=== block 1 ===
**Block 1: zoomed window**

Bar = 10 um. Region (12, 14) to (42, 44) um. Cells in grey, sequential cells in the stronger grey; small squares are vias.
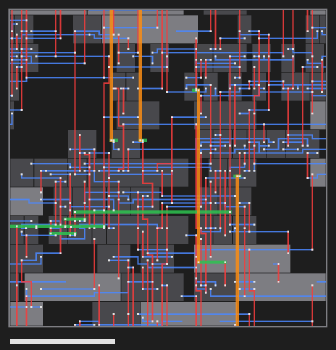
**Block 1: nets reached from selected ports**

Bar = 20 um.
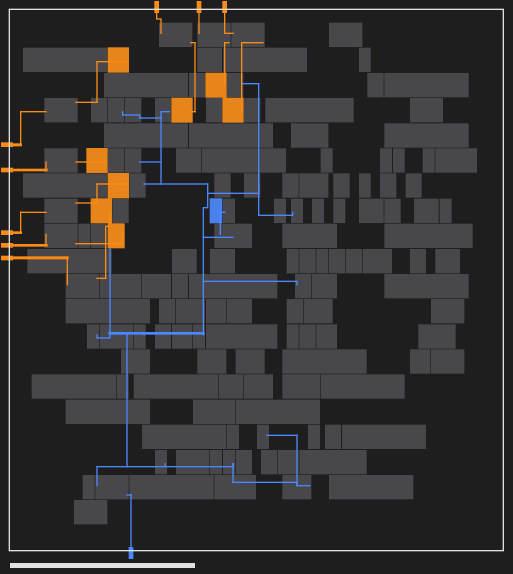
$ cat src/rtl/frame_tx_stuffer.sv
// Serial frame transmitter: "100" preamble, then an MSB-first payload with bit stuffing so "100" never appears after the preamble.
// Optional even-parity bit after the payload when FRAME_TX_PARITY_EN is defined.
module frame_tx_stuffer #(
  parameter int WIDTH = 8
) (
  input  logic             clk,
  input  logic             rst,
  input  logic [WIDTH-1:0] data_in,
  input  logic             data_valid,
  output logic             data_ready,
  output logic             out,
  output logic             busy,
  output logic             frame_done
);

  localparam int CW = $clog2(WIDTH + 1);

  typedef enum logic [2:0] {
    IDLE,
    PRE,
    DATA,
    STUFF
`ifdef FRAME_TX_PARITY_EN
    , PAR
`endif
  } state_t;

  state_t           state;
  logic [WIDTH-1:0] sreg;
  logic [CW-1:0]    bit_cnt;
  logic [CW-1:0]    stuff_cnt;
  logic [1:0]       pre_cnt;
  logic [1:0]       hist;
`ifdef FRAME_TX_PARITY_EN
  logic             par_bit;
`endif

  assign data_ready = (state == IDLE);
  assign busy       = (state != IDLE);

  // Each branch decides the bit that will be on 'out' during the next cycle.
  // NOTE: sequential state uses non-blocking assignments only, so every branch reads pre-edge values.
  always_ff @(posedge clk or posedge rst) begin
    if (rst) begin
      // NOTE: the payload register is reset too; it is tiny and keeps an aborted word from lingering.
      state      <= IDLE;
      out        <= 1'b1;
      frame_done <= 1'b0;
      sreg       <= '0;
      bit_cnt    <= '0;
      stuff_cnt  <= '0;
      pre_cnt    <= '0;
      hist       <= '0;
`ifdef FRAME_TX_PARITY_EN
      par_bit    <= 1'b0;
`endif
    end else if (state == IDLE) begin
      // History clears here, so the first payload bit always starts from "00".
      out        <= 1'b1;
      frame_done <= 1'b0;
      bit_cnt    <= '0;
      stuff_cnt  <= '0;
      pre_cnt    <= '0;
      hist       <= '0;
      if (data_valid) begin
        sreg    <= data_in;
        state   <= PRE;
        pre_cnt <= 2'd1;
`ifdef FRAME_TX_PARITY_EN
        par_bit <= ^data_in;
`endif
      end
    end else if (frame_done) begin
      state      <= IDLE;
      out        <= 1'b1;
      frame_done <= 1'b0;
    end else if (state == PRE && pre_cnt != 2'd3) begin
      out     <= 1'b0;
      pre_cnt <= pre_cnt + 2'd1;
    end else if (hist == 2'b10 && stuff_cnt != '1) begin
      // A '0' after a '1' would let a following '0' form the delimiter.
      out       <= 1'b1;
      state     <= STUFF;
      hist      <= {hist[0], 1'b1};
      stuff_cnt <= stuff_cnt + CW'(1);
    end else if (bit_cnt != CW'(WIDTH)) begin
      out     <= sreg[WIDTH-1];
      sreg    <= {sreg[WIDTH-2:0], 1'b0};
      bit_cnt <= bit_cnt + CW'(1);
      hist    <= {hist[0], sreg[WIDTH-1]};
      state   <= DATA;
`ifdef FRAME_TX_PARITY_EN
      frame_done <= 1'b0;
`else
      frame_done <= (bit_cnt == CW'(WIDTH - 1));
`endif
    end
`ifdef FRAME_TX_PARITY_EN
    else begin
      out        <= par_bit;
      state      <= PAR;
      frame_done <= 1'b1;
    end
`endif
  end

endmodule

$ cat config.mk
export PLATFORM = sky130hd
export DESIGN_NAME = frame_tx_stuffer
export DESIGN_NICKNAME = d
export VERILOG_FILES = /design/src/rtl/frame_tx_stuffer.sv
export SDC_FILE = /design/constraint.sdc
export NUM_CORES = 1
export LEC_CHECK = 0
export CAP_MARGIN = 0
export CORE_ASPECT_RATIO = 1.1
export CORE_UTILIZATION = 45
export CTS_BUF_LIST = sky130_fd_sc_hd__clkbuf_4 sky130_fd_sc_hd__clkbuf_8 sky130_fd_sc_hd__clkbuf_16
export DETAILED_ROUTE_END_ITERATION = 8
export GPL_TIMING_DRIVEN = 0
export HOLD_SLACK_MARGIN = 0.15
export PLACE_DENSITY = 0.72
export SETUP_SLACK_MARGIN = 0.1
export SYNTH_ARGS = -nofsm -noshare
export SYNTH_HDL_FRONTEND = slang
export SYNTH_SLANG_ARGS = --single-unit
$ cat constraint.sdc
create_clock -name clk -period 3.4 [get_ports clk]
set_clock_uncertainty 0.1 [all_clocks]
set_input_delay 1.02 -clock clk [delete_from_list [all_inputs] [get_ports clk]]
set_output_delay 1.02 -clock clk [all_outputs]
set_load 0.01 [all_outputs]
==> flow_summary_export.csv <==
group,metric,value,unit
outcome,run_status,"finished, violations left",
outcome,failed_checks,"design-rule violations",
detailed_routing,met2WireLength,1220,um
detailed_routing,met1_length,1070,um
finish,antenna_cells,0,
finish,seq_cells,24,
clock_tree,root_buffer,"sky130_fd_sc_hd__clkbuf_4",
critical_path,worst_path_cell_chain,"or2_1 > buf_4 > inv_1 > buf_6 > clkdlybuf4s50_1",
floorplan,ios,15,
pwr,switching_fraction_of_total_power,40.6,%
finish,seqAreaFraction,40.2,%
finish,clockBufferCount,4,
finish,design_area,1500,um^2
finish,signal_buffer_area_fraction,11.4,%
final_timing,rsz_0062_raised_after_global_routing,"no",
synthesis,yosys_most_used_dff,"sky130_fd_sc_hd__dfrtp_1",
final_timing,fin_crit,3140,ps
synthesis,post_synth_most_frequent_cells,"sky130_fd_sc_hd__dfrtp_1, sky130_fd_sc_hd__a21oi_1, sky130_fd_sc_hd__nor2_1",
pwr,internal-power,790,uW
finish,regArea,603,um^2
min_path,worstHoldPathCells,2,
critical_path,timing.critical_path.from,"state[0]",
placed_design,gp_congestion,0.790,
detailed_routing,drc,1,
About 'zoomed window' of block 1:
Key: met3 = green; met4 = orange; met1 = blue; met2 = red
62 logic cells have their middle in the window. Most frequent: nor2_1 (10), a21oi_1 (8). Netlist names of flops here include hist (2). Sequential cells in the window: 5.

About 'nets reached from selected ports' of block 1:
Key: data_ready = blue [bits 1, direction output, edge bottom, end cells 1, buffers 2, wire 164 um]; data_in = orange [bits 8, direction input, edge 5 left, 3 top, end cells 8, buffers 8, wire 96.6 um]

-- stage by stage --
stage	instances	util [%]
floorplan	131	-
global placement	177	53.6
detailed placement	177	53.6
CTS	180	54.5
global route	180	54.5
finish	180	54.5
-- power groups by stage --
stage | logic (uW) | registers (uW) | clock network (uW)
6_report | 689 | 507 | 135
5_1_grt | 769 | 524 | 152
4_1_cts | 693 | 508 | 144
3_5_place_dp | 697 | 512 | 0
3_3_place_gp | 666 | 504 | 0
2_1_floorplan | 547 | 491 | 0

=== block 2 ===
File: src/rtl/sz_fit_pkg.sv
`default_nettype none
// +------------------------------------------------------------------+
// | sz_fit_pkg                                                        |
// | Shared constants and arithmetic helpers for the SZ 1-D curve-fit  |
// | predictor: output code values, signed saturation, absolute value. |
// | Revision: 1.0                                                     |
// +------------------------------------------------------------------+
package sz_fit_pkg;

  localparam logic [1:0] CODE_NONE = 2'b00;
  localparam logic [1:0] CODE_ORD0 = 2'b01;
  localparam logic [1:0] CODE_ORD1 = 2'b10;
  localparam logic [1:0] CODE_ORD2 = 2'b11;

  // Helpers operate on a fixed wide container; callers sign-extend in and
  // truncate out. Supports sample widths up to SZ_MAXW-3.
  localparam int SZ_MAXW = 64;

  // Clamp v to the signed range of a w-bit value.
  function automatic logic signed [SZ_MAXW-1:0] sat_s(
    input logic signed [SZ_MAXW-1:0] v,
    input int                        w
  );
    logic signed [SZ_MAXW-1:0] hi;
    logic signed [SZ_MAXW-1:0] lo;
    hi = (64'sd1 <<< (w - 1)) - 64'sd1;
    lo = -hi - 64'sd1;
    if (v > hi)      sat_s = hi;
    else if (v < lo) sat_s = lo;
    else             sat_s = v;
  endfunction

  // Absolute value; callers guarantee v is never the most negative value.
  function automatic logic signed [SZ_MAXW-1:0] abs_s(
    input logic signed [SZ_MAXW-1:0] v
  );
    abs_s = (v < 64'sd0) ? -v : v;
  endfunction

endpackage
`default_nettype wire

File: src/rtl/sz_fit_hist.sv
`default_nettype none
// +------------------------------------------------------------------+
// | sz_fit_hist                                                       |
// | Per-channel history register file {h1,h2,h3,cnt}. One read port  |
// | feeding prediction, one write port that shifts in a new           |
// | reconstructed value for the written channel.                      |
// | Revision: 1.0                                                     |
// +------------------------------------------------------------------+
module sz_fit_hist #(
  parameter int WIDTH    = 32,
  parameter int CHANNELS = 4,
  parameter int CH_W     = (CHANNELS > 1) ? $clog2(CHANNELS) : 1
) (
  input  logic             clk,
  input  logic             rst,
  input  logic [CH_W-1:0]  rd_ch_i,
  output logic [WIDTH-1:0] rd_h1_o,
  output logic [WIDTH-1:0] rd_h2_o,
  output logic [WIDTH-1:0] rd_h3_o,
  output logic [1:0]       rd_cnt_o,
  input  logic             wr_en_i,
  input  logic [CH_W-1:0]  wr_ch_i,
  input  logic [WIDTH-1:0] wr_recon_i,
  input  logic [1:0]       wr_cnt_i
);

  logic [WIDTH-1:0] h1_q  [CHANNELS];
  logic [WIDTH-1:0] h2_q  [CHANNELS];
  logic [WIDTH-1:0] h3_q  [CHANNELS];
  logic [1:0]       cnt_q [CHANNELS];

  // Shift the written channel's history by one and store its new count.
  always_ff @(posedge clk or negedge rst) begin
    if (!rst) begin
      for (int i = 0; i < CHANNELS; i++) begin
        h1_q[i]  <= '0;
        h2_q[i]  <= '0;
        h3_q[i]  <= '0;
        cnt_q[i] <= '0;
      end
    end else if (wr_en_i) begin
      h1_q[wr_ch_i]  <= wr_recon_i;
      h2_q[wr_ch_i]  <= h1_q[wr_ch_i];
      h3_q[wr_ch_i]  <= h2_q[wr_ch_i];
      cnt_q[wr_ch_i] <= wr_cnt_i;
    end
  end

  assign rd_h1_o  = h1_q[rd_ch_i];
  assign rd_h2_o  = h2_q[rd_ch_i];
  assign rd_h3_o  = h3_q[rd_ch_i];
  assign rd_cnt_o = cnt_q[rd_ch_i];

endmodule
`default_nettype wire

File: src/rtl/sz_fit_1d_mc.sv
`default_nettype none
// +------------------------------------------------------------------+
// | sz_fit_1d_mc                                                      |
// | Multi-channel order-0/1/2 extrapolating predictor. Three-stage    |
// | pipeline: predict, error, select/bound. Same-channel hazards stall|
// | the input so each sample sees its predecessor's reconstruction.   |
// | Revision: 1.0                                                     |
// +------------------------------------------------------------------+
module sz_fit_1d_mc
  import sz_fit_pkg::*;
#(
  parameter int WIDTH    = 32,
  parameter int CHANNELS = 4,
  parameter int CH_W     = (CHANNELS > 1) ? $clog2(CHANNELS) : 1
) (
  input  logic             clk,
  input  logic             rst,
  input  logic             in_valid,
  output logic             in_ready,
  input  logic [CH_W-1:0]  in_ch,
  input  logic             in_first,
  input  logic [WIDTH-1:0] in_data,
  input  logic [WIDTH-1:0] err_bound,
  output logic             out_valid,
  input  logic             out_ready,
  output logic [CH_W-1:0]  out_ch,
  output logic [1:0]       out_code,
  output logic [WIDTH-1:0] out_recon,
  output logic [WIDTH:0]   out_err
);

  localparam int PW = WIDTH + 3;  // prediction headroom: 3*h1 + 3*h2 + h3
  localparam int EW = WIDTH + 2;  // error width

  // ---------------- handshake ----------------
  logic s1_valid_q, s2_valid_q, out_valid_q;
  logic [CH_W-1:0] s1_ch_q, s2_ch_q, out_ch_q;
  logic advance, hazard, accept;

  assign advance  = ~(out_valid_q & ~out_ready);
  assign hazard   = (s1_valid_q && (s1_ch_q == in_ch)) ||
                    (s2_valid_q && (s2_ch_q == in_ch));
  assign in_ready = rst & advance & ~hazard;
  assign accept   = in_valid & in_ready;

  // ---------------- stage 1: history read, predictions ----------------
  logic [WIDTH-1:0] h1_rd, h2_rd, h3_rd;
  logic [1:0]       cnt_rd;
  logic signed [PW-1:0] h1_x, h2_x, h3_x, p1_raw, p2_raw;
  logic [WIDTH-1:0] p1_sat, p2_sat;

  logic             wr_en;
  logic [1:0]       wr_cnt;
  logic [WIDTH-1:0] recon_d;

  sz_fit_hist #(.WIDTH(WIDTH), .CHANNELS(CHANNELS), .CH_W(CH_W)) u_hist (
    .clk        (clk),
    .rst        (rst),
    .rd_ch_i    (in_ch),
    .rd_h1_o    (h1_rd),
    .rd_h2_o    (h2_rd),
    .rd_h3_o    (h3_rd),
    .rd_cnt_o   (cnt_rd),
    .wr_en_i    (wr_en),
    .wr_ch_i    (s2_ch_q),
    .wr_recon_i (recon_d),
    .wr_cnt_i   (wr_cnt)
  );

  assign h1_x   = {{3{h1_rd[WIDTH-1]}}, h1_rd};
  assign h2_x   = {{3{h2_rd[WIDTH-1]}}, h2_rd};
  assign h3_x   = {{3{h3_rd[WIDTH-1]}}, h3_rd};
  assign p1_raw = (h1_x <<< 1) - h2_x;
  assign p2_raw = (h1_x <<< 1) + h1_x - (h2_x <<< 1) - h2_x + h3_x;
  assign p1_sat = WIDTH'(sat_s(64'(p1_raw), WIDTH));
  assign p2_sat = WIDTH'(sat_s(64'(p2_raw), WIDTH));

  logic [WIDTH-1:0] s1_data_q, s1_bound_q, s1_p0_q, s1_p1_q, s1_p2_q;
  logic [1:0]       s1_cnt_q;

  // Capture the accepted sample with its predictions; a block start sees an empty history.
  always_ff @(posedge clk or negedge rst) begin
    if (!rst) begin
      s1_valid_q <= 1'b0;
      s1_ch_q    <= '0;
      s1_data_q  <= '0;
      s1_bound_q <= '0;
      s1_p0_q    <= '0;
      s1_p1_q    <= '0;
      s1_p2_q    <= '0;
      s1_cnt_q   <= '0;
    end else if (advance) begin
      s1_valid_q <= accept;
      if (accept) begin
        s1_ch_q    <= in_ch;
        s1_data_q  <= in_data;
        s1_bound_q <= err_bound;
        s1_p0_q    <= h1_rd;
        s1_p1_q    <= p1_sat;
        s1_p2_q    <= p2_sat;
        s1_cnt_q   <= in_first ? 2'd0 : cnt_rd;
      end
    end
  end

  // ---------------- stage 2: absolute errors, eligibility ----------------
  logic signed [EW-1:0] d_x, q0_x, q1_x, q2_x;
  logic [EW-1:0]        e0, e1, e2;

  assign d_x  = {{2{s1_data_q[WIDTH-1]}}, s1_data_q};
  assign q0_x = {{2{s1_p0_q[WIDTH-1]}}, s1_p0_q};
  assign q1_x = {{2{s1_p1_q[WIDTH-1]}}, s1_p1_q};
  assign q2_x = {{2{s1_p2_q[WIDTH-1]}}, s1_p2_q};
  assign e0   = EW'(abs_s(64'(d_x - q0_x)));
  assign e1   = EW'(abs_s(64'(d_x - q1_x)));
  assign e2   = EW'(abs_s(64'(d_x - q2_x)));

  logic [WIDTH-1:0] s2_data_q, s2_bound_q, s2_p0_q, s2_p1_q, s2_p2_q;
  logic [EW-1:0]    s2_e0_q, s2_e1_q, s2_e2_q;
  logic [2:0]       s2_elig_q;
  logic [1:0]       s2_cnt_q;

  // Register errors and which models have enough history to be used.
  always_ff @(posedge clk or negedge rst) begin
    if (!rst) begin
      s2_valid_q <= 1'b0;
      s2_ch_q    <= '0;
      s2_data_q  <= '0;
      s2_bound_q <= '0;
      s2_p0_q    <= '0;
      s2_p1_q    <= '0;
      s2_p2_q    <= '0;
      s2_e0_q    <= '0;
      s2_e1_q    <= '0;
      s2_e2_q    <= '0;
      s2_elig_q  <= '0;
      s2_cnt_q   <= '0;
    end else if (advance) begin
      s2_valid_q <= s1_valid_q;
      if (s1_valid_q) begin
        s2_ch_q    <= s1_ch_q;
        s2_data_q  <= s1_data_q;
        s2_bound_q <= s1_bound_q;
        s2_p0_q    <= s1_p0_q;
        s2_p1_q    <= s1_p1_q;
        s2_p2_q    <= s1_p2_q;
        s2_e0_q    <= e0;
        s2_e1_q    <= e1;
        s2_e2_q    <= e2;
        s2_elig_q  <= {s1_cnt_q > 2'd2, s1_cnt_q > 2'd1, s1_cnt_q > 2'd0};
        s2_cnt_q   <= s1_cnt_q;
      end
    end
  end

  // ---------------- stage 3: selection, bound check, writeback ----------------
  logic             found;
  logic [EW-1:0]    best_e;
  logic [1:0]       sel_code, code_d;
  logic [WIDTH-1:0] sel_p;
  logic [WIDTH:0]   err_d;

  // Lowest error wins; strict less-than keeps ties on the lower order.
  always_comb begin
    found    = 1'b0;
    best_e   = '0;
    sel_code = CODE_NONE;
    sel_p    = s2_data_q;
    code_d   = CODE_NONE;
    recon_d  = s2_data_q;
    err_d    = '0;
    if (s2_elig_q[0]) begin
      found = 1'b1; best_e = s2_e0_q; sel_code = CODE_ORD0; sel_p = s2_p0_q;
    end
    if (s2_elig_q[1] && (!found || (s2_e1_q < best_e))) begin
      found = 1'b1; best_e = s2_e1_q; sel_code = CODE_ORD1; sel_p = s2_p1_q;
    end
    if (s2_elig_q[2] && (!found || (s2_e2_q < best_e))) begin
      found = 1'b1; best_e = s2_e2_q; sel_code = CODE_ORD2; sel_p = s2_p2_q;
    end
    if (found && (best_e <= {2'b00, s2_bound_q})) begin
      code_d  = sel_code;
      recon_d = sel_p;
    end
    err_d = {s2_data_q[WIDTH-1], s2_data_q} - {recon_d[WIDTH-1], recon_d};
  end

  assign wr_en  = s2_valid_q & advance;
  assign wr_cnt = (s2_cnt_q == 2'd3) ? 2'd3 : s2_cnt_q + 2'd1;

  logic [1:0]       out_code_q;
  logic [WIDTH-1:0] out_recon_q;
  logic [WIDTH:0]   out_err_q;

  // Output register; held stable while downstream stalls.
  always_ff @(posedge clk or negedge rst) begin
    if (!rst) begin
      out_valid_q <= 1'b0;
      out_ch_q    <= '0;
      out_code_q  <= CODE_NONE;
      out_recon_q <= '0;
      out_err_q   <= '0;
    end else if (advance) begin
      out_valid_q <= s2_valid_q;
      if (s2_valid_q) begin
        out_ch_q    <= s2_ch_q;
        out_code_q  <= code_d;
        out_recon_q <= recon_d;
        out_err_q   <= err_d;
      end
    end
  end

  assign out_valid = out_valid_q;
  assign out_ch    = out_ch_q;
  assign out_code  = out_code_q;
  assign out_recon = out_recon_q;
  assign out_err   = out_err_q;

endmodule
`default_nettype wire

File: config.mk
export PLATFORM = sky130hd
export DESIGN_NAME = sz_fit_1d_mc
export DESIGN_NICKNAME = d
export VERILOG_FILES = /design/src/rtl/sz_fit_pkg.sv /design/src/rtl/sz_fit_hist.sv /design/src/rtl/sz_fit_1d_mc.sv
export SDC_FILE = /design/constraint.sdc
export NUM_CORES = 2
export LEC_CHECK = 0
export CAP_MARGIN = 25
export CORE_ASPECT_RATIO = 0.8
export CORE_MARGIN = 3
export CORE_UTILIZATION = 50
export DETAILED_ROUTE_END_ITERATION = 8
export PLACE_DENSITY = 0.67
export SLEW_MARGIN = 10
export SYNTH_ARGS = -nofsm -noshare
export SYNTH_HDL_FRONTEND = slang
export SYNTH_SLANG_ARGS = --single-unit
File: constraint.sdc
create_clock -name clk -period 24.6 [get_ports clk]
set_input_delay 4.92 -clock clk [delete_from_list [all_inputs] [get_ports clk]]
set_output_delay 4.92 -clock clk [all_outputs]
set_load 0.05 [all_outputs]
**Block 2: signal wires by layer**

Only two layers are drawn.
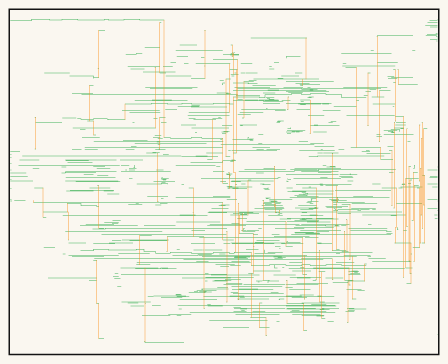
Key: met3 = green [wire length 13,300 um]; met4 = orange [wire length 4,080 um]

==> flow_summary_export.csv <==
group,metric,value,unit
outcome,run_status,"complete, no violations",
critical_path,critical_path_required,25190,ps
final_timing,min_period_over_period,50.7,%
finish,flow.area_growth_from_synthesis,10.8,%
finish,layout_top_registers,"u_hist.h1_q: 128 flops, u_hist.h2_q: 128 flops, u_hist.h3_q: 128 flops",
clock_tree,root_buffer,"sky130_fd_sc_hd__clkbuf_16",
critical_path,critPathBufInv,4,
placed_design,gp_congestion,0.961,
critical_path,setup.worst_path.end_class,"flop",
synthesis,postSynthSeqShare,41.3,%
global_routing,grt_pass1_wl,248000,um
finish,layout.cells.most_common_list,"sky130_fd_sc_hd__nand2_1, sky130_fd_sc_hd__dfrtp_1, sky130_fd_sc_hd__o21ai_0, sky130_fd_sc_hd__a21oi_1, sky130_fd_sc_hd__nor2_1",
placed_design,dp.final_hpwl,119000,um
floorplan,die_height,301,um
synthesis,yosys_most_used_dff,"sky130_fd_sc_hd__dfrtp_1",
critical_path,timing.critical_path.slowest_cell_delay,870,ps
clock_tree,clk_latency,710,ps
synthesis,syn-instance-count,5651,
final_timing,final.hold.worst_slack,476,ps
critical_path,timing.critical_path.depth,42,
synthesis,yosysUniqueCellTypes,100,
flow_run,maxCapViolations,0,
synthesis,synth_nets,6121,
## metal layers
metal,GRT usage (%),wire length (um),vias to the layer above
met4,7.23,4080,2
li1,-,-,20000
met5,0,7,-
met2,41.8,68900,1469
met1,42.6,73500,21300
met3,5.63,13300,223
## layout make-up
cell class                      instances  area, um^2
Inverter                              248         931
Clock buffer                          126        2650
Antenna cell                            2        5.00
Clock inverter                         41         526
Sequential cell                       897       22400
Tap cell                             1417        1770
Timing Repair Buffer                  205        1970
Fill cell                            9314       46900
Multi-Input combinational cell       4211       29900

=== block 3 ===
<file path="config.mk">
export PLATFORM = sky130hd
export DESIGN_NAME = traffic_fsm
export DESIGN_NICKNAME = d
export VERILOG_FILES = /design/src/rtl/traffic_pkg.sv /design/src/rtl/interval_timer.sv /design/src/rtl/traffic_fsm.sv
export SDC_FILE = /design/constraint.sdc
export NUM_CORES = 1
export LEC_CHECK = 0
export CORE_MARGIN = 4
export CORE_UTILIZATION = 45
export DETAILED_ROUTE_END_ITERATION = 10
export GPL_ROUTABILITY_DRIVEN = 0
export GPL_TIMING_DRIVEN = 0
export PLACE_DENSITY = 0.67
export SLEW_MARGIN = 20
export SYNTH_ARGS = -nofsm -noshare
export SYNTH_HDL_FRONTEND = slang
export SYNTH_SLANG_ARGS = --single-unit
</file>
<file path="constraint.sdc">
create_clock -name clk -period 2.1 [get_ports clk]
set_input_delay 0.42 -clock clk [delete_from_list [all_inputs] [get_ports clk]]
set_output_delay 0.42 -clock clk [all_outputs]
set_load 0.05 [all_outputs]
</file>
<file path="src/rtl/traffic_pkg.sv">
// Shared types, lamp encodings and default intervals for the traffic light controller.
package traffic_pkg;

    localparam int unsigned CNT_W = 4;

    // Default interval lengths, in ticks
    localparam int unsigned T_BASE_DFLT = 6;
    localparam int unsigned T_EXT_DFLT  = 3;
    localparam int unsigned T_YEL_DFLT  = 2;

    typedef enum logic [2:0] {
        MAIN_G1 = 3'd0,
        MAIN_G2 = 3'd1,
        MAIN_Y  = 3'd2,
        WALK    = 3'd3,
        SIDE_G1 = 3'd4,
        SIDE_G2 = 3'd5,
        SIDE_Y  = 3'd6
    } state_e;

    typedef enum logic [1:0] {
        SEL_BASE = 2'd0,
        SEL_EXT  = 2'd1,
        SEL_YEL  = 2'd2,
        SEL_NONE = 2'd3
    } sel_e;

    // Lamp encodings {R,Y,G}
    localparam logic [2:0] LIGHT_R = 3'b100;
    localparam logic [2:0] LIGHT_Y = 3'b010;
    localparam logic [2:0] LIGHT_G = 3'b001;

    // Main street lamp for a given state
    function automatic logic [2:0] main_lamp(state_e s);
        logic [2:0] l;
        case (s)
            MAIN_G1, MAIN_G2: l = LIGHT_G;
            MAIN_Y:           l = LIGHT_Y;
            default:          l = LIGHT_R;
        endcase
        return l;
    endfunction

    // Side street lamp for a given state
    function automatic logic [2:0] side_lamp(state_e s);
        logic [2:0] l;
        case (s)
            SIDE_G1, SIDE_G2: l = LIGHT_G;
            SIDE_Y:           l = LIGHT_Y;
            default:          l = LIGHT_R;
        endcase
        return l;
    endfunction

    // A zero-length interval would never expire, so it is stored as one tick
    function automatic logic [CNT_W-1:0] sat_interval(logic [CNT_W-1:0] v);
        return (v == '0) ? CNT_W'(1) : v;
    endfunction

endpackage

</file>
<file path="src/rtl/interval_timer.sv">
// Down-counter measuring the length of the current state in ticks.
module interval_timer
    import traffic_pkg::*;
#(
    parameter int unsigned RST_VAL = T_BASE_DFLT
) (
    input  logic             clk,
    input  logic             reset,
    input  logic             load,
    input  logic [CNT_W-1:0] load_value,
    input  logic             tick,
    output logic             expire
);

    logic [CNT_W-1:0] cnt_q, cnt_d;

    // Load has priority; otherwise count down on each tick, holding at one
    always_comb begin
        cnt_d = cnt_q;
        if (load) begin
            cnt_d = load_value;
        end else if (tick && (cnt_q > CNT_W'(1))) begin
            cnt_d = cnt_q - CNT_W'(1);
        end
    end

    // Counter register
    always_ff @(posedge clk or negedge reset) begin
        if (!reset) begin
            cnt_q <= CNT_W'(RST_VAL);
        end else begin
            cnt_q <= cnt_d;
        end
    end

    // Last tick of the interval
    assign expire = tick && (cnt_q == CNT_W'(1));

endmodule

</file>
<file path="src/rtl/traffic_fsm.sv">
// Traffic light controller: main/side street phases, walk phase, programmable intervals.
module traffic_fsm
    import traffic_pkg::*;
#(
    parameter int unsigned T_BASE_DEF = T_BASE_DFLT,
    parameter int unsigned T_EXT_DEF  = T_EXT_DFLT,
    parameter int unsigned T_YEL_DEF  = T_YEL_DFLT
) (
    input  logic       clk,
    input  logic       reset,
    input  logic       tick,
    input  logic       sensor_sync,
    input  logic       wr_sync,
    input  logic       prog_sync,
    input  logic [1:0] time_param_sel,
    input  logic [3:0] time_value,
    output logic [2:0] main_light,
    output logic [2:0] side_light,
    output logic       walk_lamp
);

    state_e           state_q, state_d;
    logic [CNT_W-1:0] t_base_q, t_base_d;
    logic [CNT_W-1:0] t_ext_q, t_ext_d;
    logic [CNT_W-1:0] t_yel_q, t_yel_d;
    logic             walk_pend_q, walk_pend_d;
    logic             tmr_load;
    logic [CNT_W-1:0] tmr_val;
    logic             tmr_expire;

    interval_timer #(
        .RST_VAL(T_BASE_DEF)
    ) u_timer (
        .clk       (clk),
        .reset     (reset),
        .load      (tmr_load),
        .load_value(tmr_val),
        .tick      (tick),
        .expire    (tmr_expire)
    );

    // Interval register update from the reprogram strobe
    always_comb begin
        t_base_d = t_base_q;
        t_ext_d  = t_ext_q;
        t_yel_d  = t_yel_q;
        if (prog_sync) begin
            case (sel_e'(time_param_sel))
                SEL_BASE: t_base_d = sat_interval(time_value);
                SEL_EXT:  t_ext_d  = sat_interval(time_value);
                SEL_YEL:  t_yel_d  = sat_interval(time_value);
                default:  ;
            endcase
        end
    end

    // Next state and timer reload; reprogramming restarts the cycle at MAIN_G1
    always_comb begin
        state_d  = state_q;
        tmr_load = 1'b0;
        tmr_val  = t_base_q;
        if (prog_sync) begin
            state_d  = MAIN_G1;
            tmr_load = 1'b1;
            tmr_val  = t_base_d;
        end else if (tmr_expire) begin
            tmr_load = 1'b1;
            case (state_q)
                MAIN_G1: begin
                    state_d = MAIN_G2;
                    tmr_val = sensor_sync ? t_ext_q : t_base_q;
                end
                MAIN_G2: begin
                    state_d = MAIN_Y;
                    tmr_val = t_yel_q;
                end
                MAIN_Y: begin
                    state_d = walk_pend_q ? WALK : SIDE_G1;
                    tmr_val = walk_pend_q ? t_ext_q : t_base_q;
                end
                WALK: begin
                    state_d = SIDE_G1;
                    tmr_val = t_base_q;
                end
                SIDE_G1: begin
                    state_d = sensor_sync ? SIDE_G2 : SIDE_Y;
                    tmr_val = sensor_sync ? t_ext_q : t_yel_q;
                end
                SIDE_G2: begin
                    state_d = SIDE_Y;
                    tmr_val = t_yel_q;
                end
                SIDE_Y: begin
                    state_d = MAIN_G1;
                    tmr_val = t_base_q;
                end
                default: begin
                    state_d = MAIN_G1;
                    tmr_val = t_base_q;
                end
            endcase
        end
    end

    // Walk request latch; entering WALK serves it and beats a same-cycle request
    always_comb begin
        walk_pend_d = walk_pend_q | wr_sync;
        if ((state_d == WALK) && (state_q != WALK)) begin
            walk_pend_d = 1'b0;
        end
    end

    // State, intervals and walk request registers
    always_ff @(posedge clk or negedge reset) begin
        if (!reset) begin
            state_q     <= MAIN_G1;
            t_base_q    <= CNT_W'(T_BASE_DEF);
            t_ext_q     <= CNT_W'(T_EXT_DEF);
            t_yel_q     <= CNT_W'(T_YEL_DEF);
            walk_pend_q <= 1'b0;
        end else begin
            state_q     <= state_d;
            t_base_q    <= t_base_d;
            t_ext_q     <= t_ext_d;
            t_yel_q     <= t_yel_d;
            walk_pend_q <= walk_pend_d;
        end
    end

    // Lamp registers decoded from next state, so they track the state register
    always_ff @(posedge clk or negedge reset) begin
        if (!reset) begin
            main_light <= LIGHT_G;
            side_light <= LIGHT_R;
            walk_lamp  <= 1'b0;
        end else begin
            main_light <= main_lamp(state_d);
            side_light <= side_lamp(state_d);
            walk_lamp  <= (state_d == WALK);
        end
    end

endmodule

</file>
**Block 3: zoomed window**

Bar = 10 um. Region (18, 18) to (48, 48) um. Cells in grey, sequential cells in the stronger grey; small squares are vias.
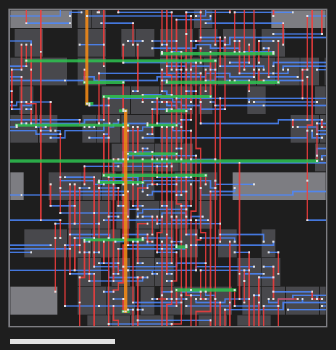
Key: met4 = orange; met1 = blue; met3 = green; met2 = red
Sequential cells in the window: 3. Netlist names of flops here include u_timer.cnt_q (2), t_yel_q (1). 75 logic cells have their middle in the window. Most frequent: o21ai_0 (8), nor2_1 (7), nand2_1 (6).

**Block 3: nets reached from selected ports**

Bar = 20 um.
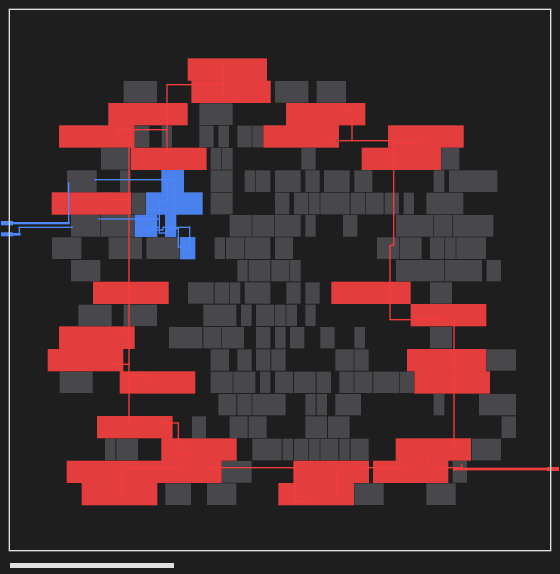
Key: reset = red [bits 1, direction input, edge right, end cells 27, buffers 1, wire 194 um]; time_param_sel = blue [bits 2, direction input, edge left, end cells 5, buffers 2, wire 67.5 um]

**Block 3: signal wires by layer**

Only two layers are drawn.
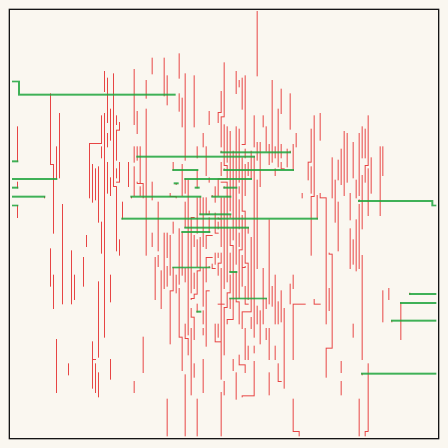
Key: met2 = red [wire length 1,520 um]; met3 = green [wire length 209 um]

==> flow_summary_export.csv <==
group,metric,value,unit
synthesis,synth-warning-count,0,
finish,sh_comb_area,43.5,%
pwr,power.share.clock,19.0,%
detailed_routing,drc,0,
clock_tree,tritoncts,"built",
critical_path,critPathArrivalTime,2220,ps
detailed_routing,antenna_left,0,
pwr,clock_power,235,uW
finish,clockBufferCount,3,
synthesis,synth_nets,164,
critical_path,worstSetupStartpointType,"flop",
final_timing,final.hold.worst_slack,50.6,ps
outcome,run_status,"complete, no violations",
synthesis,post_synthesis_share_of_cell_area_spent_on_and_or_nand_and_nor_gates,21.7,%
synthesis,post_synth.cell_area_avg,9.99,um^2
synthesis,synth.logic.top_family,"simple AND/OR/NAND/NOR gates",
pwr,proportion_of_power_drawn_by_combinational_gates,26.0,%
finish,layout.cells.most_common_list,"sky130_fd_sc_hd__dfrtp_1, sky130_fd_sc_hd__clkdlybuf4s50_1, sky130_fd_sc_hd__nor2_1, sky130_fd_sc_hd__nand2_1, sky130_fd_sc_hd__mux2_2",
## path summary, 6_finish.rpt
path,from,end,slack (ps),cells after the start
worst max register to register,u_timer.cnt_q[1],u_timer.cnt_q[3],100,7
min in group clk,t_ext_q[0],t_ext_q[0],500,2
worst max-delay path,u_timer.cnt_q[1],u_timer.cnt_q[3],100,7
worst min register to register,t_ext_q[0],t_ext_q[0],500,2
worst min-delay path,reset,main_light[1],50,1
max in group asynchronous,reset,t_ext_q[0],1650,1
## metrics by stage
stage,instances,util (%)
after floorplan,150,-
after global placement,211,55.1
after detailed placement,211,55.0
after CTS,215,55.9
after global routing,215,56.0
final,215,56.0

=== block 4 ===
**Block 4: the metal 1 layer**

Supply wires on this layer in grey.
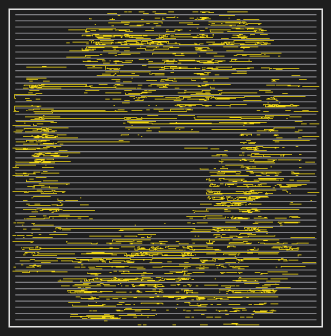
**Block 4: clock routing**

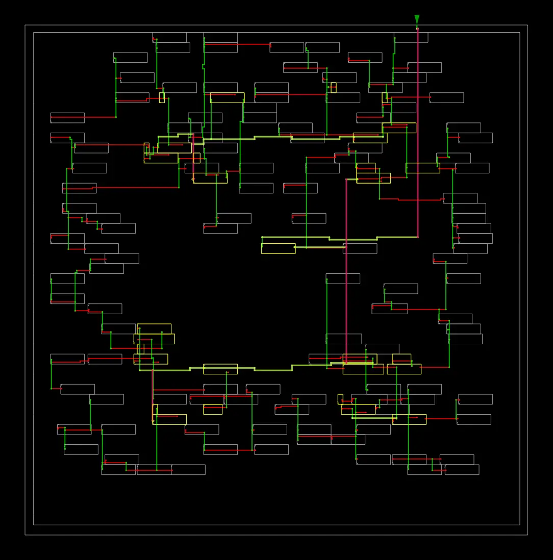
`config.mk`:
```
export PLATFORM = sky130hd
export DESIGN_NAME = apb_master_arb
export DESIGN_NICKNAME = d
export VERILOG_FILES = /design/src/rtl/apb_master_arb.sv
export SDC_FILE = /design/constraint.sdc
export NUM_CORES = 1
export LEC_CHECK = 0
export CELL_PAD_IN_SITES_DETAIL_PLACEMENT = 0
export CELL_PAD_IN_SITES_GLOBAL_PLACEMENT = 1
export CORE_AREA = 2 2 134 136
export DETAILED_ROUTE_END_ITERATION = 12
export DIE_AREA = 0 0 136 138
export GPL_TIMING_DRIVEN = 0
export PLACE_DENSITY = 0.85
export SLEW_MARGIN = 20
export SYNTH_ARGS = -nofsm -noshare
export SYNTH_HDL_FRONTEND = slang
export SYNTH_SLANG_ARGS = --single-unit
```
`constraint.sdc`:
```
create_clock -name PCLK -period 1.87 [get_ports PCLK]
set_clock_uncertainty 0.2 [all_clocks]
set_input_delay 0.374 -clock PCLK [delete_from_list [all_inputs] [get_ports PCLK]]
set_output_delay 0.374 -clock PCLK [all_outputs]
set_load 0.005 [all_outputs]
```
`src/rtl/apb_master_arb.sv`:
```
// Two-requester APB master: round-robin arbitration in IDLE, then one SETUP and one
// or more ACCESS cycles per transfer, with an optional PREADY wait timeout.
module apb_master_arb #(
    parameter int ADDR_W  = 4,
    parameter int DATA_W  = 32,
    parameter int TIMEOUT = 16
) (
    input  logic              PCLK,
    input  logic              PRESETn,
    input  logic              req0,
    input  logic              req1,
    input  logic              wr0,
    input  logic              wr1,
    input  logic [ADDR_W-1:0] addr0,
    input  logic [ADDR_W-1:0] addr1,
    input  logic [DATA_W-1:0] wdata0,
    input  logic [DATA_W-1:0] wdata1,
    output logic              done0,
    output logic              done1,
    output logic              err0,
    output logic              err1,
    output logic [DATA_W-1:0] rdata0,
    output logic [DATA_W-1:0] rdata1,
    output logic              PSEL,
    output logic              PENABLE,
    output logic              PWRITE,
    output logic [ADDR_W-1:0] PADDR,
    output logic [DATA_W-1:0] PWDATA,
    input  logic [DATA_W-1:0] PRDATA,
    input  logic              PREADY,
    output logic              busy,
    output logic [1:0]        dbg_state
);

    typedef enum logic [1:0] {
        IDLE   = 2'd0,
        SETUP  = 2'd1,
        ACCESS = 2'd2
    } state_t;

    localparam logic [7:0] TMO_LIM = 8'(TIMEOUT);

    state_t            state_q;
    logic              psel_q, penable_q, pwrite_q;
    logic [ADDR_W-1:0] paddr_q;
    logic [DATA_W-1:0] pwdata_q;
    logic              done0_q, done1_q, err0_q, err1_q;
    logic [DATA_W-1:0] rdata0_q, rdata1_q;
    logic [7:0]        wait_q;
    logic              owner_q;
    logic              last_q;

    logic              elig0, elig1, grant_any, grant_sel;
    logic [7:0]        wait_d;
    logic              timeout_hit, fin, fin_err;
    logic [DATA_W-1:0] fin_data;

    // A requester whose done pulse is showing this cycle sits out one arbitration.
    assign elig0     = req0 & ~done0_q;
    assign elig1     = req1 & ~done1_q;
    assign grant_any = elig0 | elig1;
    assign grant_sel = (elig0 & elig1) ? ~last_q : elig1;

    assign wait_d      = wait_q + 8'd1;
    assign timeout_hit = (TIMEOUT != 0) && (wait_d == TMO_LIM);
    // PREADY wins over a timeout landing on the same edge.
    assign fin         = PREADY | timeout_hit;
    assign fin_err     = ~PREADY;
    assign fin_data    = (PREADY && !pwrite_q) ? PRDATA : '0;

    always_ff @(posedge PCLK or negedge PRESETn) begin
        if (!PRESETn) begin
            state_q   <= IDLE;
            psel_q    <= 1'b0;
            penable_q <= 1'b0;
            pwrite_q  <= 1'b0;
            paddr_q   <= '0;
            pwdata_q  <= '0;
            done0_q   <= 1'b0;
            done1_q   <= 1'b0;
            err0_q    <= 1'b0;
            err1_q    <= 1'b0;
            rdata0_q  <= '0;
            rdata1_q  <= '0;
            wait_q    <= 8'd0;
            owner_q   <= 1'b0;
            last_q    <= 1'b1;
        end else begin
            done0_q <= 1'b0;
            done1_q <= 1'b0;
            err0_q  <= 1'b0;
            err1_q  <= 1'b0;
            case (state_q)
                IDLE: begin
                    if (grant_any) begin
                        state_q   <= SETUP;
                        psel_q    <= 1'b1;
                        penable_q <= 1'b0;
                        owner_q   <= grant_sel;
                        last_q    <= grant_sel;
                        pwrite_q  <= grant_sel ? wr1 : wr0;
                        paddr_q   <= grant_sel ? addr1 : addr0;
                        pwdata_q  <= grant_sel ? wdata1 : wdata0;
                        wait_q    <= 8'd0;
                    end
                end
                SETUP: begin
                    state_q   <= ACCESS;
                    penable_q <= 1'b1;
                end
                ACCESS: begin
                    if (fin) begin
                        state_q   <= IDLE;
                        psel_q    <= 1'b0;
                        penable_q <= 1'b0;
                        if (owner_q) begin
                            done1_q  <= 1'b1;
                            err1_q   <= fin_err;
                            rdata1_q <= fin_data;
                        end else begin
                            done0_q  <= 1'b1;
                            err0_q   <= fin_err;
                            rdata0_q <= fin_data;
                        end
                    end else begin
                        wait_q <= wait_d;
                    end
                end
                default: begin
                    state_q   <= IDLE;
                    psel_q    <= 1'b0;
                    penable_q <= 1'b0;
                end
            endcase
        end
    end

    assign PSEL      = psel_q;
    assign PENABLE   = penable_q;
    assign PWRITE    = pwrite_q;
    assign PADDR     = paddr_q;
    assign PWDATA    = pwdata_q;
    assign done0     = done0_q;
    assign done1     = done1_q;
    assign err0      = err0_q;
    assign err1      = err1_q;
    assign rdata0    = rdata0_q;
    assign rdata1    = rdata1_q;
    assign busy      = (state_q != IDLE);
    assign dbg_state = state_q;

endmodule

```
==> flow_summary_export.csv <==
group,metric,value,unit
synthesis,post_synthesis_share_of_cell_area_spent_on_and_or_nand_and_nor_gates,8.97,%
synthesis,yosys-top-cells-area,"sky130_fd_sc_hd__dfrtp_1, sky130_fd_sc_hd__a22o_1, sky130_fd_sc_hd__mux2i_1, sky130_fd_sc_hd__o21ai_0, sky130_fd_sc_hd__nand2_1",
detailed_routing,met2WireLength,7960,um
clock_tree,clockBufferDepth,2,
min_path,hold_class,"in -> async",
placed_design,place_area,7310,um^2
critical_path,path_max_fanout,10,
pwr,power.largest_group,"combinational cells",
synthesis,yosysUniqueCellTypes,33,
critical_path,timing.critical_path.slowest_cell_delay,410,ps
pwr,internal-power,8450,uW
pwr,final_total_power,12100,uW
pwr,comb_cell_power,4720,uW
pwr,proportion_of_power_drawn_by_combinational_gates,38.9,%
outcome,run_status,"complete, no violations",
floorplan,floorplanUtilization,27.4,%
synthesis,netlist.area_leader.share,61.0,%
critical_path,critical_path.reg2reg.startpoint,"dbg_state[0]",
## Picture notes: 'the metal 1 layer' of block 4
The longest straight run is 78.2 um. The wires run mostly horizontal. 694 nets have wire on it. The layer carries 6,360 um of wire.

## Picture notes: 'clock routing' of block 4
Clock Buffer Count: 26
number of buffers added by the clock tree synthesis step: 17
total clock network power: 3130 uW

-- final cells by class --
cell class / instances / area [um^2]
buffer: 26 / 215
clock buffer: 26 / 489
clock inverter: 4 / 70.1
fill: 1604 / 9230
inverter: 5 / 18.8
multi-input combinational: 244 / 1750
sequential: 118 / 2960
tap: 229 / 287
timing repair buffer: 247 / 2520
-- cell families after synthesis --
group                    after synthesis
adder cells (fa/ha/maj)                1
buffers and inverters                 32
AND/OR/NAND/NOR                       89
AND-OR/OR-AND                        116
multiplexers                          38
flip-flops                           118

=== block 5 ===
**Block 5: nets reached from selected ports**

Bar = 20 um.
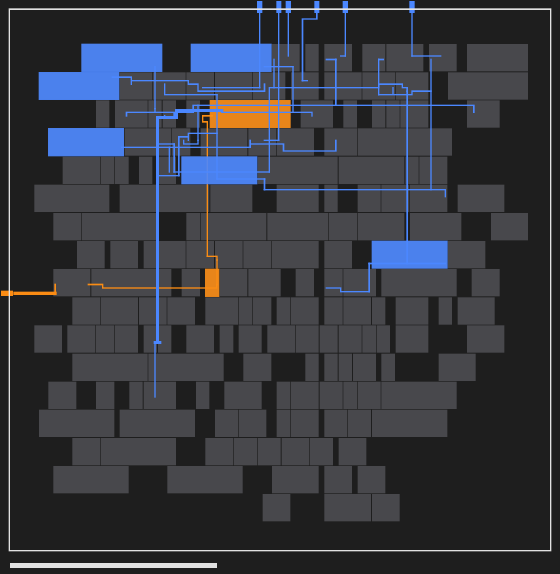
===== config.mk =====
export PLATFORM = sky130hd
export DESIGN_NAME = uart_rx_fsm_flat
export DESIGN_NICKNAME = d
export VERILOG_FILES = /design/src/rtl/uart_rx_fsm_if.sv /design/src/rtl/uart_rx_fsm.sv /design/src/flat_wrapper.sv
export SDC_FILE = /design/constraint.sdc
export NUM_CORES = 1
export LEC_CHECK = 0
export CAP_MARGIN = 20
export CORE_MARGIN = 2
export CORE_UTILIZATION = 48
export CTS_CLUSTER_DIAMETER = 30
export CTS_CLUSTER_SIZE = 8
export DETAILED_ROUTE_END_ITERATION = 8
export PLACE_DENSITY = 0.88
export SLEW_MARGIN = 20
export SYNTH_ARGS = -nofsm -noshare
export SYNTH_HDL_FRONTEND = slang
export SYNTH_SLANG_ARGS = --single-unit

===== constraint.sdc =====
create_clock -name CLK -period 2.3 [get_ports CLK]
set_input_delay 0.46 -clock CLK [delete_from_list [all_inputs] [get_ports CLK]]
set_output_delay 0.46 -clock CLK [all_outputs]
set_load 0.1 [all_outputs]

===== src/rtl/uart_rx_fsm_if.sv =====
// Control/status bundle between the UART RX frame sequencer and the RX datapath.
// master = the sequencer, slave = the pin plus the sampler/checker blocks.
interface uart_rx_fsm_if #(
  parameter int unsigned DATA_WIDTH = 8
);
  localparam int unsigned BIT_CNT_W = (DATA_WIDTH > 1) ? $clog2(DATA_WIDTH) : 1;

  logic                 RX_IN;
  logic [5:0]           PRESCALE;
  logic                 PAR_EN;
  logic                 strt_glitch;
  logic                 par_err;
  logic                 stp_err;
  logic [5:0]           edge_cnt;
  logic [BIT_CNT_W-1:0] bit_cnt;
  logic                 dat_samp_en;
  logic                 strt_chk_en;
  logic                 deser_en;
  logic                 par_chk_en;
  logic                 stp_chk_en;
  logic                 data_valid;

  modport master (
    input  RX_IN, PRESCALE, PAR_EN, strt_glitch, par_err, stp_err,
    output edge_cnt, bit_cnt, dat_samp_en, strt_chk_en, deser_en,
           par_chk_en, stp_chk_en, data_valid
  );

  modport slave (
    output RX_IN, PRESCALE, PAR_EN, strt_glitch, par_err, stp_err,
    input  edge_cnt, bit_cnt, dat_samp_en, strt_chk_en, deser_en,
           par_chk_en, stp_chk_en, data_valid
  );
endinterface


===== src/rtl/uart_rx_fsm.sv =====
// UART RX frame sequencer: start detection, per-bit edge/data-bit counting,
// datapath enables and the one-cycle data_valid qualification pulse.
module uart_rx_fsm #(
  parameter int unsigned DATA_WIDTH = 8
) (
  input  logic          CLK,
  input  logic          RST,
  uart_rx_fsm_if.master bus
);
  localparam int unsigned BIT_CNT_W = (DATA_WIDTH > 1) ? $clog2(DATA_WIDTH) : 1;

  typedef enum logic [2:0] {
    IDLE    = 3'd0,
    START   = 3'd1,
    DATA    = 3'd2,
    PARITY  = 3'd3,
    STOP    = 3'd4,
    ERR_CHK = 3'd5
  } state_t;

  state_t               state;
  state_t               state_nxt;
  logic [5:0]           edge_nxt;
  logic [BIT_CNT_W-1:0] bit_nxt;
  logic                 wrap;
  logic                 dv_nxt;

  // Next state and counters; every transition inside a bit period waits for the wrap.
  always_comb begin
    state_nxt = state;
    edge_nxt  = bus.edge_cnt;
    bit_nxt   = bus.bit_cnt;
    wrap      = (bus.edge_cnt == (bus.PRESCALE - 6'd1));
    dv_nxt    = 1'b0;

    if (state inside {START, DATA, PARITY, STOP}) begin
      edge_nxt = wrap ? 6'd0 : (bus.edge_cnt + 6'd1);
    end

    case (state)
      IDLE: begin
        edge_nxt = 6'd0;
        bit_nxt  = '0;
        if (!bus.RX_IN) begin
          state_nxt = START;
          edge_nxt  = 6'd1;
        end
      end
      START: begin
        if (wrap) begin
          state_nxt = bus.strt_glitch ? IDLE : DATA;
          bit_nxt   = '0;
        end
      end
      DATA: begin
        if (wrap) begin
          if (bus.bit_cnt == BIT_CNT_W'(DATA_WIDTH - 1)) begin
            state_nxt = bus.PAR_EN ? PARITY : STOP;
            bit_nxt   = '0;
          end else begin
            bit_nxt = bus.bit_cnt + BIT_CNT_W'(1);
          end
        end
      end
      PARITY: begin
        if (wrap) state_nxt = STOP;
      end
      STOP: begin
        if (wrap) state_nxt = ERR_CHK;
      end
      ERR_CHK: begin
        // Checker results are settled here; a low line is treated as the next start bit.
        dv_nxt  = !bus.stp_err && (!bus.PAR_EN || !bus.par_err);
        bit_nxt = '0;
        if (!bus.RX_IN) begin
          state_nxt = START;
          edge_nxt  = 6'd1;
        end else begin
          state_nxt = IDLE;
          edge_nxt  = 6'd0;
        end
      end
      default: begin
        state_nxt = IDLE;
        edge_nxt  = 6'd0;
        bit_nxt   = '0;
      end
    endcase
  end

  // Enables are decoded from the next state so the registered copies track the state register.
  always_ff @(posedge CLK) begin
    if (!RST) begin
      state           <= IDLE;
      bus.edge_cnt    <= 6'd0;
      bus.bit_cnt     <= '0;
      bus.dat_samp_en <= 1'b0;
      bus.strt_chk_en <= 1'b0;
      bus.deser_en    <= 1'b0;
      bus.par_chk_en  <= 1'b0;
      bus.stp_chk_en  <= 1'b0;
      bus.data_valid  <= 1'b0;
    end else begin
      state           <= state_nxt;
      bus.edge_cnt    <= edge_nxt;
      bus.bit_cnt     <= bit_nxt;
      bus.dat_samp_en <= (state_nxt inside {START, DATA, PARITY, STOP});
      bus.strt_chk_en <= (state_nxt == START);
      bus.deser_en    <= (state_nxt == DATA);
      bus.par_chk_en  <= (state_nxt == PARITY);
      bus.stp_chk_en  <= (state_nxt == STOP);
      bus.data_valid  <= dv_nxt;
    end
  end
endmodule


===== src/flat_wrapper.sv =====
// flat-port wrapper written by rule: the top's interface ports become plain ports
module uart_rx_fsm_flat 
#(
  parameter int unsigned DATA_WIDTH = 8
)
  (CLK, RST, bus_RX_IN, bus_PRESCALE, bus_PAR_EN, bus_strt_glitch, bus_par_err, bus_stp_err, bus_edge_cnt, bus_bit_cnt, bus_dat_samp_en, bus_strt_chk_en, bus_deser_en, bus_par_chk_en, bus_stp_chk_en, bus_data_valid);
  uart_rx_fsm_if #(.DATA_WIDTH(DATA_WIDTH)) bus_i ();
  input  logic CLK;
  input  logic RST;
  input wire logic [$bits(bus_i.RX_IN)-1:0] bus_RX_IN;
  input wire logic [$bits(bus_i.PRESCALE)-1:0] bus_PRESCALE;
  input wire logic [$bits(bus_i.PAR_EN)-1:0] bus_PAR_EN;
  input wire logic [$bits(bus_i.strt_glitch)-1:0] bus_strt_glitch;
  input wire logic [$bits(bus_i.par_err)-1:0] bus_par_err;
  input wire logic [$bits(bus_i.stp_err)-1:0] bus_stp_err;
  output wire logic [$bits(bus_i.edge_cnt)-1:0] bus_edge_cnt;
  output wire logic [$bits(bus_i.bit_cnt)-1:0] bus_bit_cnt;
  output wire logic [$bits(bus_i.dat_samp_en)-1:0] bus_dat_samp_en;
  output wire logic [$bits(bus_i.strt_chk_en)-1:0] bus_strt_chk_en;
  output wire logic [$bits(bus_i.deser_en)-1:0] bus_deser_en;
  output wire logic [$bits(bus_i.par_chk_en)-1:0] bus_par_chk_en;
  output wire logic [$bits(bus_i.stp_chk_en)-1:0] bus_stp_chk_en;
  output wire logic [$bits(bus_i.data_valid)-1:0] bus_data_valid;
  assign bus_i.RX_IN = bus_RX_IN;
  assign bus_i.PRESCALE = bus_PRESCALE;
  assign bus_i.PAR_EN = bus_PAR_EN;
  assign bus_i.strt_glitch = bus_strt_glitch;
  assign bus_i.par_err = bus_par_err;
  assign bus_i.stp_err = bus_stp_err;
  assign bus_edge_cnt = bus_i.edge_cnt;
  assign bus_bit_cnt = bus_i.bit_cnt;
  assign bus_dat_samp_en = bus_i.dat_samp_en;
  assign bus_strt_chk_en = bus_i.strt_chk_en;
  assign bus_deser_en = bus_i.deser_en;
  assign bus_par_chk_en = bus_i.par_chk_en;
  assign bus_stp_chk_en = bus_i.stp_chk_en;
  assign bus_data_valid = bus_i.data_valid;
  uart_rx_fsm #(.DATA_WIDTH(DATA_WIDTH)) u_core (.CLK(CLK), .RST(RST), .bus(bus_i));
endmodule

==> flow_summary_export.csv <==
group,metric,value,unit
outcome,run_status,"complete, no violations",
synthesis,yosys_cell_count,128,
synthesis,yosysUniqueCellTypes,42,
clock_tree,number_of_buffers_added_by_the_clock_tree_synthesis_step,3,
placed_design,port_buffers,27,
floorplan,core_box_area,2210,um^2
floorplan,floorplanUtilization,50.5,%
synthesis,post_synthesis_cell_type_with_the_largest_instance_count,"sky130_fd_sc_hd__dfxtp_1",
finish,seqAreaFraction,23.0,%
placed_design,place_ws,-357,ps
critical_path,worst_path_cell_chain,"clkdlybuf4s50_1 > inv_2 > ha_4 > nand2b_4 > o211a_1 > buf_4 > o31ai_2 > buf_4 > a31oi_2 > o21ai_2 > buf_4 > nor4_4",
finish,clockBufferCount,4,
final_timing,clock.fmax,440,MHz
pwr,power.switching,238,uW
final_timing,skew,4.92,ps
finish,lay_top_count,"sky130_fd_sc_hd__buf_4",
final_timing,min_period_over_period,98.8,%
synthesis,yosys.area_share.aoi,22.6,%
synthesis,post_synth.cell_area_avg,8.72,um^2
min_path,worst_hold_path.endpoint,"u_core.bus.edge_cnt[5]",
clock_tree,tritoncts,"built",
global_routing,grt_pass1_wl,5020,um
synthesis,synth.logic.top_family,"simple AND/OR/NAND/NOR gates",
detailed_routing,avgRoutedWirePerCell,15.6,um
About 'nets reached from selected ports' of block 5:
Key: bus_edge_cnt = blue [bits 6, direction output, edge top, end cells 6, buffers 6, wire 335 um]; bus_strt_glitch = orange [bits 1, direction input, edge left, end cells 2, buffers 1, wire 36.5 um]

## per-layer routing
metal  GRT usage [%]  vias up  routed length [um]
li1                -      551                   -
met1            31.7      547                1250
met2            39.9       56                1510
met3            4.00       13                 212
met4            12.0        0                 111
met5               0        -                   0
## critical path, delay by kind of cell
kind / cells / cell delay, ps
fa+ha+maj: 1 / 170
compound gates: 4 / 620
simple gates: 2 / 170
buf+inv: 5 / 1040
## what timing repair did
item	4_1_cts	5_1_grt
cloned	0	0
gates resized	6	8
endpoints found under the setup margin	3	7
setup buffers	2	2
pin swaps	4	2

=== block 6 ===
**Block 6: the metal 1 layer**

Supply wires on this layer in grey.
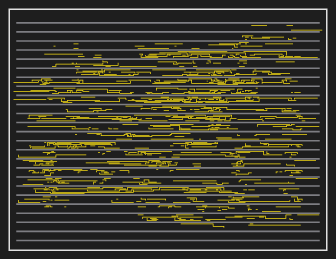
## src/rtl/mult_pkg.sv

```systemverilog
// Shared definitions for the sequential shift-and-add multiplier.
//   MULT_WIDTH   : default operand width
//   MULT_CNT_W   : iteration counter width for MULT_WIDTH
//   mult_state_t : control FSM states
package mult_pkg;
  localparam int MULT_WIDTH = 8;
  localparam int MULT_CNT_W = $clog2(MULT_WIDTH) + 1;

  typedef enum logic [1:0] {
    IDLE = 2'd0,
    RUN  = 2'd1,
    DONE = 2'd2
  } mult_state_t;
endpackage

```

## src/rtl/seq_mult_dp.sv

```systemverilog
// Datapath for seq_multiplier: operand capture, masked partial product,
// accumulate and shift.
//   clk, rst  : clock, async active-high reset
//   load_i    : capture a_i/b_i and clear the accumulator
//   step_i    : perform one multiply iteration
//   a_i, b_i  : multiplicand / multiplier
//   acc_nxt_o : accumulator value after the current iteration (what the
//               next edge will store when step_i is high)
module seq_mult_dp
  import mult_pkg::*;
#(
  parameter int WIDTH = MULT_WIDTH
) (
  input  logic               clk,
  input  logic               rst,
  input  logic               load_i,
  input  logic               step_i,
  input  logic [WIDTH-1:0]   a_i,
  input  logic [WIDTH-1:0]   b_i,
  output logic [2*WIDTH-1:0] acc_nxt_o
);
  logic [WIDTH-1:0]   a_q, a_d;
  logic [WIDTH-1:0]   mq_q, mq_d;
  logic [2*WIDTH-1:0] acc_q, acc_d;
  logic [WIDTH-1:0]   pp;
  logic [WIDTH:0]     sum;

  // Partial product is the multiplicand gated by the current multiplier bit.
  assign pp  = a_q & {WIDTH{mq_q[0]}};
  assign sum = {1'b0, acc_q[2*WIDTH-1:WIDTH]} + {1'b0, pp};
  // {carry, hi, lo} >> 1: carry lands in the accumulator MSB, lo's LSB drops.
  assign acc_nxt_o = {sum, acc_q[WIDTH-1:1]};

  always_comb begin
    a_d   = a_q;
    mq_d  = mq_q;
    acc_d = acc_q;
    if (load_i) begin
      a_d   = a_i;
      mq_d  = b_i;
      acc_d = '0;
    end else if (step_i) begin
      mq_d  = mq_q >> 1;
      acc_d = acc_nxt_o;
    end
  end

  always_ff @(posedge clk or posedge rst) begin
    if (rst) begin
      a_q   <= '0;
      mq_q  <= '0;
      acc_q <= '0;
    end else begin
      a_q   <= a_d;
      mq_q  <= mq_d;
      acc_q <= acc_d;
    end
  end
endmodule

```

## src/rtl/seq_multiplier.sv

```systemverilog
// Sequential unsigned multiplier, one partial product per cycle.
//   clk, rst : clock, async active-high reset
//   start    : request, accepted in IDLE or DONE
//   a, b     : unsigned operands, sampled on the accepting edge
//   busy     : high while iterating
//   done     : one-cycle pulse, product just updated
//   product  : registered result, held until the next completion
module seq_multiplier
  import mult_pkg::*;
#(
  parameter int WIDTH = MULT_WIDTH
) (
  input  logic               clk,
  input  logic               rst,
  input  logic               start,
  input  logic [WIDTH-1:0]   a,
  input  logic [WIDTH-1:0]   b,
  output logic               busy,
  output logic               done,
  output logic [2*WIDTH-1:0] product
);
  localparam int CNT_W = $clog2(WIDTH) + 1;

  mult_state_t        state_q, state_d;
  logic [CNT_W-1:0]   cnt_q, cnt_d;
  logic [2*WIDTH-1:0] product_q, product_d;
  logic               done_q, done_d;
  logic [2*WIDTH-1:0] acc_nxt;
  logic               load, step, last;

  seq_mult_dp #(.WIDTH(WIDTH)) u_dp (
    .clk       (clk),
    .rst       (rst),
    .load_i    (load),
    .step_i    (step),
    .a_i       (a),
    .b_i       (b),
    .acc_nxt_o (acc_nxt)
  );

  assign last = (cnt_q == CNT_W'(WIDTH - 1));

  always_comb begin
    state_d   = state_q;
    cnt_d     = cnt_q;
    product_d = product_q;
    done_d    = 1'b0;
    load      = 1'b0;
    step      = 1'b0;
    case (state_q)
      IDLE: begin
        if (start) begin
          load    = 1'b1;
          cnt_d   = '0;
          state_d = RUN;
        end
      end
      RUN: begin
        // start is ignored here; operands in flight stay untouched.
        step  = 1'b1;
        cnt_d = cnt_q + CNT_W'(1);
        if (last) begin
          // Final accumulate and product write share the same edge.
          product_d = acc_nxt;
          done_d    = 1'b1;
          state_d   = DONE;
        end
      end
      DONE: begin
        if (start) begin
          load    = 1'b1;
          cnt_d   = '0;
          state_d = RUN;
        end else begin
          state_d = IDLE;
        end
      end
      default: state_d = IDLE;
    endcase
  end

  always_ff @(posedge clk or posedge rst) begin
    if (rst) begin
      state_q   <= IDLE;
      cnt_q     <= '0;
      product_q <= '0;
      done_q    <= 1'b0;
    end else begin
      state_q   <= state_d;
      cnt_q     <= cnt_d;
      product_q <= product_d;
      done_q    <= done_d;
    end
  end

  assign busy    = (state_q == RUN);
  assign done    = done_q;
  assign product = product_q;
endmodule

```

## config.mk

```make
export PLATFORM = sky130hd
export DESIGN_NAME = seq_multiplier
export DESIGN_NICKNAME = d
export VERILOG_FILES = /design/src/rtl/mult_pkg.sv /design/src/rtl/seq_mult_dp.sv /design/src/rtl/seq_multiplier.sv
export SDC_FILE = /design/constraint.sdc
export NUM_CORES = 1
export LEC_CHECK = 0
export ABC_AREA = 1
export CAP_MARGIN = 20
export CORE_ASPECT_RATIO = 0.75
export CORE_MARGIN = 1.5
export CORE_UTILIZATION = 40
export CTS_CLUSTER_DIAMETER = 40
export DETAILED_ROUTE_END_ITERATION = 6
export DONT_BUFFER_PORTS = 1
export GPL_TIMING_DRIVEN = 1
export PLACE_DENSITY = 0.6
export SYNTH_ARGS = -nofsm -noshare
export SYNTH_HDL_FRONTEND = slang
export SYNTH_SLANG_ARGS = --single-unit
```

## constraint.sdc

```tcl
create_clock -name clk -period 5.5 [get_ports clk]
set_clock_uncertainty 0.2 [all_clocks]
set_input_delay 1.1 -clock clk [delete_from_list [all_inputs] [get_ports clk]]
set_output_delay 1.1 -clock clk [all_outputs]
set_load 0.01 [all_outputs]
```

==> flow_summary_export.csv <==
group,metric,value,unit
finish,layout.cells.most_common_list,"sky130_fd_sc_hd__nand2_1, sky130_fd_sc_hd__dfrtp_1, sky130_fd_sc_hd__inv_1, sky130_fd_sc_hd__nand3_1, sky130_fd_sc_hd__o21ai_1",
pwr,proportion_of_power_drawn_by_combinational_gates,38.0,%
floorplan,die_area,6810,um^2
pwr,worst_ir_drop_vdd,0.175,mV
floorplan,die_height,71.9,um
finish,drive_gt1_share,7.67,%
floorplan,num_rows,24,
clock_tree,tritoncts,"built",
outcome,run_status,"complete, no violations",
min_path,worstHoldPathCells,2,
synthesis,yosys.area_share.aoi,9.45,%
floorplan,floorplanUtilization,42.5,%
pwr,clock_power,274,uW
finish,flow.area_growth_from_synthesis,5.84,%
placed_design,dp.final_hpwl,3290,um
## Picture notes: 'the metal 1 layer' of block 6
The wires run mostly horizontal. The layer holds 57% of the routed length.

## tightest hold or removal path, delay by kind of cell (launching register included)
family / cells / cell delay, ps
simple gates: 2 / 110
flops: 1 / 360
## area by class of cell
| class | count | area [um^2] | area share [%] |
|---|---|---|---|
| clock buffers | 6 | 82.6 | 3.09 |
| clock inverters | 1 | 30.0 | 1.12 |
| inverters | 45 | 174 | 6.50 |
| multi-input cells | 180 | 933 | 34.9 |
| flip-flops and latches | 54 | 1350 | 50.5 |
| well taps | 78 | 97.6 | 3.65 |
| repair buffers | 1 | 7.51 | 0.281 |

=== block 7 ===
===== src/rtl/data_mem_pkg.sv =====
// Shared types and constants for the data-port memory initiator.
package data_mem_pkg;

  typedef enum logic [1:0] {
    ST_IDLE   = 2'd0,
    ST_SETUP  = 2'd1,
    ST_ACCESS = 2'd2,
    ST_RESP   = 2'd3
  } state_t;

  localparam int MEM_SIZE_DEF = 256;
  localparam int AW_DEF       = $clog2(MEM_SIZE_DEF);
  localparam int IDX_LSB      = 2;
  localparam int WAIT_MIN     = 1;

endpackage


===== src/rtl/mem_wait_counter.sv =====
// Loadable down-counter holding a memory enable for a fixed number of cycles.
module mem_wait_counter #(
  parameter int W = 1
) (
  input  logic         clk,
  input  logic         rst,
  input  logic         i_load,
  input  logic [W-1:0] i_value,
  input  logic         i_en,
  output logic         o_zero
);

  logic [W-1:0] r_cnt;

  always_ff @(posedge clk or posedge rst) begin
    if (rst) begin
      r_cnt <= '0;
    end else if (i_load) begin
      r_cnt <= i_value;
    end else if (i_en && (r_cnt != '0)) begin
      r_cnt <= r_cnt - W'(1);
    end
  end

  assign o_zero = (r_cnt == '0);

endmodule


===== src/rtl/data_mem_initiator.sv =====
// Data-port requester: SETUP/ACCESS/RESP sequencing of the unified memory.
// Optional misaligned-address error path: DATA_MEM_ALIGN_CHECK_EN.
module data_mem_initiator
  import data_mem_pkg::*;
#(
  parameter  int MEM_WIDTH   = 32,
  parameter  int MEM_SIZE    = 256,
  parameter  int WAIT_CYCLES = 1,
  localparam int AW          = $clog2(MEM_SIZE)
) (
  input  logic                 clk,
  input  logic                 reset,
  input  logic                 req_valid,
  output logic                 req_ready,
  input  logic                 req_write,
  input  logic [31:0]          req_addr,
  input  logic [MEM_WIDTH-1:0] req_wdata,
  output logic                 resp_valid,
  output logic [MEM_WIDTH-1:0] resp_rdata,
  output logic                 resp_err,
  output logic                 busy,
  output logic [AW-1:0]        mem_addr_data,
  output logic                 mem_read_en_data,
  output logic                 mem_write_en_data,
  output logic [MEM_WIDTH-1:0] mem_write_val_data,
  input  logic [MEM_WIDTH-1:0] mem_read_val_data
);

  localparam int CW = $clog2(WAIT_CYCLES + 1);

  if (WAIT_CYCLES < WAIT_MIN) begin : g_wait_chk
    $error("WAIT_CYCLES must be at least 1");
  end

  state_t               r_state;
  logic                 r_write;
  logic [AW-1:0]        r_addr;
  logic [MEM_WIDTH-1:0] r_wval;
  logic                 r_re;
  logic                 r_we;
  logic                 r_rv;
  logic [MEM_WIDTH-1:0] r_rdata;
  logic                 w_cnt_zero;
  logic                 w_unused_addr;
`ifdef DATA_MEM_ALIGN_CHECK_EN
  logic                 r_err;
`endif

  assign w_unused_addr = ^{req_addr[31:AW+2], req_addr[1:0]};

  mem_wait_counter #(
    .W (CW)
  ) u_wait (
    .clk     (clk),
    .rst     (reset),
    .i_load  (r_state == ST_SETUP),
    .i_value (CW'(WAIT_CYCLES - 1)),
    .i_en    (r_state == ST_ACCESS),
    .o_zero  (w_cnt_zero)
  );

  always_ff @(posedge clk or posedge reset) begin
    if (reset) begin
      r_state <= ST_IDLE;
      r_write <= 1'b0;
      r_addr  <= '0;
      r_wval  <= '0;
      r_re    <= 1'b0;
      r_we    <= 1'b0;
      r_rv    <= 1'b0;
      r_rdata <= '0;
`ifdef DATA_MEM_ALIGN_CHECK_EN
      r_err   <= 1'b0;
`endif
    end else begin
      unique case (r_state)
        ST_IDLE: begin
          if (req_valid) begin
`ifdef DATA_MEM_ALIGN_CHECK_EN
            if (|req_addr[1:0]) begin
              r_state <= ST_RESP;
              r_rv    <= 1'b1;
              r_err   <= 1'b1;
            end else
`endif
            begin
              r_state <= ST_SETUP;
              r_addr  <= req_addr[AW+1:IDX_LSB];
              r_write <= req_write;
              r_wval  <= req_write ? req_wdata : '0;
            end
          end
        end
        ST_SETUP: begin
          r_state <= ST_ACCESS;
          r_re    <= ~r_write;
          r_we    <= r_write;
        end
        ST_ACCESS: begin
          if (w_cnt_zero) begin
            r_state <= ST_RESP;
            r_re    <= 1'b0;
            r_we    <= 1'b0;
            r_rv    <= 1'b1;
            if (!r_write) r_rdata <= mem_read_val_data;
          end
        end
        ST_RESP: begin
          r_state <= ST_IDLE;
          r_rv    <= 1'b0;
          r_rdata <= '0;
`ifdef DATA_MEM_ALIGN_CHECK_EN
          r_err   <= 1'b0;
`endif
        end
        default: r_state <= ST_IDLE;
      endcase
    end
  end

  assign req_ready          = (r_state == ST_IDLE) && !reset;
  assign busy               = (r_state != ST_IDLE);
  assign resp_valid         = r_rv;
  assign resp_rdata         = r_rdata;
  assign mem_addr_data      = r_addr;
  assign mem_read_en_data   = r_re;
  assign mem_write_en_data  = r_we;
  assign mem_write_val_data = r_wval;
`ifdef DATA_MEM_ALIGN_CHECK_EN
  assign resp_err           = r_err;
`else
  assign resp_err           = 1'b0;
`endif

endmodule


===== config.mk =====
export PLATFORM = sky130hd
export DESIGN_NAME = data_mem_initiator
export DESIGN_NICKNAME = d
export VERILOG_FILES = /design/src/rtl/data_mem_pkg.sv /design/src/rtl/mem_wait_counter.sv /design/src/rtl/data_mem_initiator.sv
export SDC_FILE = /design/constraint.sdc
export NUM_CORES = 1
export LEC_CHECK = 0
export ABC_AREA = 1
export CAP_MARGIN = 20
export CORE_UTILIZATION = 40
export DETAILED_ROUTE_END_ITERATION = 12
export GPL_TIMING_DRIVEN = 0
export PLACE_DENSITY = 0.8
export SYNTH_ARGS = -nofsm -noshare
export SYNTH_HDL_FRONTEND = slang
export SYNTH_SLANG_ARGS = --single-unit

===== constraint.sdc =====
create_clock -name clk -period 3.76 [get_ports clk]
set_input_delay 0.376 -clock clk [delete_from_list [all_inputs] [get_ports clk]]
set_output_delay 0.376 -clock clk [all_outputs]
set_load 0.01 [all_outputs]

**Block 7: the metal 1 layer**

Supply wires on this layer in grey.
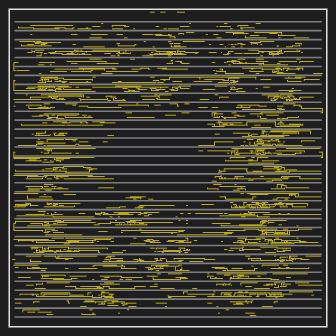
556 nets have wire on it. The layer carries 3,790 um of wire.

**Block 7: nets reached from selected ports**

Bar = 20 um.
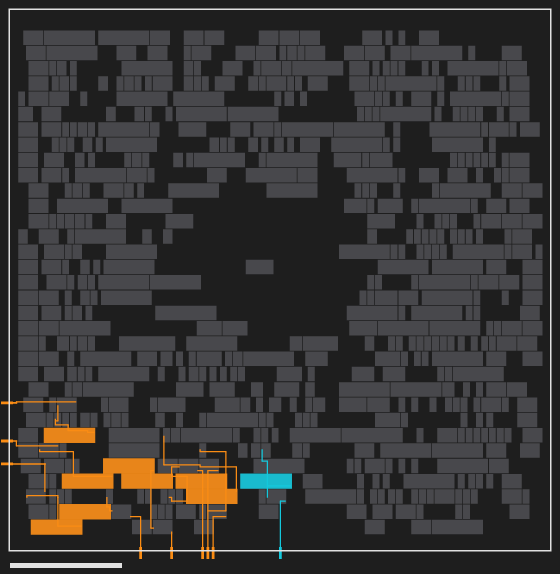
Key: mem_addr_data = orange [bits 8, direction output, edge 5 bottom, 3 left, end cells 8, buffers 8, wire 195 um]; mem_read_en_data = cyan [bits 1, direction output, edge bottom, end cells 1, buffers 1, wire 22.8 um]

**Block 7: signal wires by layer**

Only two layers are drawn.
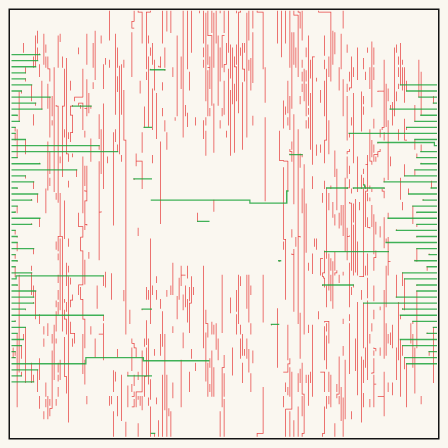
Key: met2 = red [wire length 3,860 um]; met3 = green [wire length 686 um]

==> flow_summary_export.csv <==
group,metric,value,unit
pwr,power_per_cell_area,783,nW/um^2
clock_tree,cts_hold_buf,0,
critical_path,cpLargestDelayFamily,"buffers and inverters",
global_routing,globalRoute.busiestLayer,"met2",
final_timing,finalSetupViolCount,0,
synthesis,yosys.stat.chipArea,3540,um^2
critical_path,timing.critical_path.slowest_cell_delay,540,ps
synthesis,syn-instance-count,433,
critical_path,setup.worst_path.end_class,"primary output",
flow_run,maxCapViolations,0,
critical_path,crit-reg2reg-capture,"mem_write_val_data[21]",
critical_path,path_max_fanout,5,
pwr,seq-power,1460,uW
finish,instances_no_fill,704,
placed_design,place.detailed.instances,690,
detailed_routing,top_signal_layer_used,"met4",
detailed_routing,drt_pass_1_iters,4,
global_routing,grt_start_max_net_pins,72,
synthesis,number_of_synthesized_flops_with_an_enable_pin,0,
clock_tree,clk_latency,330,ps
outcome,run_status,"complete, no violations",
synthesis,synth_adder_area_share,2.48,%
placed_design,place_area,5210,um^2
global_routing,grt_util_all_layers,19.1,%
## area by class of cell
cell class	count	area [um^2]	area share (%)
inverter	42	160	2.96
tap	105	131	2.43
multi-input combinational	290	1240	22.9
buffer	22	166	3.08
clock inverter	5	75.1	1.39
clock buffer	9	124	2.29
timing repair buffer	152	1540	28.5
sequential	79	1980	36.5
## worst register-to-register path: stages (launching register included)
cell and delay [ps]:
sky130_fd_sc_hd__dfrtp_1 420, sky130_fd_sc_hd__inv_1 120, sky130_fd_sc_hd__ha_1 250, sky130_fd_sc_hd__nand2_2 180, sky130_fd_sc_hd__clkbuf_1 330, sky130_fd_sc_hd__o21ai_0 170

=== block 8 ===
**Block 8: cell area per tile**

Bar = 10 um. 8 x 9 tiles, from white (low) to dark blue (high), 0 to 100% covered.
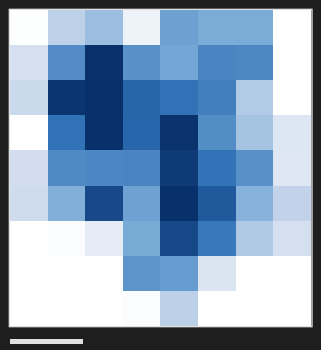
**config.mk**
```make
export PLATFORM = sky130hd
export DESIGN_NAME = tffc_counter
export DESIGN_NICKNAME = d
export VERILOG_FILES = /design/src/rtl/tffc_counter.sv
export SDC_FILE = /design/constraint.sdc
export NUM_CORES = 1
export LEC_CHECK = 0
export CAP_MARGIN = 15
export CORE_AREA = 2 2 39 41
export CTS_CLUSTER_SIZE = 28
export DETAILED_ROUTE_END_ITERATION = 10
export DIE_AREA = 0 0 41 43
export GPL_TIMING_DRIVEN = 0
export PLACE_DENSITY = 0.78
export SLEW_MARGIN = 15
export SYNTH_ARGS = -nofsm -noshare
export SYNTH_HDL_FRONTEND = slang
export SYNTH_SLANG_ARGS = --single-unit
```
**constraint.sdc**
```tcl
create_clock -name clock -period 2.1 [get_ports clock]
set_clock_uncertainty 0.15 [all_clocks]
set_input_delay 0.315 -clock clock [delete_from_list [all_inputs] [get_ports clock]]
set_output_delay 0.315 -clock clock [all_outputs]
set_load 0.02 [all_outputs]
```
**src/rtl/tffc_counter.sv**
```systemverilog
// tffc_counter: WIDTH-bit multi-mode register bank (hold / toggle-mask /
// count up / count down modulo MAX+1) with synchronous parallel load,
// combinational cascade terminal count and sticky wrap flag.
//
// Build option: define TFFC_SATURATE_EN to clamp at the count limits
// instead of wrapping (ovf still records the attempted wrap).
module tffc_counter #(
   parameter int unsigned WIDTH = 4,
   parameter int unsigned MAX   = (1 << WIDTH) - 1
) (
   input  logic             clock,
   input  logic             reset,   // async, active low
   input  logic             EN,
   input  logic             load,
   input  logic [1:0]       mode,
   input  logic [WIDTH-1:0] T,
   input  logic [WIDTH-1:0] D,
   output logic [WIDTH-1:0] Q,
   output logic             tc,
   output logic             ovf
);

   typedef enum logic [1:0] {
      M_HOLD   = 2'b00,
      M_TOGGLE = 2'b01,
      M_UP     = 2'b10,
      M_DOWN   = 2'b11
   } mode_e;

   localparam logic [WIDTH-1:0] L_MAX  = WIDTH'(MAX);
   localparam logic [WIDTH-1:0] L_ZERO = '0;
   localparam logic [WIDTH-1:0] L_ONE  = WIDTH'(1);

   // Value taken on a wrap event: wrap-around by default, clamp when saturating.
`ifdef TFFC_SATURATE_EN
   localparam logic [WIDTH-1:0] L_UP_WRAP_Q = L_MAX;
   localparam logic [WIDTH-1:0] L_DN_WRAP_Q = L_ZERO;
`else
   localparam logic [WIDTH-1:0] L_UP_WRAP_Q = L_ZERO;
   localparam logic [WIDTH-1:0] L_DN_WRAP_Q = L_MAX;
`endif

   logic [WIDTH-1:0] r_q;
   logic             r_ovf;
   mode_e            w_mode;
   logic             w_at_top;
   logic             w_at_bot;
   logic             w_up_wrap;
   logic             w_dn_wrap;

   assign w_mode   = mode_e'(mode);
   // Q above MAX (reachable via load or toggle) also counts as "at top".
   assign w_at_top = (r_q >= L_MAX);
   assign w_at_bot = (r_q == L_ZERO);

   assign w_up_wrap = (w_mode == M_UP)   && w_at_top;
   assign w_dn_wrap = (w_mode == M_DOWN) && w_at_bot;

   // Cascade output: independent of reset so a chain sees it at once.
   assign tc  = EN & (w_up_wrap | w_dn_wrap);
   assign Q   = r_q;
   assign ovf = r_ovf;

   // State update: reset > load > EN; ovf is sticky until load or reset.
   always_ff @(posedge clock or negedge reset) begin
      if (!reset) begin
         r_q   <= L_ZERO;
         r_ovf <= 1'b0;
      end else if (load) begin
         r_q   <= D;
         r_ovf <= 1'b0;
      end else if (EN) begin
         case (w_mode)
            M_TOGGLE: r_q <= r_q ^ T;
            M_UP: begin
               if (w_at_top) begin
                  r_q   <= L_UP_WRAP_Q;
                  r_ovf <= 1'b1;
               end else begin
                  r_q <= r_q + L_ONE;
               end
            end
            M_DOWN: begin
               if (w_at_bot) begin
                  r_q   <= L_DN_WRAP_Q;
                  r_ovf <= 1'b1;
               end else begin
                  r_q <= r_q - L_ONE;
               end
            end
            default: r_q <= r_q;
         endcase
      end
   end

endmodule

```
==> flow_summary_export.csv <==
group,metric,value,unit
outcome,run_status,"complete, no violations",
final_timing,worst_pin_slew,397,ps
detailed_routing,top_signal_layer_used,"met3",
synthesis,netlist.area_leader.share,25.4,%
placed_design,gp_congestion,0.752,
pwr,internal-power,262,uW
finish,clockBufferCount,4,
detailed_routing,antenna_left,0,
finish,layout.comb_gates.multi_input,49,
finish,signal_buffer_area_fraction,30.0,%
finish,fill_cells,150,
critical_path,worst_path_cell_chain,"inv_2 > ha_2 > nand4bb_1 > a21oi_2 > buf_4",
synthesis,muxShareOfSynthArea,4.06,%
synthesis,synth-warning-count,0,
floorplan,ios,20,
final_timing,finalMaxSlewViolations,0,
synthesis,postSynthSeqShare,25.4,%
## Picture notes: 'cell area per tile' of block 8
17% of the tiles are over 75% full. 25% of the tiles are nearly empty. The emptiest ninth of the die: bottom left. The mean over all tiles is 41%. The densest ninth of the die: middle.

-- final timing paths --
check	to	start	slack, ps	cells past startpoint
setup / recovery	tc	Q[0]	110	5
hold / removal	Q[3]	reset	140	1
setup reg to reg	Q[1]	Q[0]	400	6
hold reg to reg	ovf	ovf	350	2
max in group asynchronous	Q[0]	reset	1460	1
min in group clock	ovf	ovf	350	2
-- flip-flops by register name (all words and copies together), names as in the netlist --
register / count
Q: 4
ovf: 1

=== block 9 ===
## config.mk

```make
export PLATFORM = sky130hd
export DESIGN_NAME = tdm_demux2
export DESIGN_NICKNAME = d
export VERILOG_FILES = /design/src/rtl/tdm_demux2.sv
export SDC_FILE = /design/constraint.sdc
export NUM_CORES = 1
export LEC_CHECK = 0
export CORE_MARGIN = 2
export CORE_UTILIZATION = 48
export CTS_BUF_LIST = sky130_fd_sc_hd__clkbuf_8
export CTS_CLUSTER_DIAMETER = 50
export DETAILED_ROUTE_END_ITERATION = 8
export PLACE_DENSITY = 0.78
export SLEW_MARGIN = 20
export SYNTH_ARGS = -nofsm -noshare
export SYNTH_HDL_FRONTEND = slang
export SYNTH_SLANG_ARGS = --single-unit
```

## constraint.sdc

```tcl
create_clock -name clk -period 1.4 [get_ports clk]
set_clock_uncertainty 0.05 [all_clocks]
set_input_delay 0.28 -clock clk [delete_from_list [all_inputs] [get_ports clk]]
set_output_delay 0.28 -clock clk [all_outputs]
set_load 0.02 [all_outputs]
```

## src/rtl/tdm_demux2.sv

```systemverilog
// Two-slot TDM demultiplexer: splits one serial line carrying interleaved
// A/B bits (MSB first, A first) into two parallel W-bit words. A frame is
// 2*W bits long and starts on the bit qualified by sync.
module tdm_demux2 #(
    parameter int W = 8
) (
    input  logic         clk,
    input  logic         rst,
    input  logic         en,
    input  logic         din,
    input  logic         sync,
    output logic         sel,
    output logic         busy,
    output logic [W-1:0] a_data,
    output logic [W-1:0] b_data,
    output logic         a_valid,
    output logic         b_valid,
    output logic         err
);

    localparam int CW = $clog2(2 * W);

    localparam logic [0:0] IDLE = 1'b0;
    localparam logic [0:0] RECV = 1'b1;

    // Bit positions of the final A bit and the final B bit of a frame.
    localparam logic [CW-1:0] LAST_A = CW'(2 * W - 2);
    localparam logic [CW-1:0] LAST_B = CW'(2 * W - 1);

    logic [0:0]    state;
    logic [CW-1:0] cnt;
    logic [W-1:0]  a_sr;
    logic [W-1:0]  b_sr;

    // Words arriving MSB first: the bit shifted in on this edge becomes the LSB.
    logic [W-1:0]  a_next;
    logic [W-1:0]  b_next;

    assign a_next = {a_sr[W-2:0], din};
    assign b_next = {b_sr[W-2:0], din};

    // The slot of the next expected bit is the low bit of the counter, which
    // sits at 0 whenever the block is idle.
    assign sel  = cnt[0];
    assign busy = (state == RECV);

    // Frame sequencing, slot routing, word completion and abort detection.
    always_ff @(posedge clk) begin
        // NOTE: every register here is written with <= so all of them see
        // the pre-edge values of each other, exactly like the flops do.
        if (rst) begin
            state   <= IDLE;
            cnt     <= '0;
            a_sr    <= '0;
            b_sr    <= '0;
            a_data  <= '0;
            b_data  <= '0;
            a_valid <= 1'b0;
            b_valid <= 1'b0;
            err     <= 1'b0;
        end else begin
            // Pulses default low so they last one cycle even while en is low.
            a_valid <= 1'b0;
            b_valid <= 1'b0;
            err     <= 1'b0;

            if (en) begin
                if (sync) begin
                    // A sync while receiving abandons the partial words; in
                    // either state the current bit is the new frame's A MSB.
                    err   <= (state == RECV);
                    state <= RECV;
                    cnt   <= CW'(1);
                    a_sr  <= {{(W-1){1'b0}}, din};
                    b_sr  <= '0;
                end else if (state == RECV) begin
                    if (!cnt[0]) begin
                        a_sr <= a_next;
                    end else begin
                        b_sr <= b_next;
                    end

                    if (cnt == LAST_A) begin
                        a_data  <= a_next;
                        a_valid <= 1'b1;
                    end

                    if (cnt == LAST_B) begin
                        b_data  <= b_next;
                        b_valid <= 1'b1;
                        cnt     <= '0;
                        state   <= IDLE;
                    end else begin
                        cnt <= cnt + 1'b1;
                    end
                end
            end
        end
    end

endmodule

```

**Block 9: the metal 1 layer**

Supply wires on this layer in grey.
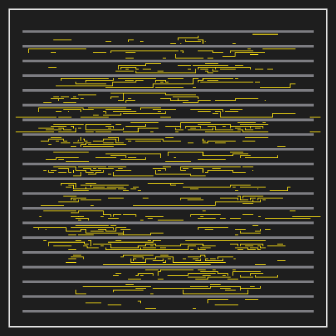
The wires run mostly horizontal. The layer holds 44% of the routed length. The longest straight run is 19.8 um. The layer carries 1,420 um of wire. 175 nets have wire on it.

**Block 9: nets reached from selected ports**

Bar = 20 um.
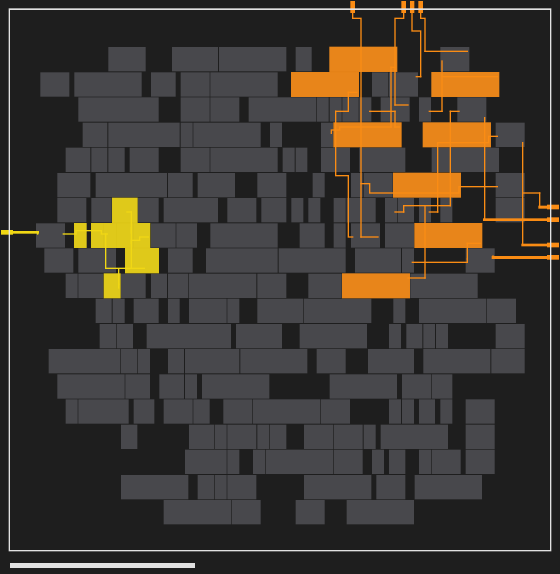
Key: en = yellow [bits 1, direction input, edge left, end cells 8, buffers 1, wire 27.9 um]; a_data = orange [bits 8, direction output, edge 4 right, 4 top, end cells 8, buffers 8, wire 219 um]

==> flow_summary_export.csv <==
group,metric,value,unit
pwr,final_total_power,1960,uW
finish,final_core_utilization,68.7,%
clock_tree,clk_latency,280,ps
placed_design,gp_congestion,0.824,
critical_path,cpLargestDelayFamily,"simple AND/OR/NAND/NOR gates",
final_timing,hold_viol,0,
finish,final.signal_buffer_count,39,
synthesis,synth_adder_area_share,1.76,%
synthesis,netlist.area_leader.share,53.6,%
pwr,total_leakage_power,0.000828,uW
critical_path,worstSetupStartpointType,"flop",
detailed_routing,drt_pass_1_iters,4,
detailed_routing,avgRoutedWirePerCell,14.7,um
global_routing,grt_pass1_wl,5310,um
final_timing,slew_headroom,74.8,%
synthesis,yosys.stat.chipArea,1420,um^2
finish,fill_cells,228,
synthesis,muxShareOfSynthArea,0.705,%
placed_design,place_area,1740,um^2
synthesis,post_synthesis_share_of_cell_area_spent_on_and_or_nand_and_nor_gates,20.9,%
final_timing,worst_pin_slew,378,ps
final_timing,final.hold.worst_slack,407,ps
synthesis,yosysUniqueCellTypes,25,
outcome,run_status,"complete, no violations",
**Block 9: zoomed window**

Bar = 10 um. Region (14, 14) to (44, 44) um. Cells in grey, sequential cells in the stronger grey; small squares are vias.
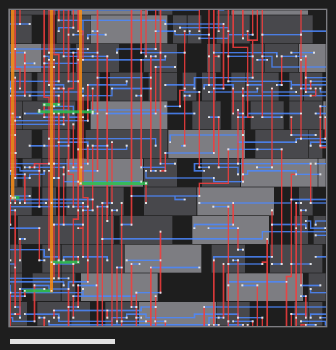
Key: met1 = blue; met2 = red; met4 = orange; met3 = green
Most frequent: nand2_1 (15), dfxtp_1 (11), a22o_1 (7). Netlist names of flops here include b_sr (5), a_sr (3). 74 logic cells have their middle in the window. Sequential cells in the window: 11.

final timing paths:
check        depth (start not counted)       from  slack [ps]         to
max                                  5       busy          40    b_sr[3]
min                                  2  b_data[2]         410  b_data[2]
max reg2reg                          5       busy          40    b_sr[3]
min reg2reg                          2  b_data[2]         410  b_data[2]
metal layers:
metal,up-vias,wire (um)
met2,33,1640
met4,0,76
met5,-,0
met1,585,1420
met3,7,120
li1,602,-
what timing repair did:
action,CTS,global route
buffers inserted,2,2
hold buffers,0,0
resized,28,17
pin swaps,1,4
setup endpoints to repair,53,28

=== block 10 ===
**Block 10: signal wires by layer**

Only two layers are drawn.
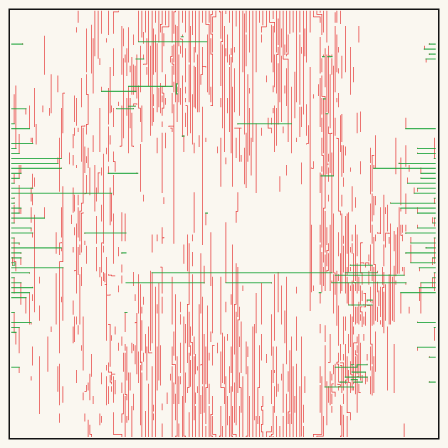
**Block 10: clock routing**

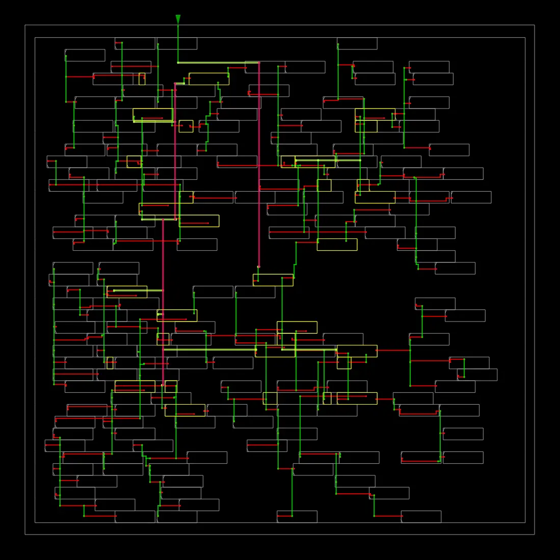
**Block 10: the metal 1 layer**

Supply wires on this layer in grey.
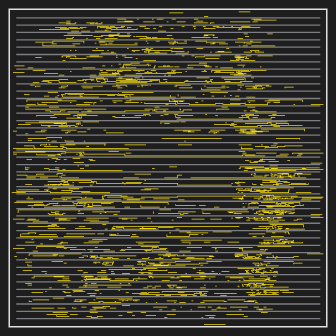
File: src/rtl/jtag_reg_bank_if.sv
// Debug register bus between the JTAG bridge (master) and a user register bank (slave).
// Writes are single-cycle strobes; reads are a flat bus the bridge slices by address.
interface jtag_reg_bank_if #(
  parameter int unsigned REG_RD_DATA_WIDTH = 96
) ();

  logic [7:0]                   reg_wr_addr;
  logic [15:0]                  reg_wr_data;
  logic                         reg_wr_en;
  logic [REG_RD_DATA_WIDTH-1:0] reg_rd_data;

  modport master (
    output reg_wr_addr,
    output reg_wr_data,
    output reg_wr_en,
    input  reg_rd_data
  );

  modport slave (
    input  reg_wr_addr,
    input  reg_wr_data,
    input  reg_wr_en,
    output reg_rd_data
  );

endinterface

File: src/rtl/jtag_reg_bank.sv
// User-side JTAG register bank: pulse, control, sticky W1C status and write statistics.
// Register k is exposed combinationally on reg_rd_data[16k+15:16k].
module jtag_reg_bank #(
  parameter int unsigned CTRL_NUM  = 2,
  parameter int unsigned STAT_NUM  = 2,
  parameter logic [15:0] CTRL_INIT = 16'h0000
) (
  input  logic                    reg_clk,
  input  logic                    rst,
  jtag_reg_bank_if.slave          bus,
  output logic [16*CTRL_NUM-1:0]  ctrl_out,
  output logic [15:0]             ctrl_pulse,
  input  logic [16*STAT_NUM-1:0]  stat_in
);

  localparam int unsigned REG_NUM   = CTRL_NUM + STAT_NUM + 2;
  localparam int unsigned STAT_BASE = CTRL_NUM + 1;
  localparam int unsigned INFO_ADDR = REG_NUM - 1;

  logic [CTRL_NUM-1:0][15:0] ctrl_q, ctrl_d;
  logic [STAT_NUM-1:0][15:0] stat_meta_q, stat_sync_q;
  logic [STAT_NUM-1:0][15:0] stat_q, stat_d;
  logic [15:0]               pulse_q, pulse_d;
  logic [7:0]                wr_cnt_q, wr_cnt_d;
  logic [7:0]                bad_cnt_q, bad_cnt_d;

  logic [CTRL_NUM-1:0] ctrl_sel;
  logic [STAT_NUM-1:0] stat_sel;
  logic                pulse_sel;
  logic                info_sel;
  logic                bad_addr;
  logic [31:0]         addr_ext;

  assign addr_ext = 32'(bus.reg_wr_addr);

  // Address decode; every select is qualified by the write strobe.
  always_comb begin
    ctrl_sel  = '0;
    stat_sel  = '0;
    pulse_sel = bus.reg_wr_en && (addr_ext == 32'd0);
    info_sel  = bus.reg_wr_en && (addr_ext == INFO_ADDR);
    bad_addr  = addr_ext >= REG_NUM;
    for (int unsigned i = 0; i < CTRL_NUM; i++) begin
      ctrl_sel[i] = bus.reg_wr_en && (addr_ext == i + 32'd1);
    end
    for (int unsigned j = 0; j < STAT_NUM; j++) begin
      stat_sel[j] = bus.reg_wr_en && (addr_ext == STAT_BASE + j);
    end
  end

  always_comb begin
    ctrl_d = ctrl_q;
    for (int unsigned i = 0; i < CTRL_NUM; i++) begin
      if (ctrl_sel[i]) begin
        ctrl_d[i] = bus.reg_wr_data;
      end
    end
  end

  // Set is OR-ed in after the clear so a simultaneous set wins.
  always_comb begin
    stat_d = stat_q;
    for (int unsigned j = 0; j < STAT_NUM; j++) begin
      stat_d[j] = (stat_q[j] & ~(stat_sel[j] ? bus.reg_wr_data : 16'h0000)) | stat_sync_q[j];
    end
  end

  always_comb begin
    pulse_d = pulse_sel ? bus.reg_wr_data : 16'h0000;
  end

  // A write to INFO clears the counters and is itself not counted.
  always_comb begin
    wr_cnt_d  = wr_cnt_q;
    bad_cnt_d = bad_cnt_q;
    if (info_sel) begin
      wr_cnt_d  = 8'h00;
      bad_cnt_d = 8'h00;
    end else if (bus.reg_wr_en) begin
      wr_cnt_d = wr_cnt_q + 8'd1;
      if (bad_addr && (bad_cnt_q != 8'hFF)) begin
        bad_cnt_d = bad_cnt_q + 8'd1;
      end
    end
  end

  always_ff @(posedge reg_clk or posedge rst) begin
    if (rst) begin
      ctrl_q      <= {CTRL_NUM{CTRL_INIT}};
      stat_meta_q <= '0;
      stat_sync_q <= '0;
      stat_q      <= '0;
      pulse_q     <= '0;
      wr_cnt_q    <= '0;
      bad_cnt_q   <= '0;
    end else begin
      ctrl_q      <= ctrl_d;
      stat_meta_q <= stat_in;
      stat_sync_q <= stat_meta_q;
      stat_q      <= stat_d;
      pulse_q     <= pulse_d;
      wr_cnt_q    <= wr_cnt_d;
      bad_cnt_q   <= bad_cnt_d;
    end
  end

  assign ctrl_out    = ctrl_q;
  assign ctrl_pulse  = pulse_q;
  // Address 0 (PULSE) is write-only and reads as zero.
  assign bus.reg_rd_data = {bad_cnt_q, wr_cnt_q, stat_q, ctrl_q, 16'h0000};

endmodule
File: src/flat_wrapper.sv
// flat-port wrapper written by rule: the top's interface ports become plain ports
module jtag_reg_bank_flat 
#(
  parameter int unsigned CTRL_NUM  = 2,
  parameter int unsigned STAT_NUM  = 2,
  parameter logic [15:0] CTRL_INIT = 16'h0000
)
  (reg_clk, rst, ctrl_out, ctrl_pulse, stat_in, bus_reg_wr_addr, bus_reg_wr_data, bus_reg_wr_en, bus_reg_rd_data);
  jtag_reg_bank_if bus_i ();
  input  logic reg_clk;
  input  logic rst;
  output logic [16*CTRL_NUM-1:0] ctrl_out;
  output logic [15:0] ctrl_pulse;
  input  logic [16*STAT_NUM-1:0] stat_in;
  input wire logic [$bits(bus_i.reg_wr_addr)-1:0] bus_reg_wr_addr;
  input wire logic [$bits(bus_i.reg_wr_data)-1:0] bus_reg_wr_data;
  input wire logic [$bits(bus_i.reg_wr_en)-1:0] bus_reg_wr_en;
  output wire logic [$bits(bus_i.reg_rd_data)-1:0] bus_reg_rd_data;
  assign bus_i.reg_wr_addr = bus_reg_wr_addr;
  assign bus_i.reg_wr_data = bus_reg_wr_data;
  assign bus_i.reg_wr_en = bus_reg_wr_en;
  assign bus_reg_rd_data = bus_i.reg_rd_data;
  jtag_reg_bank #(.CTRL_NUM(CTRL_NUM), .STAT_NUM(STAT_NUM), .CTRL_INIT(CTRL_INIT)) u_core (.reg_clk(reg_clk), .rst(rst), .bus(bus_i), .ctrl_out(ctrl_out), .ctrl_pulse(ctrl_pulse), .stat_in(stat_in));
endmodule
File: config.mk
export PLATFORM = sky130hd
export DESIGN_NAME = jtag_reg_bank_flat
export DESIGN_NICKNAME = d
export VERILOG_FILES = /design/src/rtl/jtag_reg_bank_if.sv /design/src/rtl/jtag_reg_bank.sv /design/src/flat_wrapper.sv
export SDC_FILE = /design/constraint.sdc
export NUM_CORES = 1
export LEC_CHECK = 0
export CAP_MARGIN = 20
export CORE_MARGIN = 2
export CORE_UTILIZATION = 45
export CTS_CLUSTER_SIZE = 20
export DETAILED_ROUTE_END_ITERATION = 10
export GPL_ROUTABILITY_DRIVEN = 0
export PLACE_DENSITY = 0.86
export SYNTH_ARGS = -nofsm -noshare
export SYNTH_HDL_FRONTEND = slang
export SYNTH_SLANG_ARGS = --single-unit
File: constraint.sdc
create_clock -name reg_clk -period 7.3 [get_ports reg_clk]
set_input_delay 1.46 -clock reg_clk [delete_from_list [all_inputs] [get_ports reg_clk]]
set_output_delay 1.46 -clock reg_clk [all_outputs]
set_load 0.01 [all_outputs]
==> flow_summary_export.csv <==
group,metric,value,unit
outcome,run_status,"complete, no violations",
synthesis,yosys-top-cells-area,"sky130_fd_sc_hd__dfrtp_1, sky130_fd_sc_hd__buf_4, sky130_fd_sc_hd__mux2_2, sky130_fd_sc_hd__a21o_1, sky130_fd_sc_hd__nand2_1",
min_path,hold_class,"reg -> reg",
clock_tree,h-tree-depth,4,
synthesis,yosys.area_share.aoi,6.24,%
placed_design,port_buffers,186,
synthesis,synthDominantAreaCellType,"sky130_fd_sc_hd__dfrtp_1",
pwr,internal-power,1530,uW
finish,final.signal_buffer_count,188,
pwr,comb_cell_power,237,uW
finish,regArea,4000,um^2
synthesis,netlist_area,5760,um^2
flow_run,maxCapViolations,0,
detailed_routing,antenna_left,0,
global_routing,grt_pass1_vias,3905,
global_routing,grt_pass1_wl,19900,um
detailed_routing,top_signal_layer_used,"met4",
pwr,power.share.clock,39.9,%
synthesis,postSynthSeqShare,69.5,%
critical_path,critPathKind,"in -> reg",
synthesis,async_flop_share,100,%
clock_tree,cts_num_sinks,160,
detailed_routing,met1_length,5080,um
About 'signal wires by layer' of block 10:
Key: met2 = red [wire length 6,900 um]; met3 = green [wire length 650 um]

About 'clock routing' of block 10:
clk_skew: 7.15 ps
clock latency at the later pin of the worst-skew pair: 410 ps
sequential cells: 160
Clock Buffer Count: 20
total clock network power: 814 uW

About 'the metal 1 layer' of block 10:
The layer holds 40% of the routed length. 545 nets have wire on it. The longest straight run is 46.5 um. The wires run mostly horizontal. The layer carries 5,080 um of wire.

[stage by stage]
step           setup slack (ps)  power (uW)  hold WS, ps  cell area (um^2)
2_1_floorplan              1520        1110          331              5820
3_3_place_gp               3290        1230          332              7500
3_5_place_dp               3160        1250          335              7500
4_1_cts                    3600        2070          347              8050
5_1_grt                    3460        2140          353              8050
6_report                   3600        2040          347              8050
[critical path: stages]
cell                              delay (ps)
sky130_fd_sc_hd__clkdlybuf4s50_1         810
sky130_fd_sc_hd__nor4b_4                 350
sky130_fd_sc_hd__nand2_1                 170
sky130_fd_sc_hd__nor3b_4                 770
sky130_fd_sc_hd__mux2_2                  420

=== block 11 ===
File: config.mk
export PLATFORM = sky130hd
export DESIGN_NAME = frame_parser
export DESIGN_NICKNAME = d
export VERILOG_FILES = /design/src/rtl/frame_parser.sv
export SDC_FILE = /design/constraint.sdc
export NUM_CORES = 1
export LEC_CHECK = 0
export CORE_ASPECT_RATIO = 0.8
export CORE_UTILIZATION = 53
export CTS_BUF_LIST = sky130_fd_sc_hd__clkbuf_4 sky130_fd_sc_hd__clkbuf_8
export DETAILED_ROUTE_END_ITERATION = 10
export HOLD_SLACK_MARGIN = 0.08
export PLACE_DENSITY = 0.89
export SYNTH_ARGS = -nofsm -noshare
export SYNTH_HDL_FRONTEND = slang
export SYNTH_SLANG_ARGS = --single-unit
File: constraint.sdc
create_clock -name i_clk -period 2.2 [get_ports i_clk]
set_clock_uncertainty 0.2 [all_clocks]
set_input_delay 0.44 -clock i_clk [delete_from_list [all_inputs] [get_ports i_clk]]
set_output_delay 0.44 -clock i_clk [all_outputs]
set_load 0.1 [all_outputs]
File: src/rtl/frame_parser.sv
// Byte-stream frame parser: hunts for SYNC0/SYNC1, reads a length byte, streams the payload
// and verifies the 8-bit additive checksum, with an idle-cycle watchdog for stalled frames.
module frame_parser #(
  parameter logic [7:0] SYNC0   = 8'h55,
  parameter logic [7:0] SYNC1   = 8'hD5,
  parameter int         MAX_LEN = 64,
  parameter int         TIMEOUT = 16
) (
  input  logic       i_clk,
  input  logic       i_rst,
  input  logic [7:0] iv_data,
  input  logic       i_data_wr,
  output logic [7:0] ov_payload,
  output logic       o_payload_wr,
  output logic       o_frame_done,
  output logic       o_frame_err,
  output logic [7:0] ov_frame_len
);

  localparam int              TW       = (TIMEOUT > 2) ? $clog2(TIMEOUT) : 1;
  localparam logic [TW-1:0]   TMO_LAST = TW'(TIMEOUT - 1);
  localparam logic [7:0]      MAX_B    = 8'(MAX_LEN);

  typedef enum logic [2:0] {
    S_IDLE,
    S_SYNC,
    S_LEN,
    S_PAYLOAD,
    S_CHECK
  } state_t;

  state_t        state, state_n;
  logic [7:0]    len, len_n;
  logic [7:0]    cnt, cnt_n;
  logic [7:0]    sum, sum_n;
  logic [TW-1:0] tmo, tmo_n;
  logic [7:0]    payload_n;
  logic          payload_wr_n;
  logic          done_n;
  logic          err_n;
  logic [7:0]    frame_len_n;

  always_ff @(posedge i_clk or posedge i_rst) begin
    if (i_rst) begin
      state        <= S_IDLE;
      len          <= '0;
      cnt          <= '0;
      sum          <= '0;
      tmo          <= '0;
      ov_payload   <= '0;
      o_payload_wr <= 1'b0;
      o_frame_done <= 1'b0;
      o_frame_err  <= 1'b0;
      ov_frame_len <= '0;
    end else begin
      state        <= state_n;
      len          <= len_n;
      cnt          <= cnt_n;
      sum          <= sum_n;
      tmo          <= tmo_n;
      ov_payload   <= payload_n;
      o_payload_wr <= payload_wr_n;
      o_frame_done <= done_n;
      o_frame_err  <= err_n;
      ov_frame_len <= frame_len_n;
    end
  end

  always_comb begin
    state_n      = state;
    len_n        = len;
    cnt_n        = cnt;
    sum_n        = sum;
    tmo_n        = tmo;
    payload_n    = ov_payload;
    payload_wr_n = 1'b0;
    done_n       = 1'b0;
    err_n        = 1'b0;
    frame_len_n  = ov_frame_len;

    if (i_data_wr) begin
      tmo_n = '0;
      case (state)
        S_IDLE: begin
          if (iv_data == SYNC0) state_n = S_SYNC;
        end
        S_SYNC: begin
          if (iv_data == SYNC1)      state_n = S_LEN;
          else if (iv_data == SYNC0) state_n = S_SYNC;
          else                       state_n = S_IDLE;
        end
        S_LEN: begin
          if (iv_data != 8'd0 && iv_data <= MAX_B) begin
            len_n   = iv_data;
            cnt_n   = 8'd0;
            sum_n   = iv_data;  // checksum covers the LEN byte too
            state_n = S_PAYLOAD;
          end else begin
            err_n       = 1'b1;
            frame_len_n = iv_data;
            state_n     = S_IDLE;
          end
        end
        S_PAYLOAD: begin
          sum_n        = sum + iv_data;
          cnt_n        = cnt + 8'd1;
          payload_n    = iv_data;
          payload_wr_n = 1'b1;
          if (cnt + 8'd1 == len) state_n = S_CHECK;
        end
        S_CHECK: begin
          if (iv_data == sum) done_n = 1'b1;
          else                err_n  = 1'b1;
          frame_len_n = len;
          state_n     = S_IDLE;
        end
        default: state_n = S_IDLE;
      endcase
    end else if (state != S_IDLE) begin
      // Watchdog: a stall in SYNC just drops back silently; deeper in the frame it is an error
      if (tmo == TMO_LAST) begin
        tmo_n   = '0;
        state_n = S_IDLE;
        if (state != S_SYNC) begin
          err_n       = 1'b1;
          frame_len_n = (state == S_LEN) ? 8'd0 : len;
        end
      end else begin
        tmo_n = tmo + 1'b1;
      end
    end
  end

endmodule

**Block 11: the metal 1 layer**

Supply wires on this layer in grey.
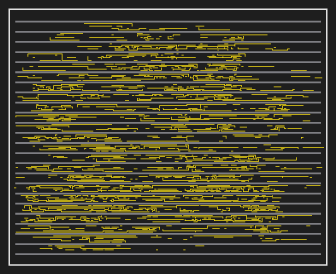
The layer carries 3,480 um of wire. The longest straight run is 28.5 um. The layer holds 44% of the routed length. The wires run mostly horizontal.

==> flow_summary_export.csv <==
group,metric,value,unit
finish,design_area,3800,um^2
synthesis,netlist_area,2920,um^2
pwr,power.largest_group,"registers",
clock_tree,post_cts_gate_resize_count,14,
finish,signal_buffer_area_fraction,18.1,%
synthesis,xor_share,3.29,%
detailed_routing,top_signal_layer_used,"met4",
global_routing,global_route.usage.met1,38.8,%
detailed_routing,wl,7830,um
critical_path,timing.reg2reg.worst_path_depth,9,
pwr,seq-power,922,uW
critical_path,critPathArrivalTime,2190,ps
synthesis,yosys-top-cells-area,"sky130_fd_sc_hd__dfrtp_1, sky130_fd_sc_hd__nand2_1, sky130_fd_sc_hd__o21ai_0, sky130_fd_sc_hd__ha_1, sky130_fd_sc_hd__a21oi_1",
outcome,run_status,"complete, no violations",
placed_design,dp.final_hpwl,5620,um
detailed_routing,dr.first_iter.drc_count,256,
**Block 11: zoomed window**

Bar = 10 um. Region (28, 19) to (58, 49) um. Cells in grey, sequential cells in the stronger grey; small squares are vias.
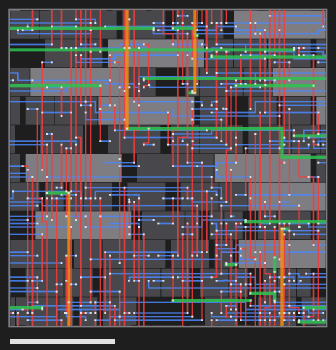
Key: met3 = green; met1 = blue; met2 = red; met4 = orange
Netlist names of flops here include len (6), state (2). Sequential cells in the window: 10. Most frequent: dfrtp_1 (10), buf_4 (9), mux2_2 (8). 73 logic cells have their middle in the window.

-- worst min path at each step --
stage                            to  slack (ps)  depth (start not counted)
floorplan                    sum[0]         250                          2
global placement      ov_payload[5]         260                          2
detailed placement    ov_payload[5]         260                          2
CTS                 ov_frame_len[6]         200                          2
global route        ov_frame_len[6]         220                          2
finish              ov_frame_len[1]         190                          2
-- flip-flops by register name, indices dropped and copies added, names as in the netlist, 3 cells and up --
name          count
tmo               4
state             3
cnt               8
len               8
sum               8
ov_frame_len      8
ov_payload        8

=== block 12 ===
**Block 12: signal wires by layer**

Only two layers are drawn.
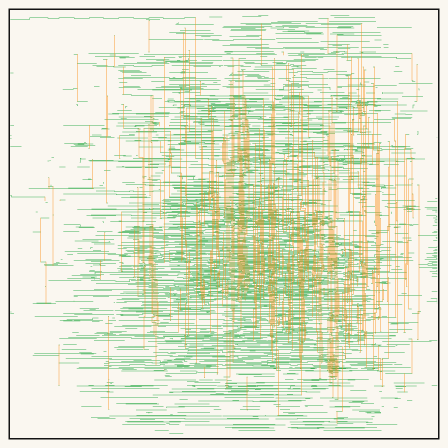
**Block 12: the metal 1 layer**

Supply wires on this layer in grey.
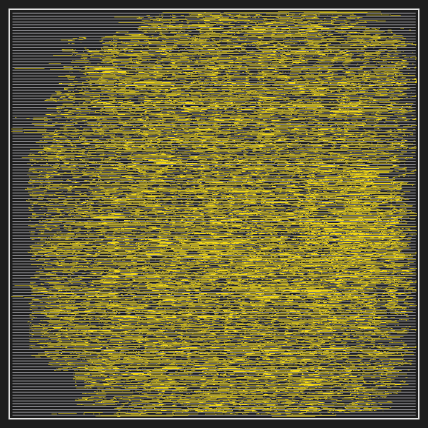
**Block 12: zoomed window**

Bar = 10 um. Region (180, 180) to (210, 210) um. Cells in grey, sequential cells in the stronger grey; small squares are vias.
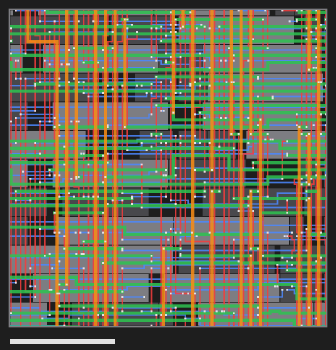
<file path="src/rtl/tlin_wave_line.sv">
// Lossy transmission-line model: forward (a->b) and backward (b->a) waves,
// each delayed by a programmable sample count and attenuated by an arithmetic shift.
module tlin_wave_line #(
    parameter int W     = 16,
    parameter int DEPTH = 64,
    parameter int DLY_W = 6
) (
    input  logic                clk,
    input  logic                rst_n,
    input  logic                cfg_load,
    input  logic [DLY_W-1:0]    cfg_delay,
    input  logic [3:0]          cfg_atten,
    input  logic                in_valid,
    output logic                in_ready,
    input  logic signed [W-1:0] a_in,
    input  logic signed [W-1:0] b_in,
    output logic                out_valid,
    input  logic                out_ready,
    output logic signed [W-1:0] b_out,
    output logic signed [W-1:0] a_out,
    output logic                filling
);

    typedef enum logic {
        FILL = 1'b0,
        RUN  = 1'b1
    } state_t;

    state_t              state_q, state_d;
    logic [DLY_W-1:0]    delay_q, delay_d;
    logic [3:0]          atten_q, atten_d;
    logic [DLY_W-1:0]    wptr_q, wptr_d;
    logic [DLY_W-1:0]    fill_q, fill_d;
    logic                out_valid_q, out_valid_d;
    logic signed [W-1:0] b_out_q, b_out_d;
    logic signed [W-1:0] a_out_q, a_out_d;

    logic signed [W-1:0] mem_fwd [DEPTH];
    logic signed [W-1:0] mem_bwd [DEPTH];

    logic                accept;
    logic [DLY_W-1:0]    rd_addr;
    logic [DLY_W-1:0]    delay_m1;
    logic signed [W-1:0] src_fwd, src_bwd;

    assign in_ready  = !cfg_load && (!out_valid_q || out_ready);
    assign accept    = in_valid && in_ready;
    assign rd_addr   = wptr_q - delay_q;
    assign delay_m1  = delay_q - DLY_W'(1);
    assign out_valid = out_valid_q;
    assign b_out     = b_out_q;
    assign a_out     = a_out_q;
    assign filling   = (state_q == FILL);

    // Zero delay bypasses the RAM; otherwise the read precedes this cycle's write.
    always_comb begin
        src_fwd = (delay_q == '0) ? a_in : mem_fwd[rd_addr];
        src_bwd = (delay_q == '0) ? b_in : mem_bwd[rd_addr];
    end

    always_comb begin
        state_d     = state_q;
        delay_d     = delay_q;
        atten_d     = atten_q;
        wptr_d      = wptr_q;
        fill_d      = fill_q;
        out_valid_d = out_valid_q;
        b_out_d     = b_out_q;
        a_out_d     = a_out_q;

        if (accept) begin
            out_valid_d = 1'b1;
        end else if (out_ready) begin
            out_valid_d = 1'b0;
        end

        if (cfg_load) begin
            delay_d = cfg_delay;
            atten_d = cfg_atten;
            wptr_d  = '0;
            fill_d  = '0;
            state_d = FILL;
        end else if (accept) begin
            wptr_d = wptr_q + DLY_W'(1);
            if (state_q == RUN || delay_q == '0) begin
                b_out_d = src_fwd >>> atten_q;
                a_out_d = src_bwd >>> atten_q;
            end else begin
                b_out_d = '0;
                a_out_d = '0;
            end
            if (state_q == FILL) begin
                fill_d = fill_q + DLY_W'(1);
                if (delay_q == '0 || fill_q == delay_m1) begin
                    state_d = RUN;
                end
            end
        end
    end

    always_ff @(posedge clk) begin
        if (!rst_n) begin
            state_q     <= FILL;
            delay_q     <= '0;
            atten_q     <= '0;
            wptr_q      <= '0;
            fill_q      <= '0;
            out_valid_q <= 1'b0;
            b_out_q     <= '0;
            a_out_q     <= '0;
        end else begin
            state_q     <= state_d;
            delay_q     <= delay_d;
            atten_q     <= atten_d;
            wptr_q      <= wptr_d;
            fill_q      <= fill_d;
            out_valid_q <= out_valid_d;
            b_out_q     <= b_out_d;
            a_out_q     <= a_out_d;
        end
    end

    // Buffer contents are never cleared; FILL masking hides stale entries.
    always_ff @(posedge clk) begin
        if (accept) begin
            mem_fwd[wptr_q] <= a_in;
            mem_bwd[wptr_q] <= b_in;
        end
    end

endmodule

</file>
<file path="config.mk">
export PLATFORM = sky130hd
export DESIGN_NAME = tlin_wave_line
export DESIGN_NICKNAME = d
export VERILOG_FILES = /design/src/rtl/tlin_wave_line.sv
export SDC_FILE = /design/constraint.sdc
export NUM_CORES = 2
export LEC_CHECK = 0
export CAP_MARGIN = 20
export CORE_MARGIN = 2
export CORE_UTILIZATION = 56
export CTS_CLUSTER_DIAMETER = 100
export DETAILED_ROUTE_END_ITERATION = 16
export GPL_TIMING_DRIVEN = 0
export PLACE_DENSITY = 0.69
export SKIP_LAST_GASP = 1
export SLEW_MARGIN = 20
export SYNTH_ARGS = -nofsm -noshare
export SYNTH_HDL_FRONTEND = slang
export SYNTH_SLANG_ARGS = --single-unit
</file>
<file path="constraint.sdc">
create_clock -name clk -period 4.7 [get_ports clk]
set_input_delay 0.705 -clock clk [delete_from_list [all_inputs] [get_ports clk]]
set_output_delay 0.705 -clock clk [all_outputs]
set_load 0.005 [all_outputs]
</file>
==> flow_summary_export.csv <==
group,metric,value,unit
outcome,run_status,"finished, violations left",
outcome,failed_checks,"negative setup slack",
critical_path,crit_slowest_cell,"sky130_fd_sc_hd__mux2i_1",
final_timing,rsz_0062_raised_after_global_routing,"yes",
finish,seq_cells,2104,
final_timing,slew_headroom,22.1,%
final_timing,worst_pin_slew,1170,ps
finish,final-comb-area,20300,um^2
finish,largestClassByArea,"flip-flops and latches",
floorplan,num_rows,141,
finish,design.final.nets,4649,
min_path,worst_hold_path.endpoint,"mem_fwd[37][9]",
floorplan,n_tap_cell,1930,
pwr,power.largest_group,"registers",
detailed_routing,met2WireLength,129000,um
finish,sh_comb_area,20.4,%
final_timing,clock.fmax,206,MHz
pwr,power.switching,11200,uW
final_timing,finalSetupViolCount,13,
critical_path,timing.critical_path.depth,16,
final_timing,post_layout_worst_setup_margin,-161,ps
Notes on 'signal wires by layer' of block 12 above:
Key: met3 = green [wire length 47.7 mm]; met4 = orange [wire length 20.3 mm]

Notes on 'the metal 1 layer' of block 12 above:
The layer holds 34% of the routed length. 4,534 nets have wire on it. The wires run mostly horizontal.

Notes on 'zoomed window' of block 12 above:
Key: met2 = red; met1 = blue; met4 = orange; met3 = green
Netlist names of flops here include mem_fwd (15). Sequential cells in the window: 15. Most frequent: edfxtp_1 (15). 37 logic cells have their middle in the window.

## stage by stage
stage,total power [uW],instances,setup slack [ps],utilization [%]
final,42800,6691,-161,67.5
after CTS,42300,6674,-93.4,67.0
after global placement,26200,6090,-3350,58.5
after detailed placement,26300,6288,-1990,61.9
after floorplan,23800,4079,669,-
after global routing,43500,6685,-147,67.5
## cell families (layout without fill, tap and decap cells)
family                     after synthesis  in the layout
DFF                                   2104           2104
muxes                                  696            696
and+or+nand+nor                        691            691
AOI/OAI and AO/OA                      307            307
buffers and inverters                  249            925
xor gates and xnor gates                22             22
adders and majority gates               10             10
other                                    0              6

=== block 13 ===
**Block 13: clock routing**

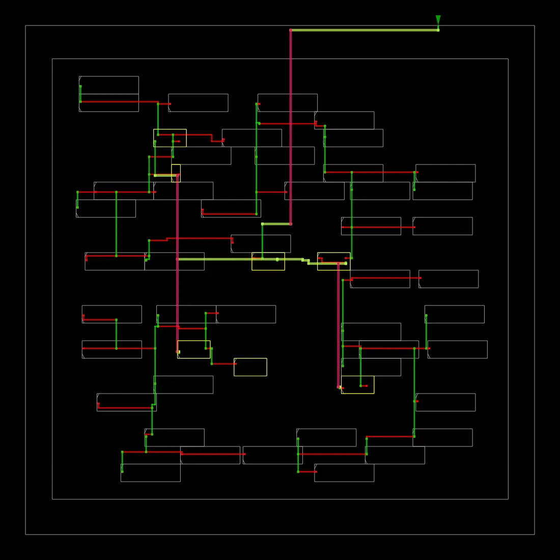
**Block 13: signal wires by layer**

Only two layers are drawn.
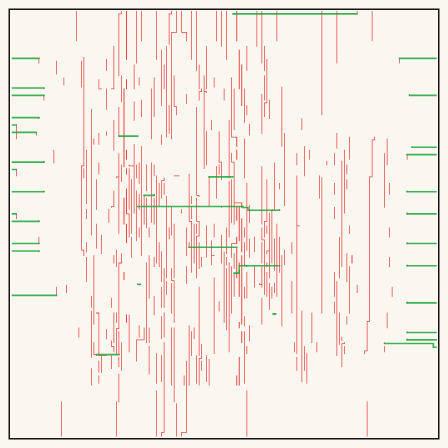
**src/rtl/mfe_pkg.sv**
```systemverilog
`default_nettype none
// ============================================================================
// mfe_pkg -- shared median-filter-engine geometry and state encodings
// Rev 1.0
// ============================================================================
package mfe_pkg;

    localparam int MFE_IMG_W   = 128;
    localparam int MFE_IMG_H   = 128;
    localparam int MFE_AW      = 14;
    localparam int MFE_DW      = 8;
    localparam int MFE_CKSUM_W = 16;

    typedef enum logic [2:0] {
        LDR_IDLE    = 3'd0,
        LDR_LOAD    = 3'd1,
        LDR_KICK    = 3'd2,
        LDR_WAIT_LO = 3'd3,
        LDR_DONE    = 3'd4
    } ldr_state_e;

    // Filter-side states, kept here so loader and filter agree on geometry
    typedef enum logic [1:0] {
        MFE_ST_IDLE  = 2'd0,
        MFE_ST_RUN   = 2'd1,
        MFE_ST_FLUSH = 2'd2
    } mfe_state_e;

    function automatic int unsigned mfe_npix(input int unsigned w, input int unsigned h);
        return w * h;
    endfunction

endpackage
`default_nettype wire

```
**src/rtl/mfe_ldr_wr_port.sv**
```systemverilog
`default_nettype none
// ============================================================================
// mfe_ldr_wr_port -- registered image-memory write stage (+ optional checksum
// accumulator under MFE_LDR_CKSUM_EN).  Rev 1.0
// ============================================================================
module mfe_ldr_wr_port
    import mfe_pkg::*;
#(
    parameter int AW = MFE_AW,
    parameter int DW = MFE_DW
) (
    input  logic                   clk,
    input  logic                   reset,
    input  logic                   wr_en,
    input  logic                   wr_sof,
    input  logic [AW-1:0]          wr_addr,
    input  logic [DW-1:0]          wr_data,
    output logic [AW-1:0]          mem_addr,
    output logic [DW-1:0]          mem_wdata,
    output logic                   mem_we,
    output logic [MFE_CKSUM_W-1:0] cksum
);

    logic          mem_we_d,    mem_we_q;
    logic [AW-1:0] mem_addr_d,  mem_addr_q;
    logic [DW-1:0] mem_wdata_d, mem_wdata_q;

    always_comb begin
        mem_we_d    = wr_en;
        mem_addr_d  = wr_en ? wr_addr : mem_addr_q;
        mem_wdata_d = wr_en ? wr_data : mem_wdata_q;
    end

    always_ff @(posedge clk or posedge reset) begin
        if (reset) begin
            mem_we_q    <= 1'b0;
            mem_addr_q  <= '0;
            mem_wdata_q <= '0;
        end else begin
            mem_we_q    <= mem_we_d;
            mem_addr_q  <= mem_addr_d;
            mem_wdata_q <= mem_wdata_d;
        end
    end

    assign mem_we    = mem_we_q;
    assign mem_addr  = mem_addr_q;
    assign mem_wdata = mem_wdata_q;

`ifdef MFE_LDR_CKSUM_EN
    logic [MFE_CKSUM_W-1:0] cksum_d, cksum_q;

    // An s_sof beat restarts the sum with its own pixel
    always_comb begin
        cksum_d = cksum_q;
        if (wr_en) begin
            cksum_d = (wr_sof ? '0 : cksum_q) + MFE_CKSUM_W'(wr_data);
        end
    end

    always_ff @(posedge clk or posedge reset) begin
        if (reset) begin
            cksum_q <= '0;
        end else begin
            cksum_q <= cksum_d;
        end
    end

    assign cksum = cksum_q;
`else
    logic unused_sof;
    assign unused_sof = wr_sof;
    assign cksum      = '0;
`endif

endmodule
`default_nettype wire

```
**src/rtl/mfe_img_loader.sv**
```systemverilog
`default_nettype none
// ============================================================================
// mfe_img_loader -- loads one raster frame into image memory, then hands it to
// the MFE.  Optional checksum: define MFE_LDR_CKSUM_EN.  Rev 1.0
// ============================================================================
module mfe_img_loader
    import mfe_pkg::*;
#(
    parameter int IMG_W = MFE_IMG_W,
    parameter int IMG_H = MFE_IMG_H,
    parameter int AW    = MFE_AW,
    parameter int DW    = MFE_DW
) (
    input  logic                   clk,
    input  logic                   reset,
    input  logic                   s_valid,
    output logic                   s_ready,
    input  logic [DW-1:0]          s_data,
    input  logic                   s_sof,
    output logic [AW-1:0]          mem_addr,
    output logic [DW-1:0]          mem_wdata,
    output logic                   mem_we,
    output logic                   mfe_ready,
    input  logic                   mfe_busy,
    output logic                   frame_done,
    output logic                   err_sof,
    output logic [MFE_CKSUM_W-1:0] cksum
);

    localparam logic [AW:0] CNT_LAST = (AW+1)'(mfe_npix(IMG_W, IMG_H) - 1);
    localparam logic [AW:0] CNT_ONE  = (AW+1)'(1);

    ldr_state_e  state_d, state_q;
    logic [AW:0] cnt_d, cnt_q;
    logic        s_ready_d, s_ready_q;
    logic        mfe_ready_d, mfe_ready_q;
    logic        frame_done_d, frame_done_q;
    logic        err_sof_d, err_sof_q;

    logic          accept;
    logic          wr_en;
    logic          wr_sof;
    logic [AW-1:0] wr_addr;

    assign accept = s_valid && s_ready_q;

    always_comb begin
        state_d   = state_q;
        cnt_d     = cnt_q;
        wr_en     = 1'b0;
        wr_sof    = 1'b0;
        wr_addr   = '0;
        err_sof_d = 1'b0;
        case (state_q)
            LDR_IDLE: begin
                if (accept && s_sof) begin
                    wr_en   = 1'b1;
                    wr_sof  = 1'b1;
                    cnt_d   = CNT_ONE;
                    state_d = LDR_LOAD;
                end
            end
            LDR_LOAD: begin
                if (accept) begin
                    wr_en = 1'b1;
                    if (s_sof) begin
                        wr_sof    = 1'b1;
                        err_sof_d = 1'b1;
                        cnt_d     = CNT_ONE;
                    end else begin
                        wr_addr = cnt_q[AW-1:0];
                        cnt_d   = cnt_q + CNT_ONE;
                        if (cnt_q == CNT_LAST) begin
                            state_d = LDR_KICK;
                        end
                    end
                end
            end
            LDR_KICK: begin
                if (mfe_busy) begin
                    state_d = LDR_WAIT_LO;
                end
            end
            LDR_WAIT_LO: begin
                if (!mfe_busy) begin
                    state_d = LDR_DONE;
                end
            end
            LDR_DONE: begin
                state_d = LDR_IDLE;
            end
            default: begin
                state_d = LDR_IDLE;
            end
        endcase

        // Outputs are decoded from the next state so they register together with it
        s_ready_d    = (state_d == LDR_IDLE) || (state_d == LDR_LOAD);
        mfe_ready_d  = (state_d == LDR_KICK);
        frame_done_d = (state_d == LDR_DONE);
    end

    always_ff @(posedge clk or posedge reset) begin
        if (reset) begin
            state_q      <= LDR_IDLE;
            cnt_q        <= '0;
            s_ready_q    <= 1'b0;
            mfe_ready_q  <= 1'b0;
            frame_done_q <= 1'b0;
            err_sof_q    <= 1'b0;
        end else begin
            state_q      <= state_d;
            cnt_q        <= cnt_d;
            s_ready_q    <= s_ready_d;
            mfe_ready_q  <= mfe_ready_d;
            frame_done_q <= frame_done_d;
            err_sof_q    <= err_sof_d;
        end
    end

    assign s_ready    = s_ready_q;
    assign mfe_ready  = mfe_ready_q;
    assign frame_done = frame_done_q;
    assign err_sof    = err_sof_q;

    mfe_ldr_wr_port #(
        .AW (AW),
        .DW (DW)
    ) u_wr_port (
        .clk       (clk),
        .reset     (reset),
        .wr_en     (wr_en),
        .wr_sof    (wr_sof),
        .wr_addr   (wr_addr),
        .wr_data   (s_data),
        .mem_addr  (mem_addr),
        .mem_wdata (mem_wdata),
        .mem_we    (mem_we),
        .cksum     (cksum)
    );

endmodule
`default_nettype wire

```
**config.mk**
```make
export PLATFORM = sky130hd
export DESIGN_NAME = mfe_img_loader
export DESIGN_NICKNAME = d
export VERILOG_FILES = /design/src/rtl/mfe_pkg.sv /design/src/rtl/mfe_ldr_wr_port.sv /design/src/rtl/mfe_img_loader.sv
export SDC_FILE = /design/constraint.sdc
export NUM_CORES = 1
export LEC_CHECK = 0
export CORE_MARGIN = 4
export CORE_UTILIZATION = 43
export DETAILED_ROUTE_END_ITERATION = 12
export HOLD_SLACK_MARGIN = 0.15
export PLACE_DENSITY = 0.72
export SLEW_MARGIN = 20
export SYNTH_ARGS = -nofsm -noshare
export SYNTH_HDL_FRONTEND = slang
export SYNTH_SLANG_ARGS = --single-unit
```
**constraint.sdc**
```tcl
create_clock -name clk -period 3.65 [get_ports clk]
set_clock_uncertainty 0.2 [all_clocks]
set_input_delay 0.5475 -clock clk [delete_from_list [all_inputs] [get_ports clk]]
set_output_delay 0.5475 -clock clk [all_outputs]
set_load 0.01 [all_outputs]
```
==> flow_summary_export.csv <==
group,metric,value,unit
floorplan,core_box_area,4790,um^2
outcome,run_status,"complete, no violations",
min_path,hp-start,"u_wr_port.mem_addr[4]",
critical_path,critical_path_end,"cnt_q[10]",
finish,design.final.nets,276,
final_timing,finalMaxSlewViolations,0,
finish,fill_cells,447,
critical_path,critPathBufInv,2,
synthesis,yosysUniqueCellTypes,42,
detailed_routing,drc,0,
finish,seqAreaFraction,43.3,%
detailed_routing,met1_length,1940,um
placed_design,place_area,2510,um^2
pwr,worst_ir_drop_vdd,0.180,mV
detailed_routing,dr.first_iter.drc_count,70,
detailed_routing,met2WireLength,1950,um
final_timing,slew_headroom,40.8,%
Notes on 'clock routing' of block 13 above:
number of buffers added by the clock tree synthesis step: 5
total clock network power: 307 uW
sequential cells: 45

Notes on 'signal wires by layer' of block 13 above:
Key: met2 = red [wire length 1,950 um]; met3 = green [wire length 212 um]

==> power by group <==
group          internal (uW)  switching, uW
clock                    150            157
sequential               523           24.6
combinational           61.7           66.5
total                    735            248
==> stage by stage <==
| step | hold WS (ps) | utilization (%) | setup slack, ps |
|---|---|---|---|
| finish | 277 | 54.4 | 1120 |
| global route | 305 | 54.4 | 884 |
| floorplan | 294 | - | 1620 |
| global placement | 260 | 52.5 | 911 |
| detailed placement | 266 | 52.5 | 814 |
| CTS | 286 | 54.4 | 1130 |


==> layout pictures side by side <==
M4 wires.
Supply wires on this layer in grey.
(a)
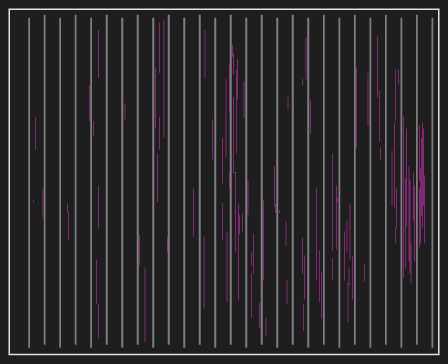
(b)
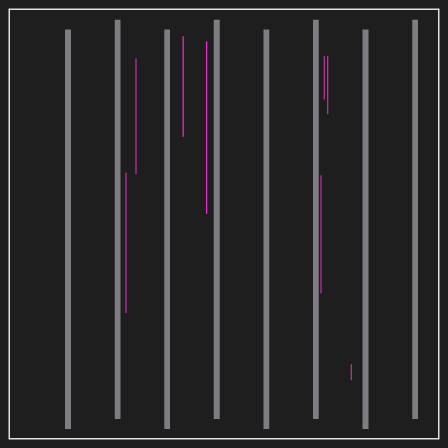
(c)
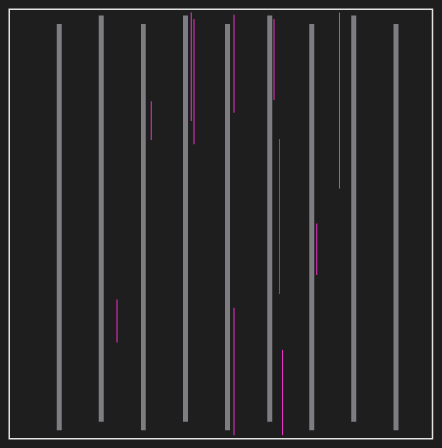
(d)
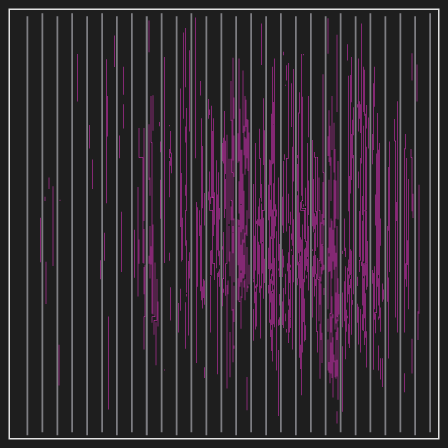
| picture | from |
|---|---|
| (c) | block 4 |
| (a) | block 2 |
| (d) | block 12 |
| (b) | block 10 |


## Gallery

Zoomed window.
panel A
Bar = 10 um. Region (44, 44) to (74, 74) um. Cells in grey, sequential cells in the stronger grey; small squares are vias.
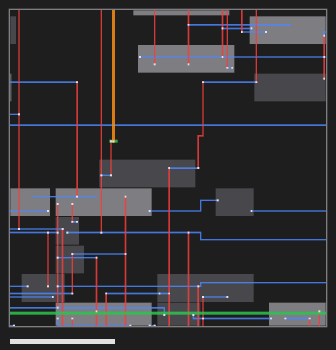
panel B
Bar = 10 um. Region (172, 135) to (202, 165) um. Cells in grey, sequential cells in the stronger grey; small squares are vias.
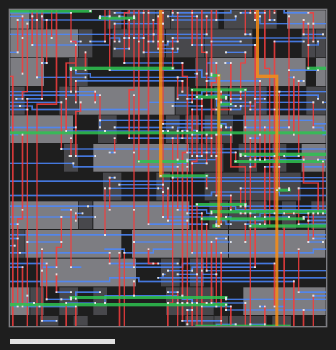
panel C
Bar = 10 um. Region (33, 33) to (63, 63) um. Cells in grey, sequential cells in the stronger grey; small squares are vias.
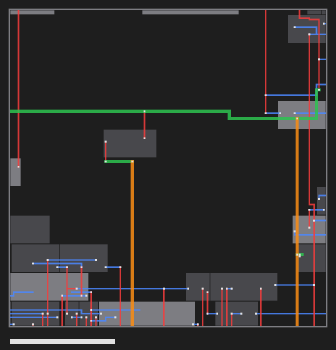
panel D
Bar = 10 um. Region (32, 21) to (62, 51) um. Cells in grey, sequential cells in the stronger grey; small squares are vias.
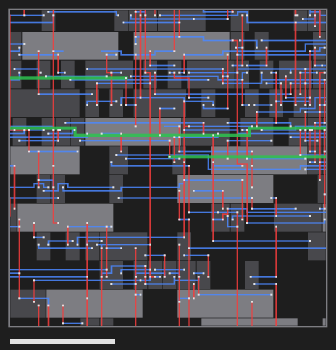
panel E
Bar = 10 um. Region (11, 11) to (41, 41) um. Cells in grey, sequential cells in the stronger grey; small squares are vias.
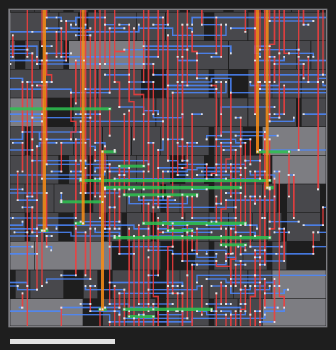
panel F
Bar = 10 um. Region (24, 24) to (54, 54) um. Cells in grey, sequential cells in the stronger grey; small squares are vias.
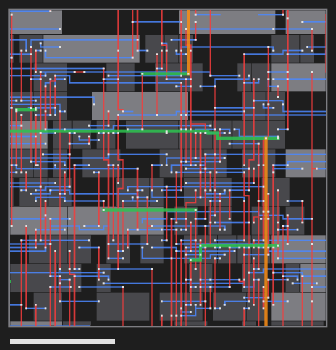
Panel A is block 10.
Panel D is block 6.
Panel B is block 2.
Panel E is block 5.
Panel F is block 13.
Panel C is block 7.

Power is estimated from default activity; no workload was simulated.
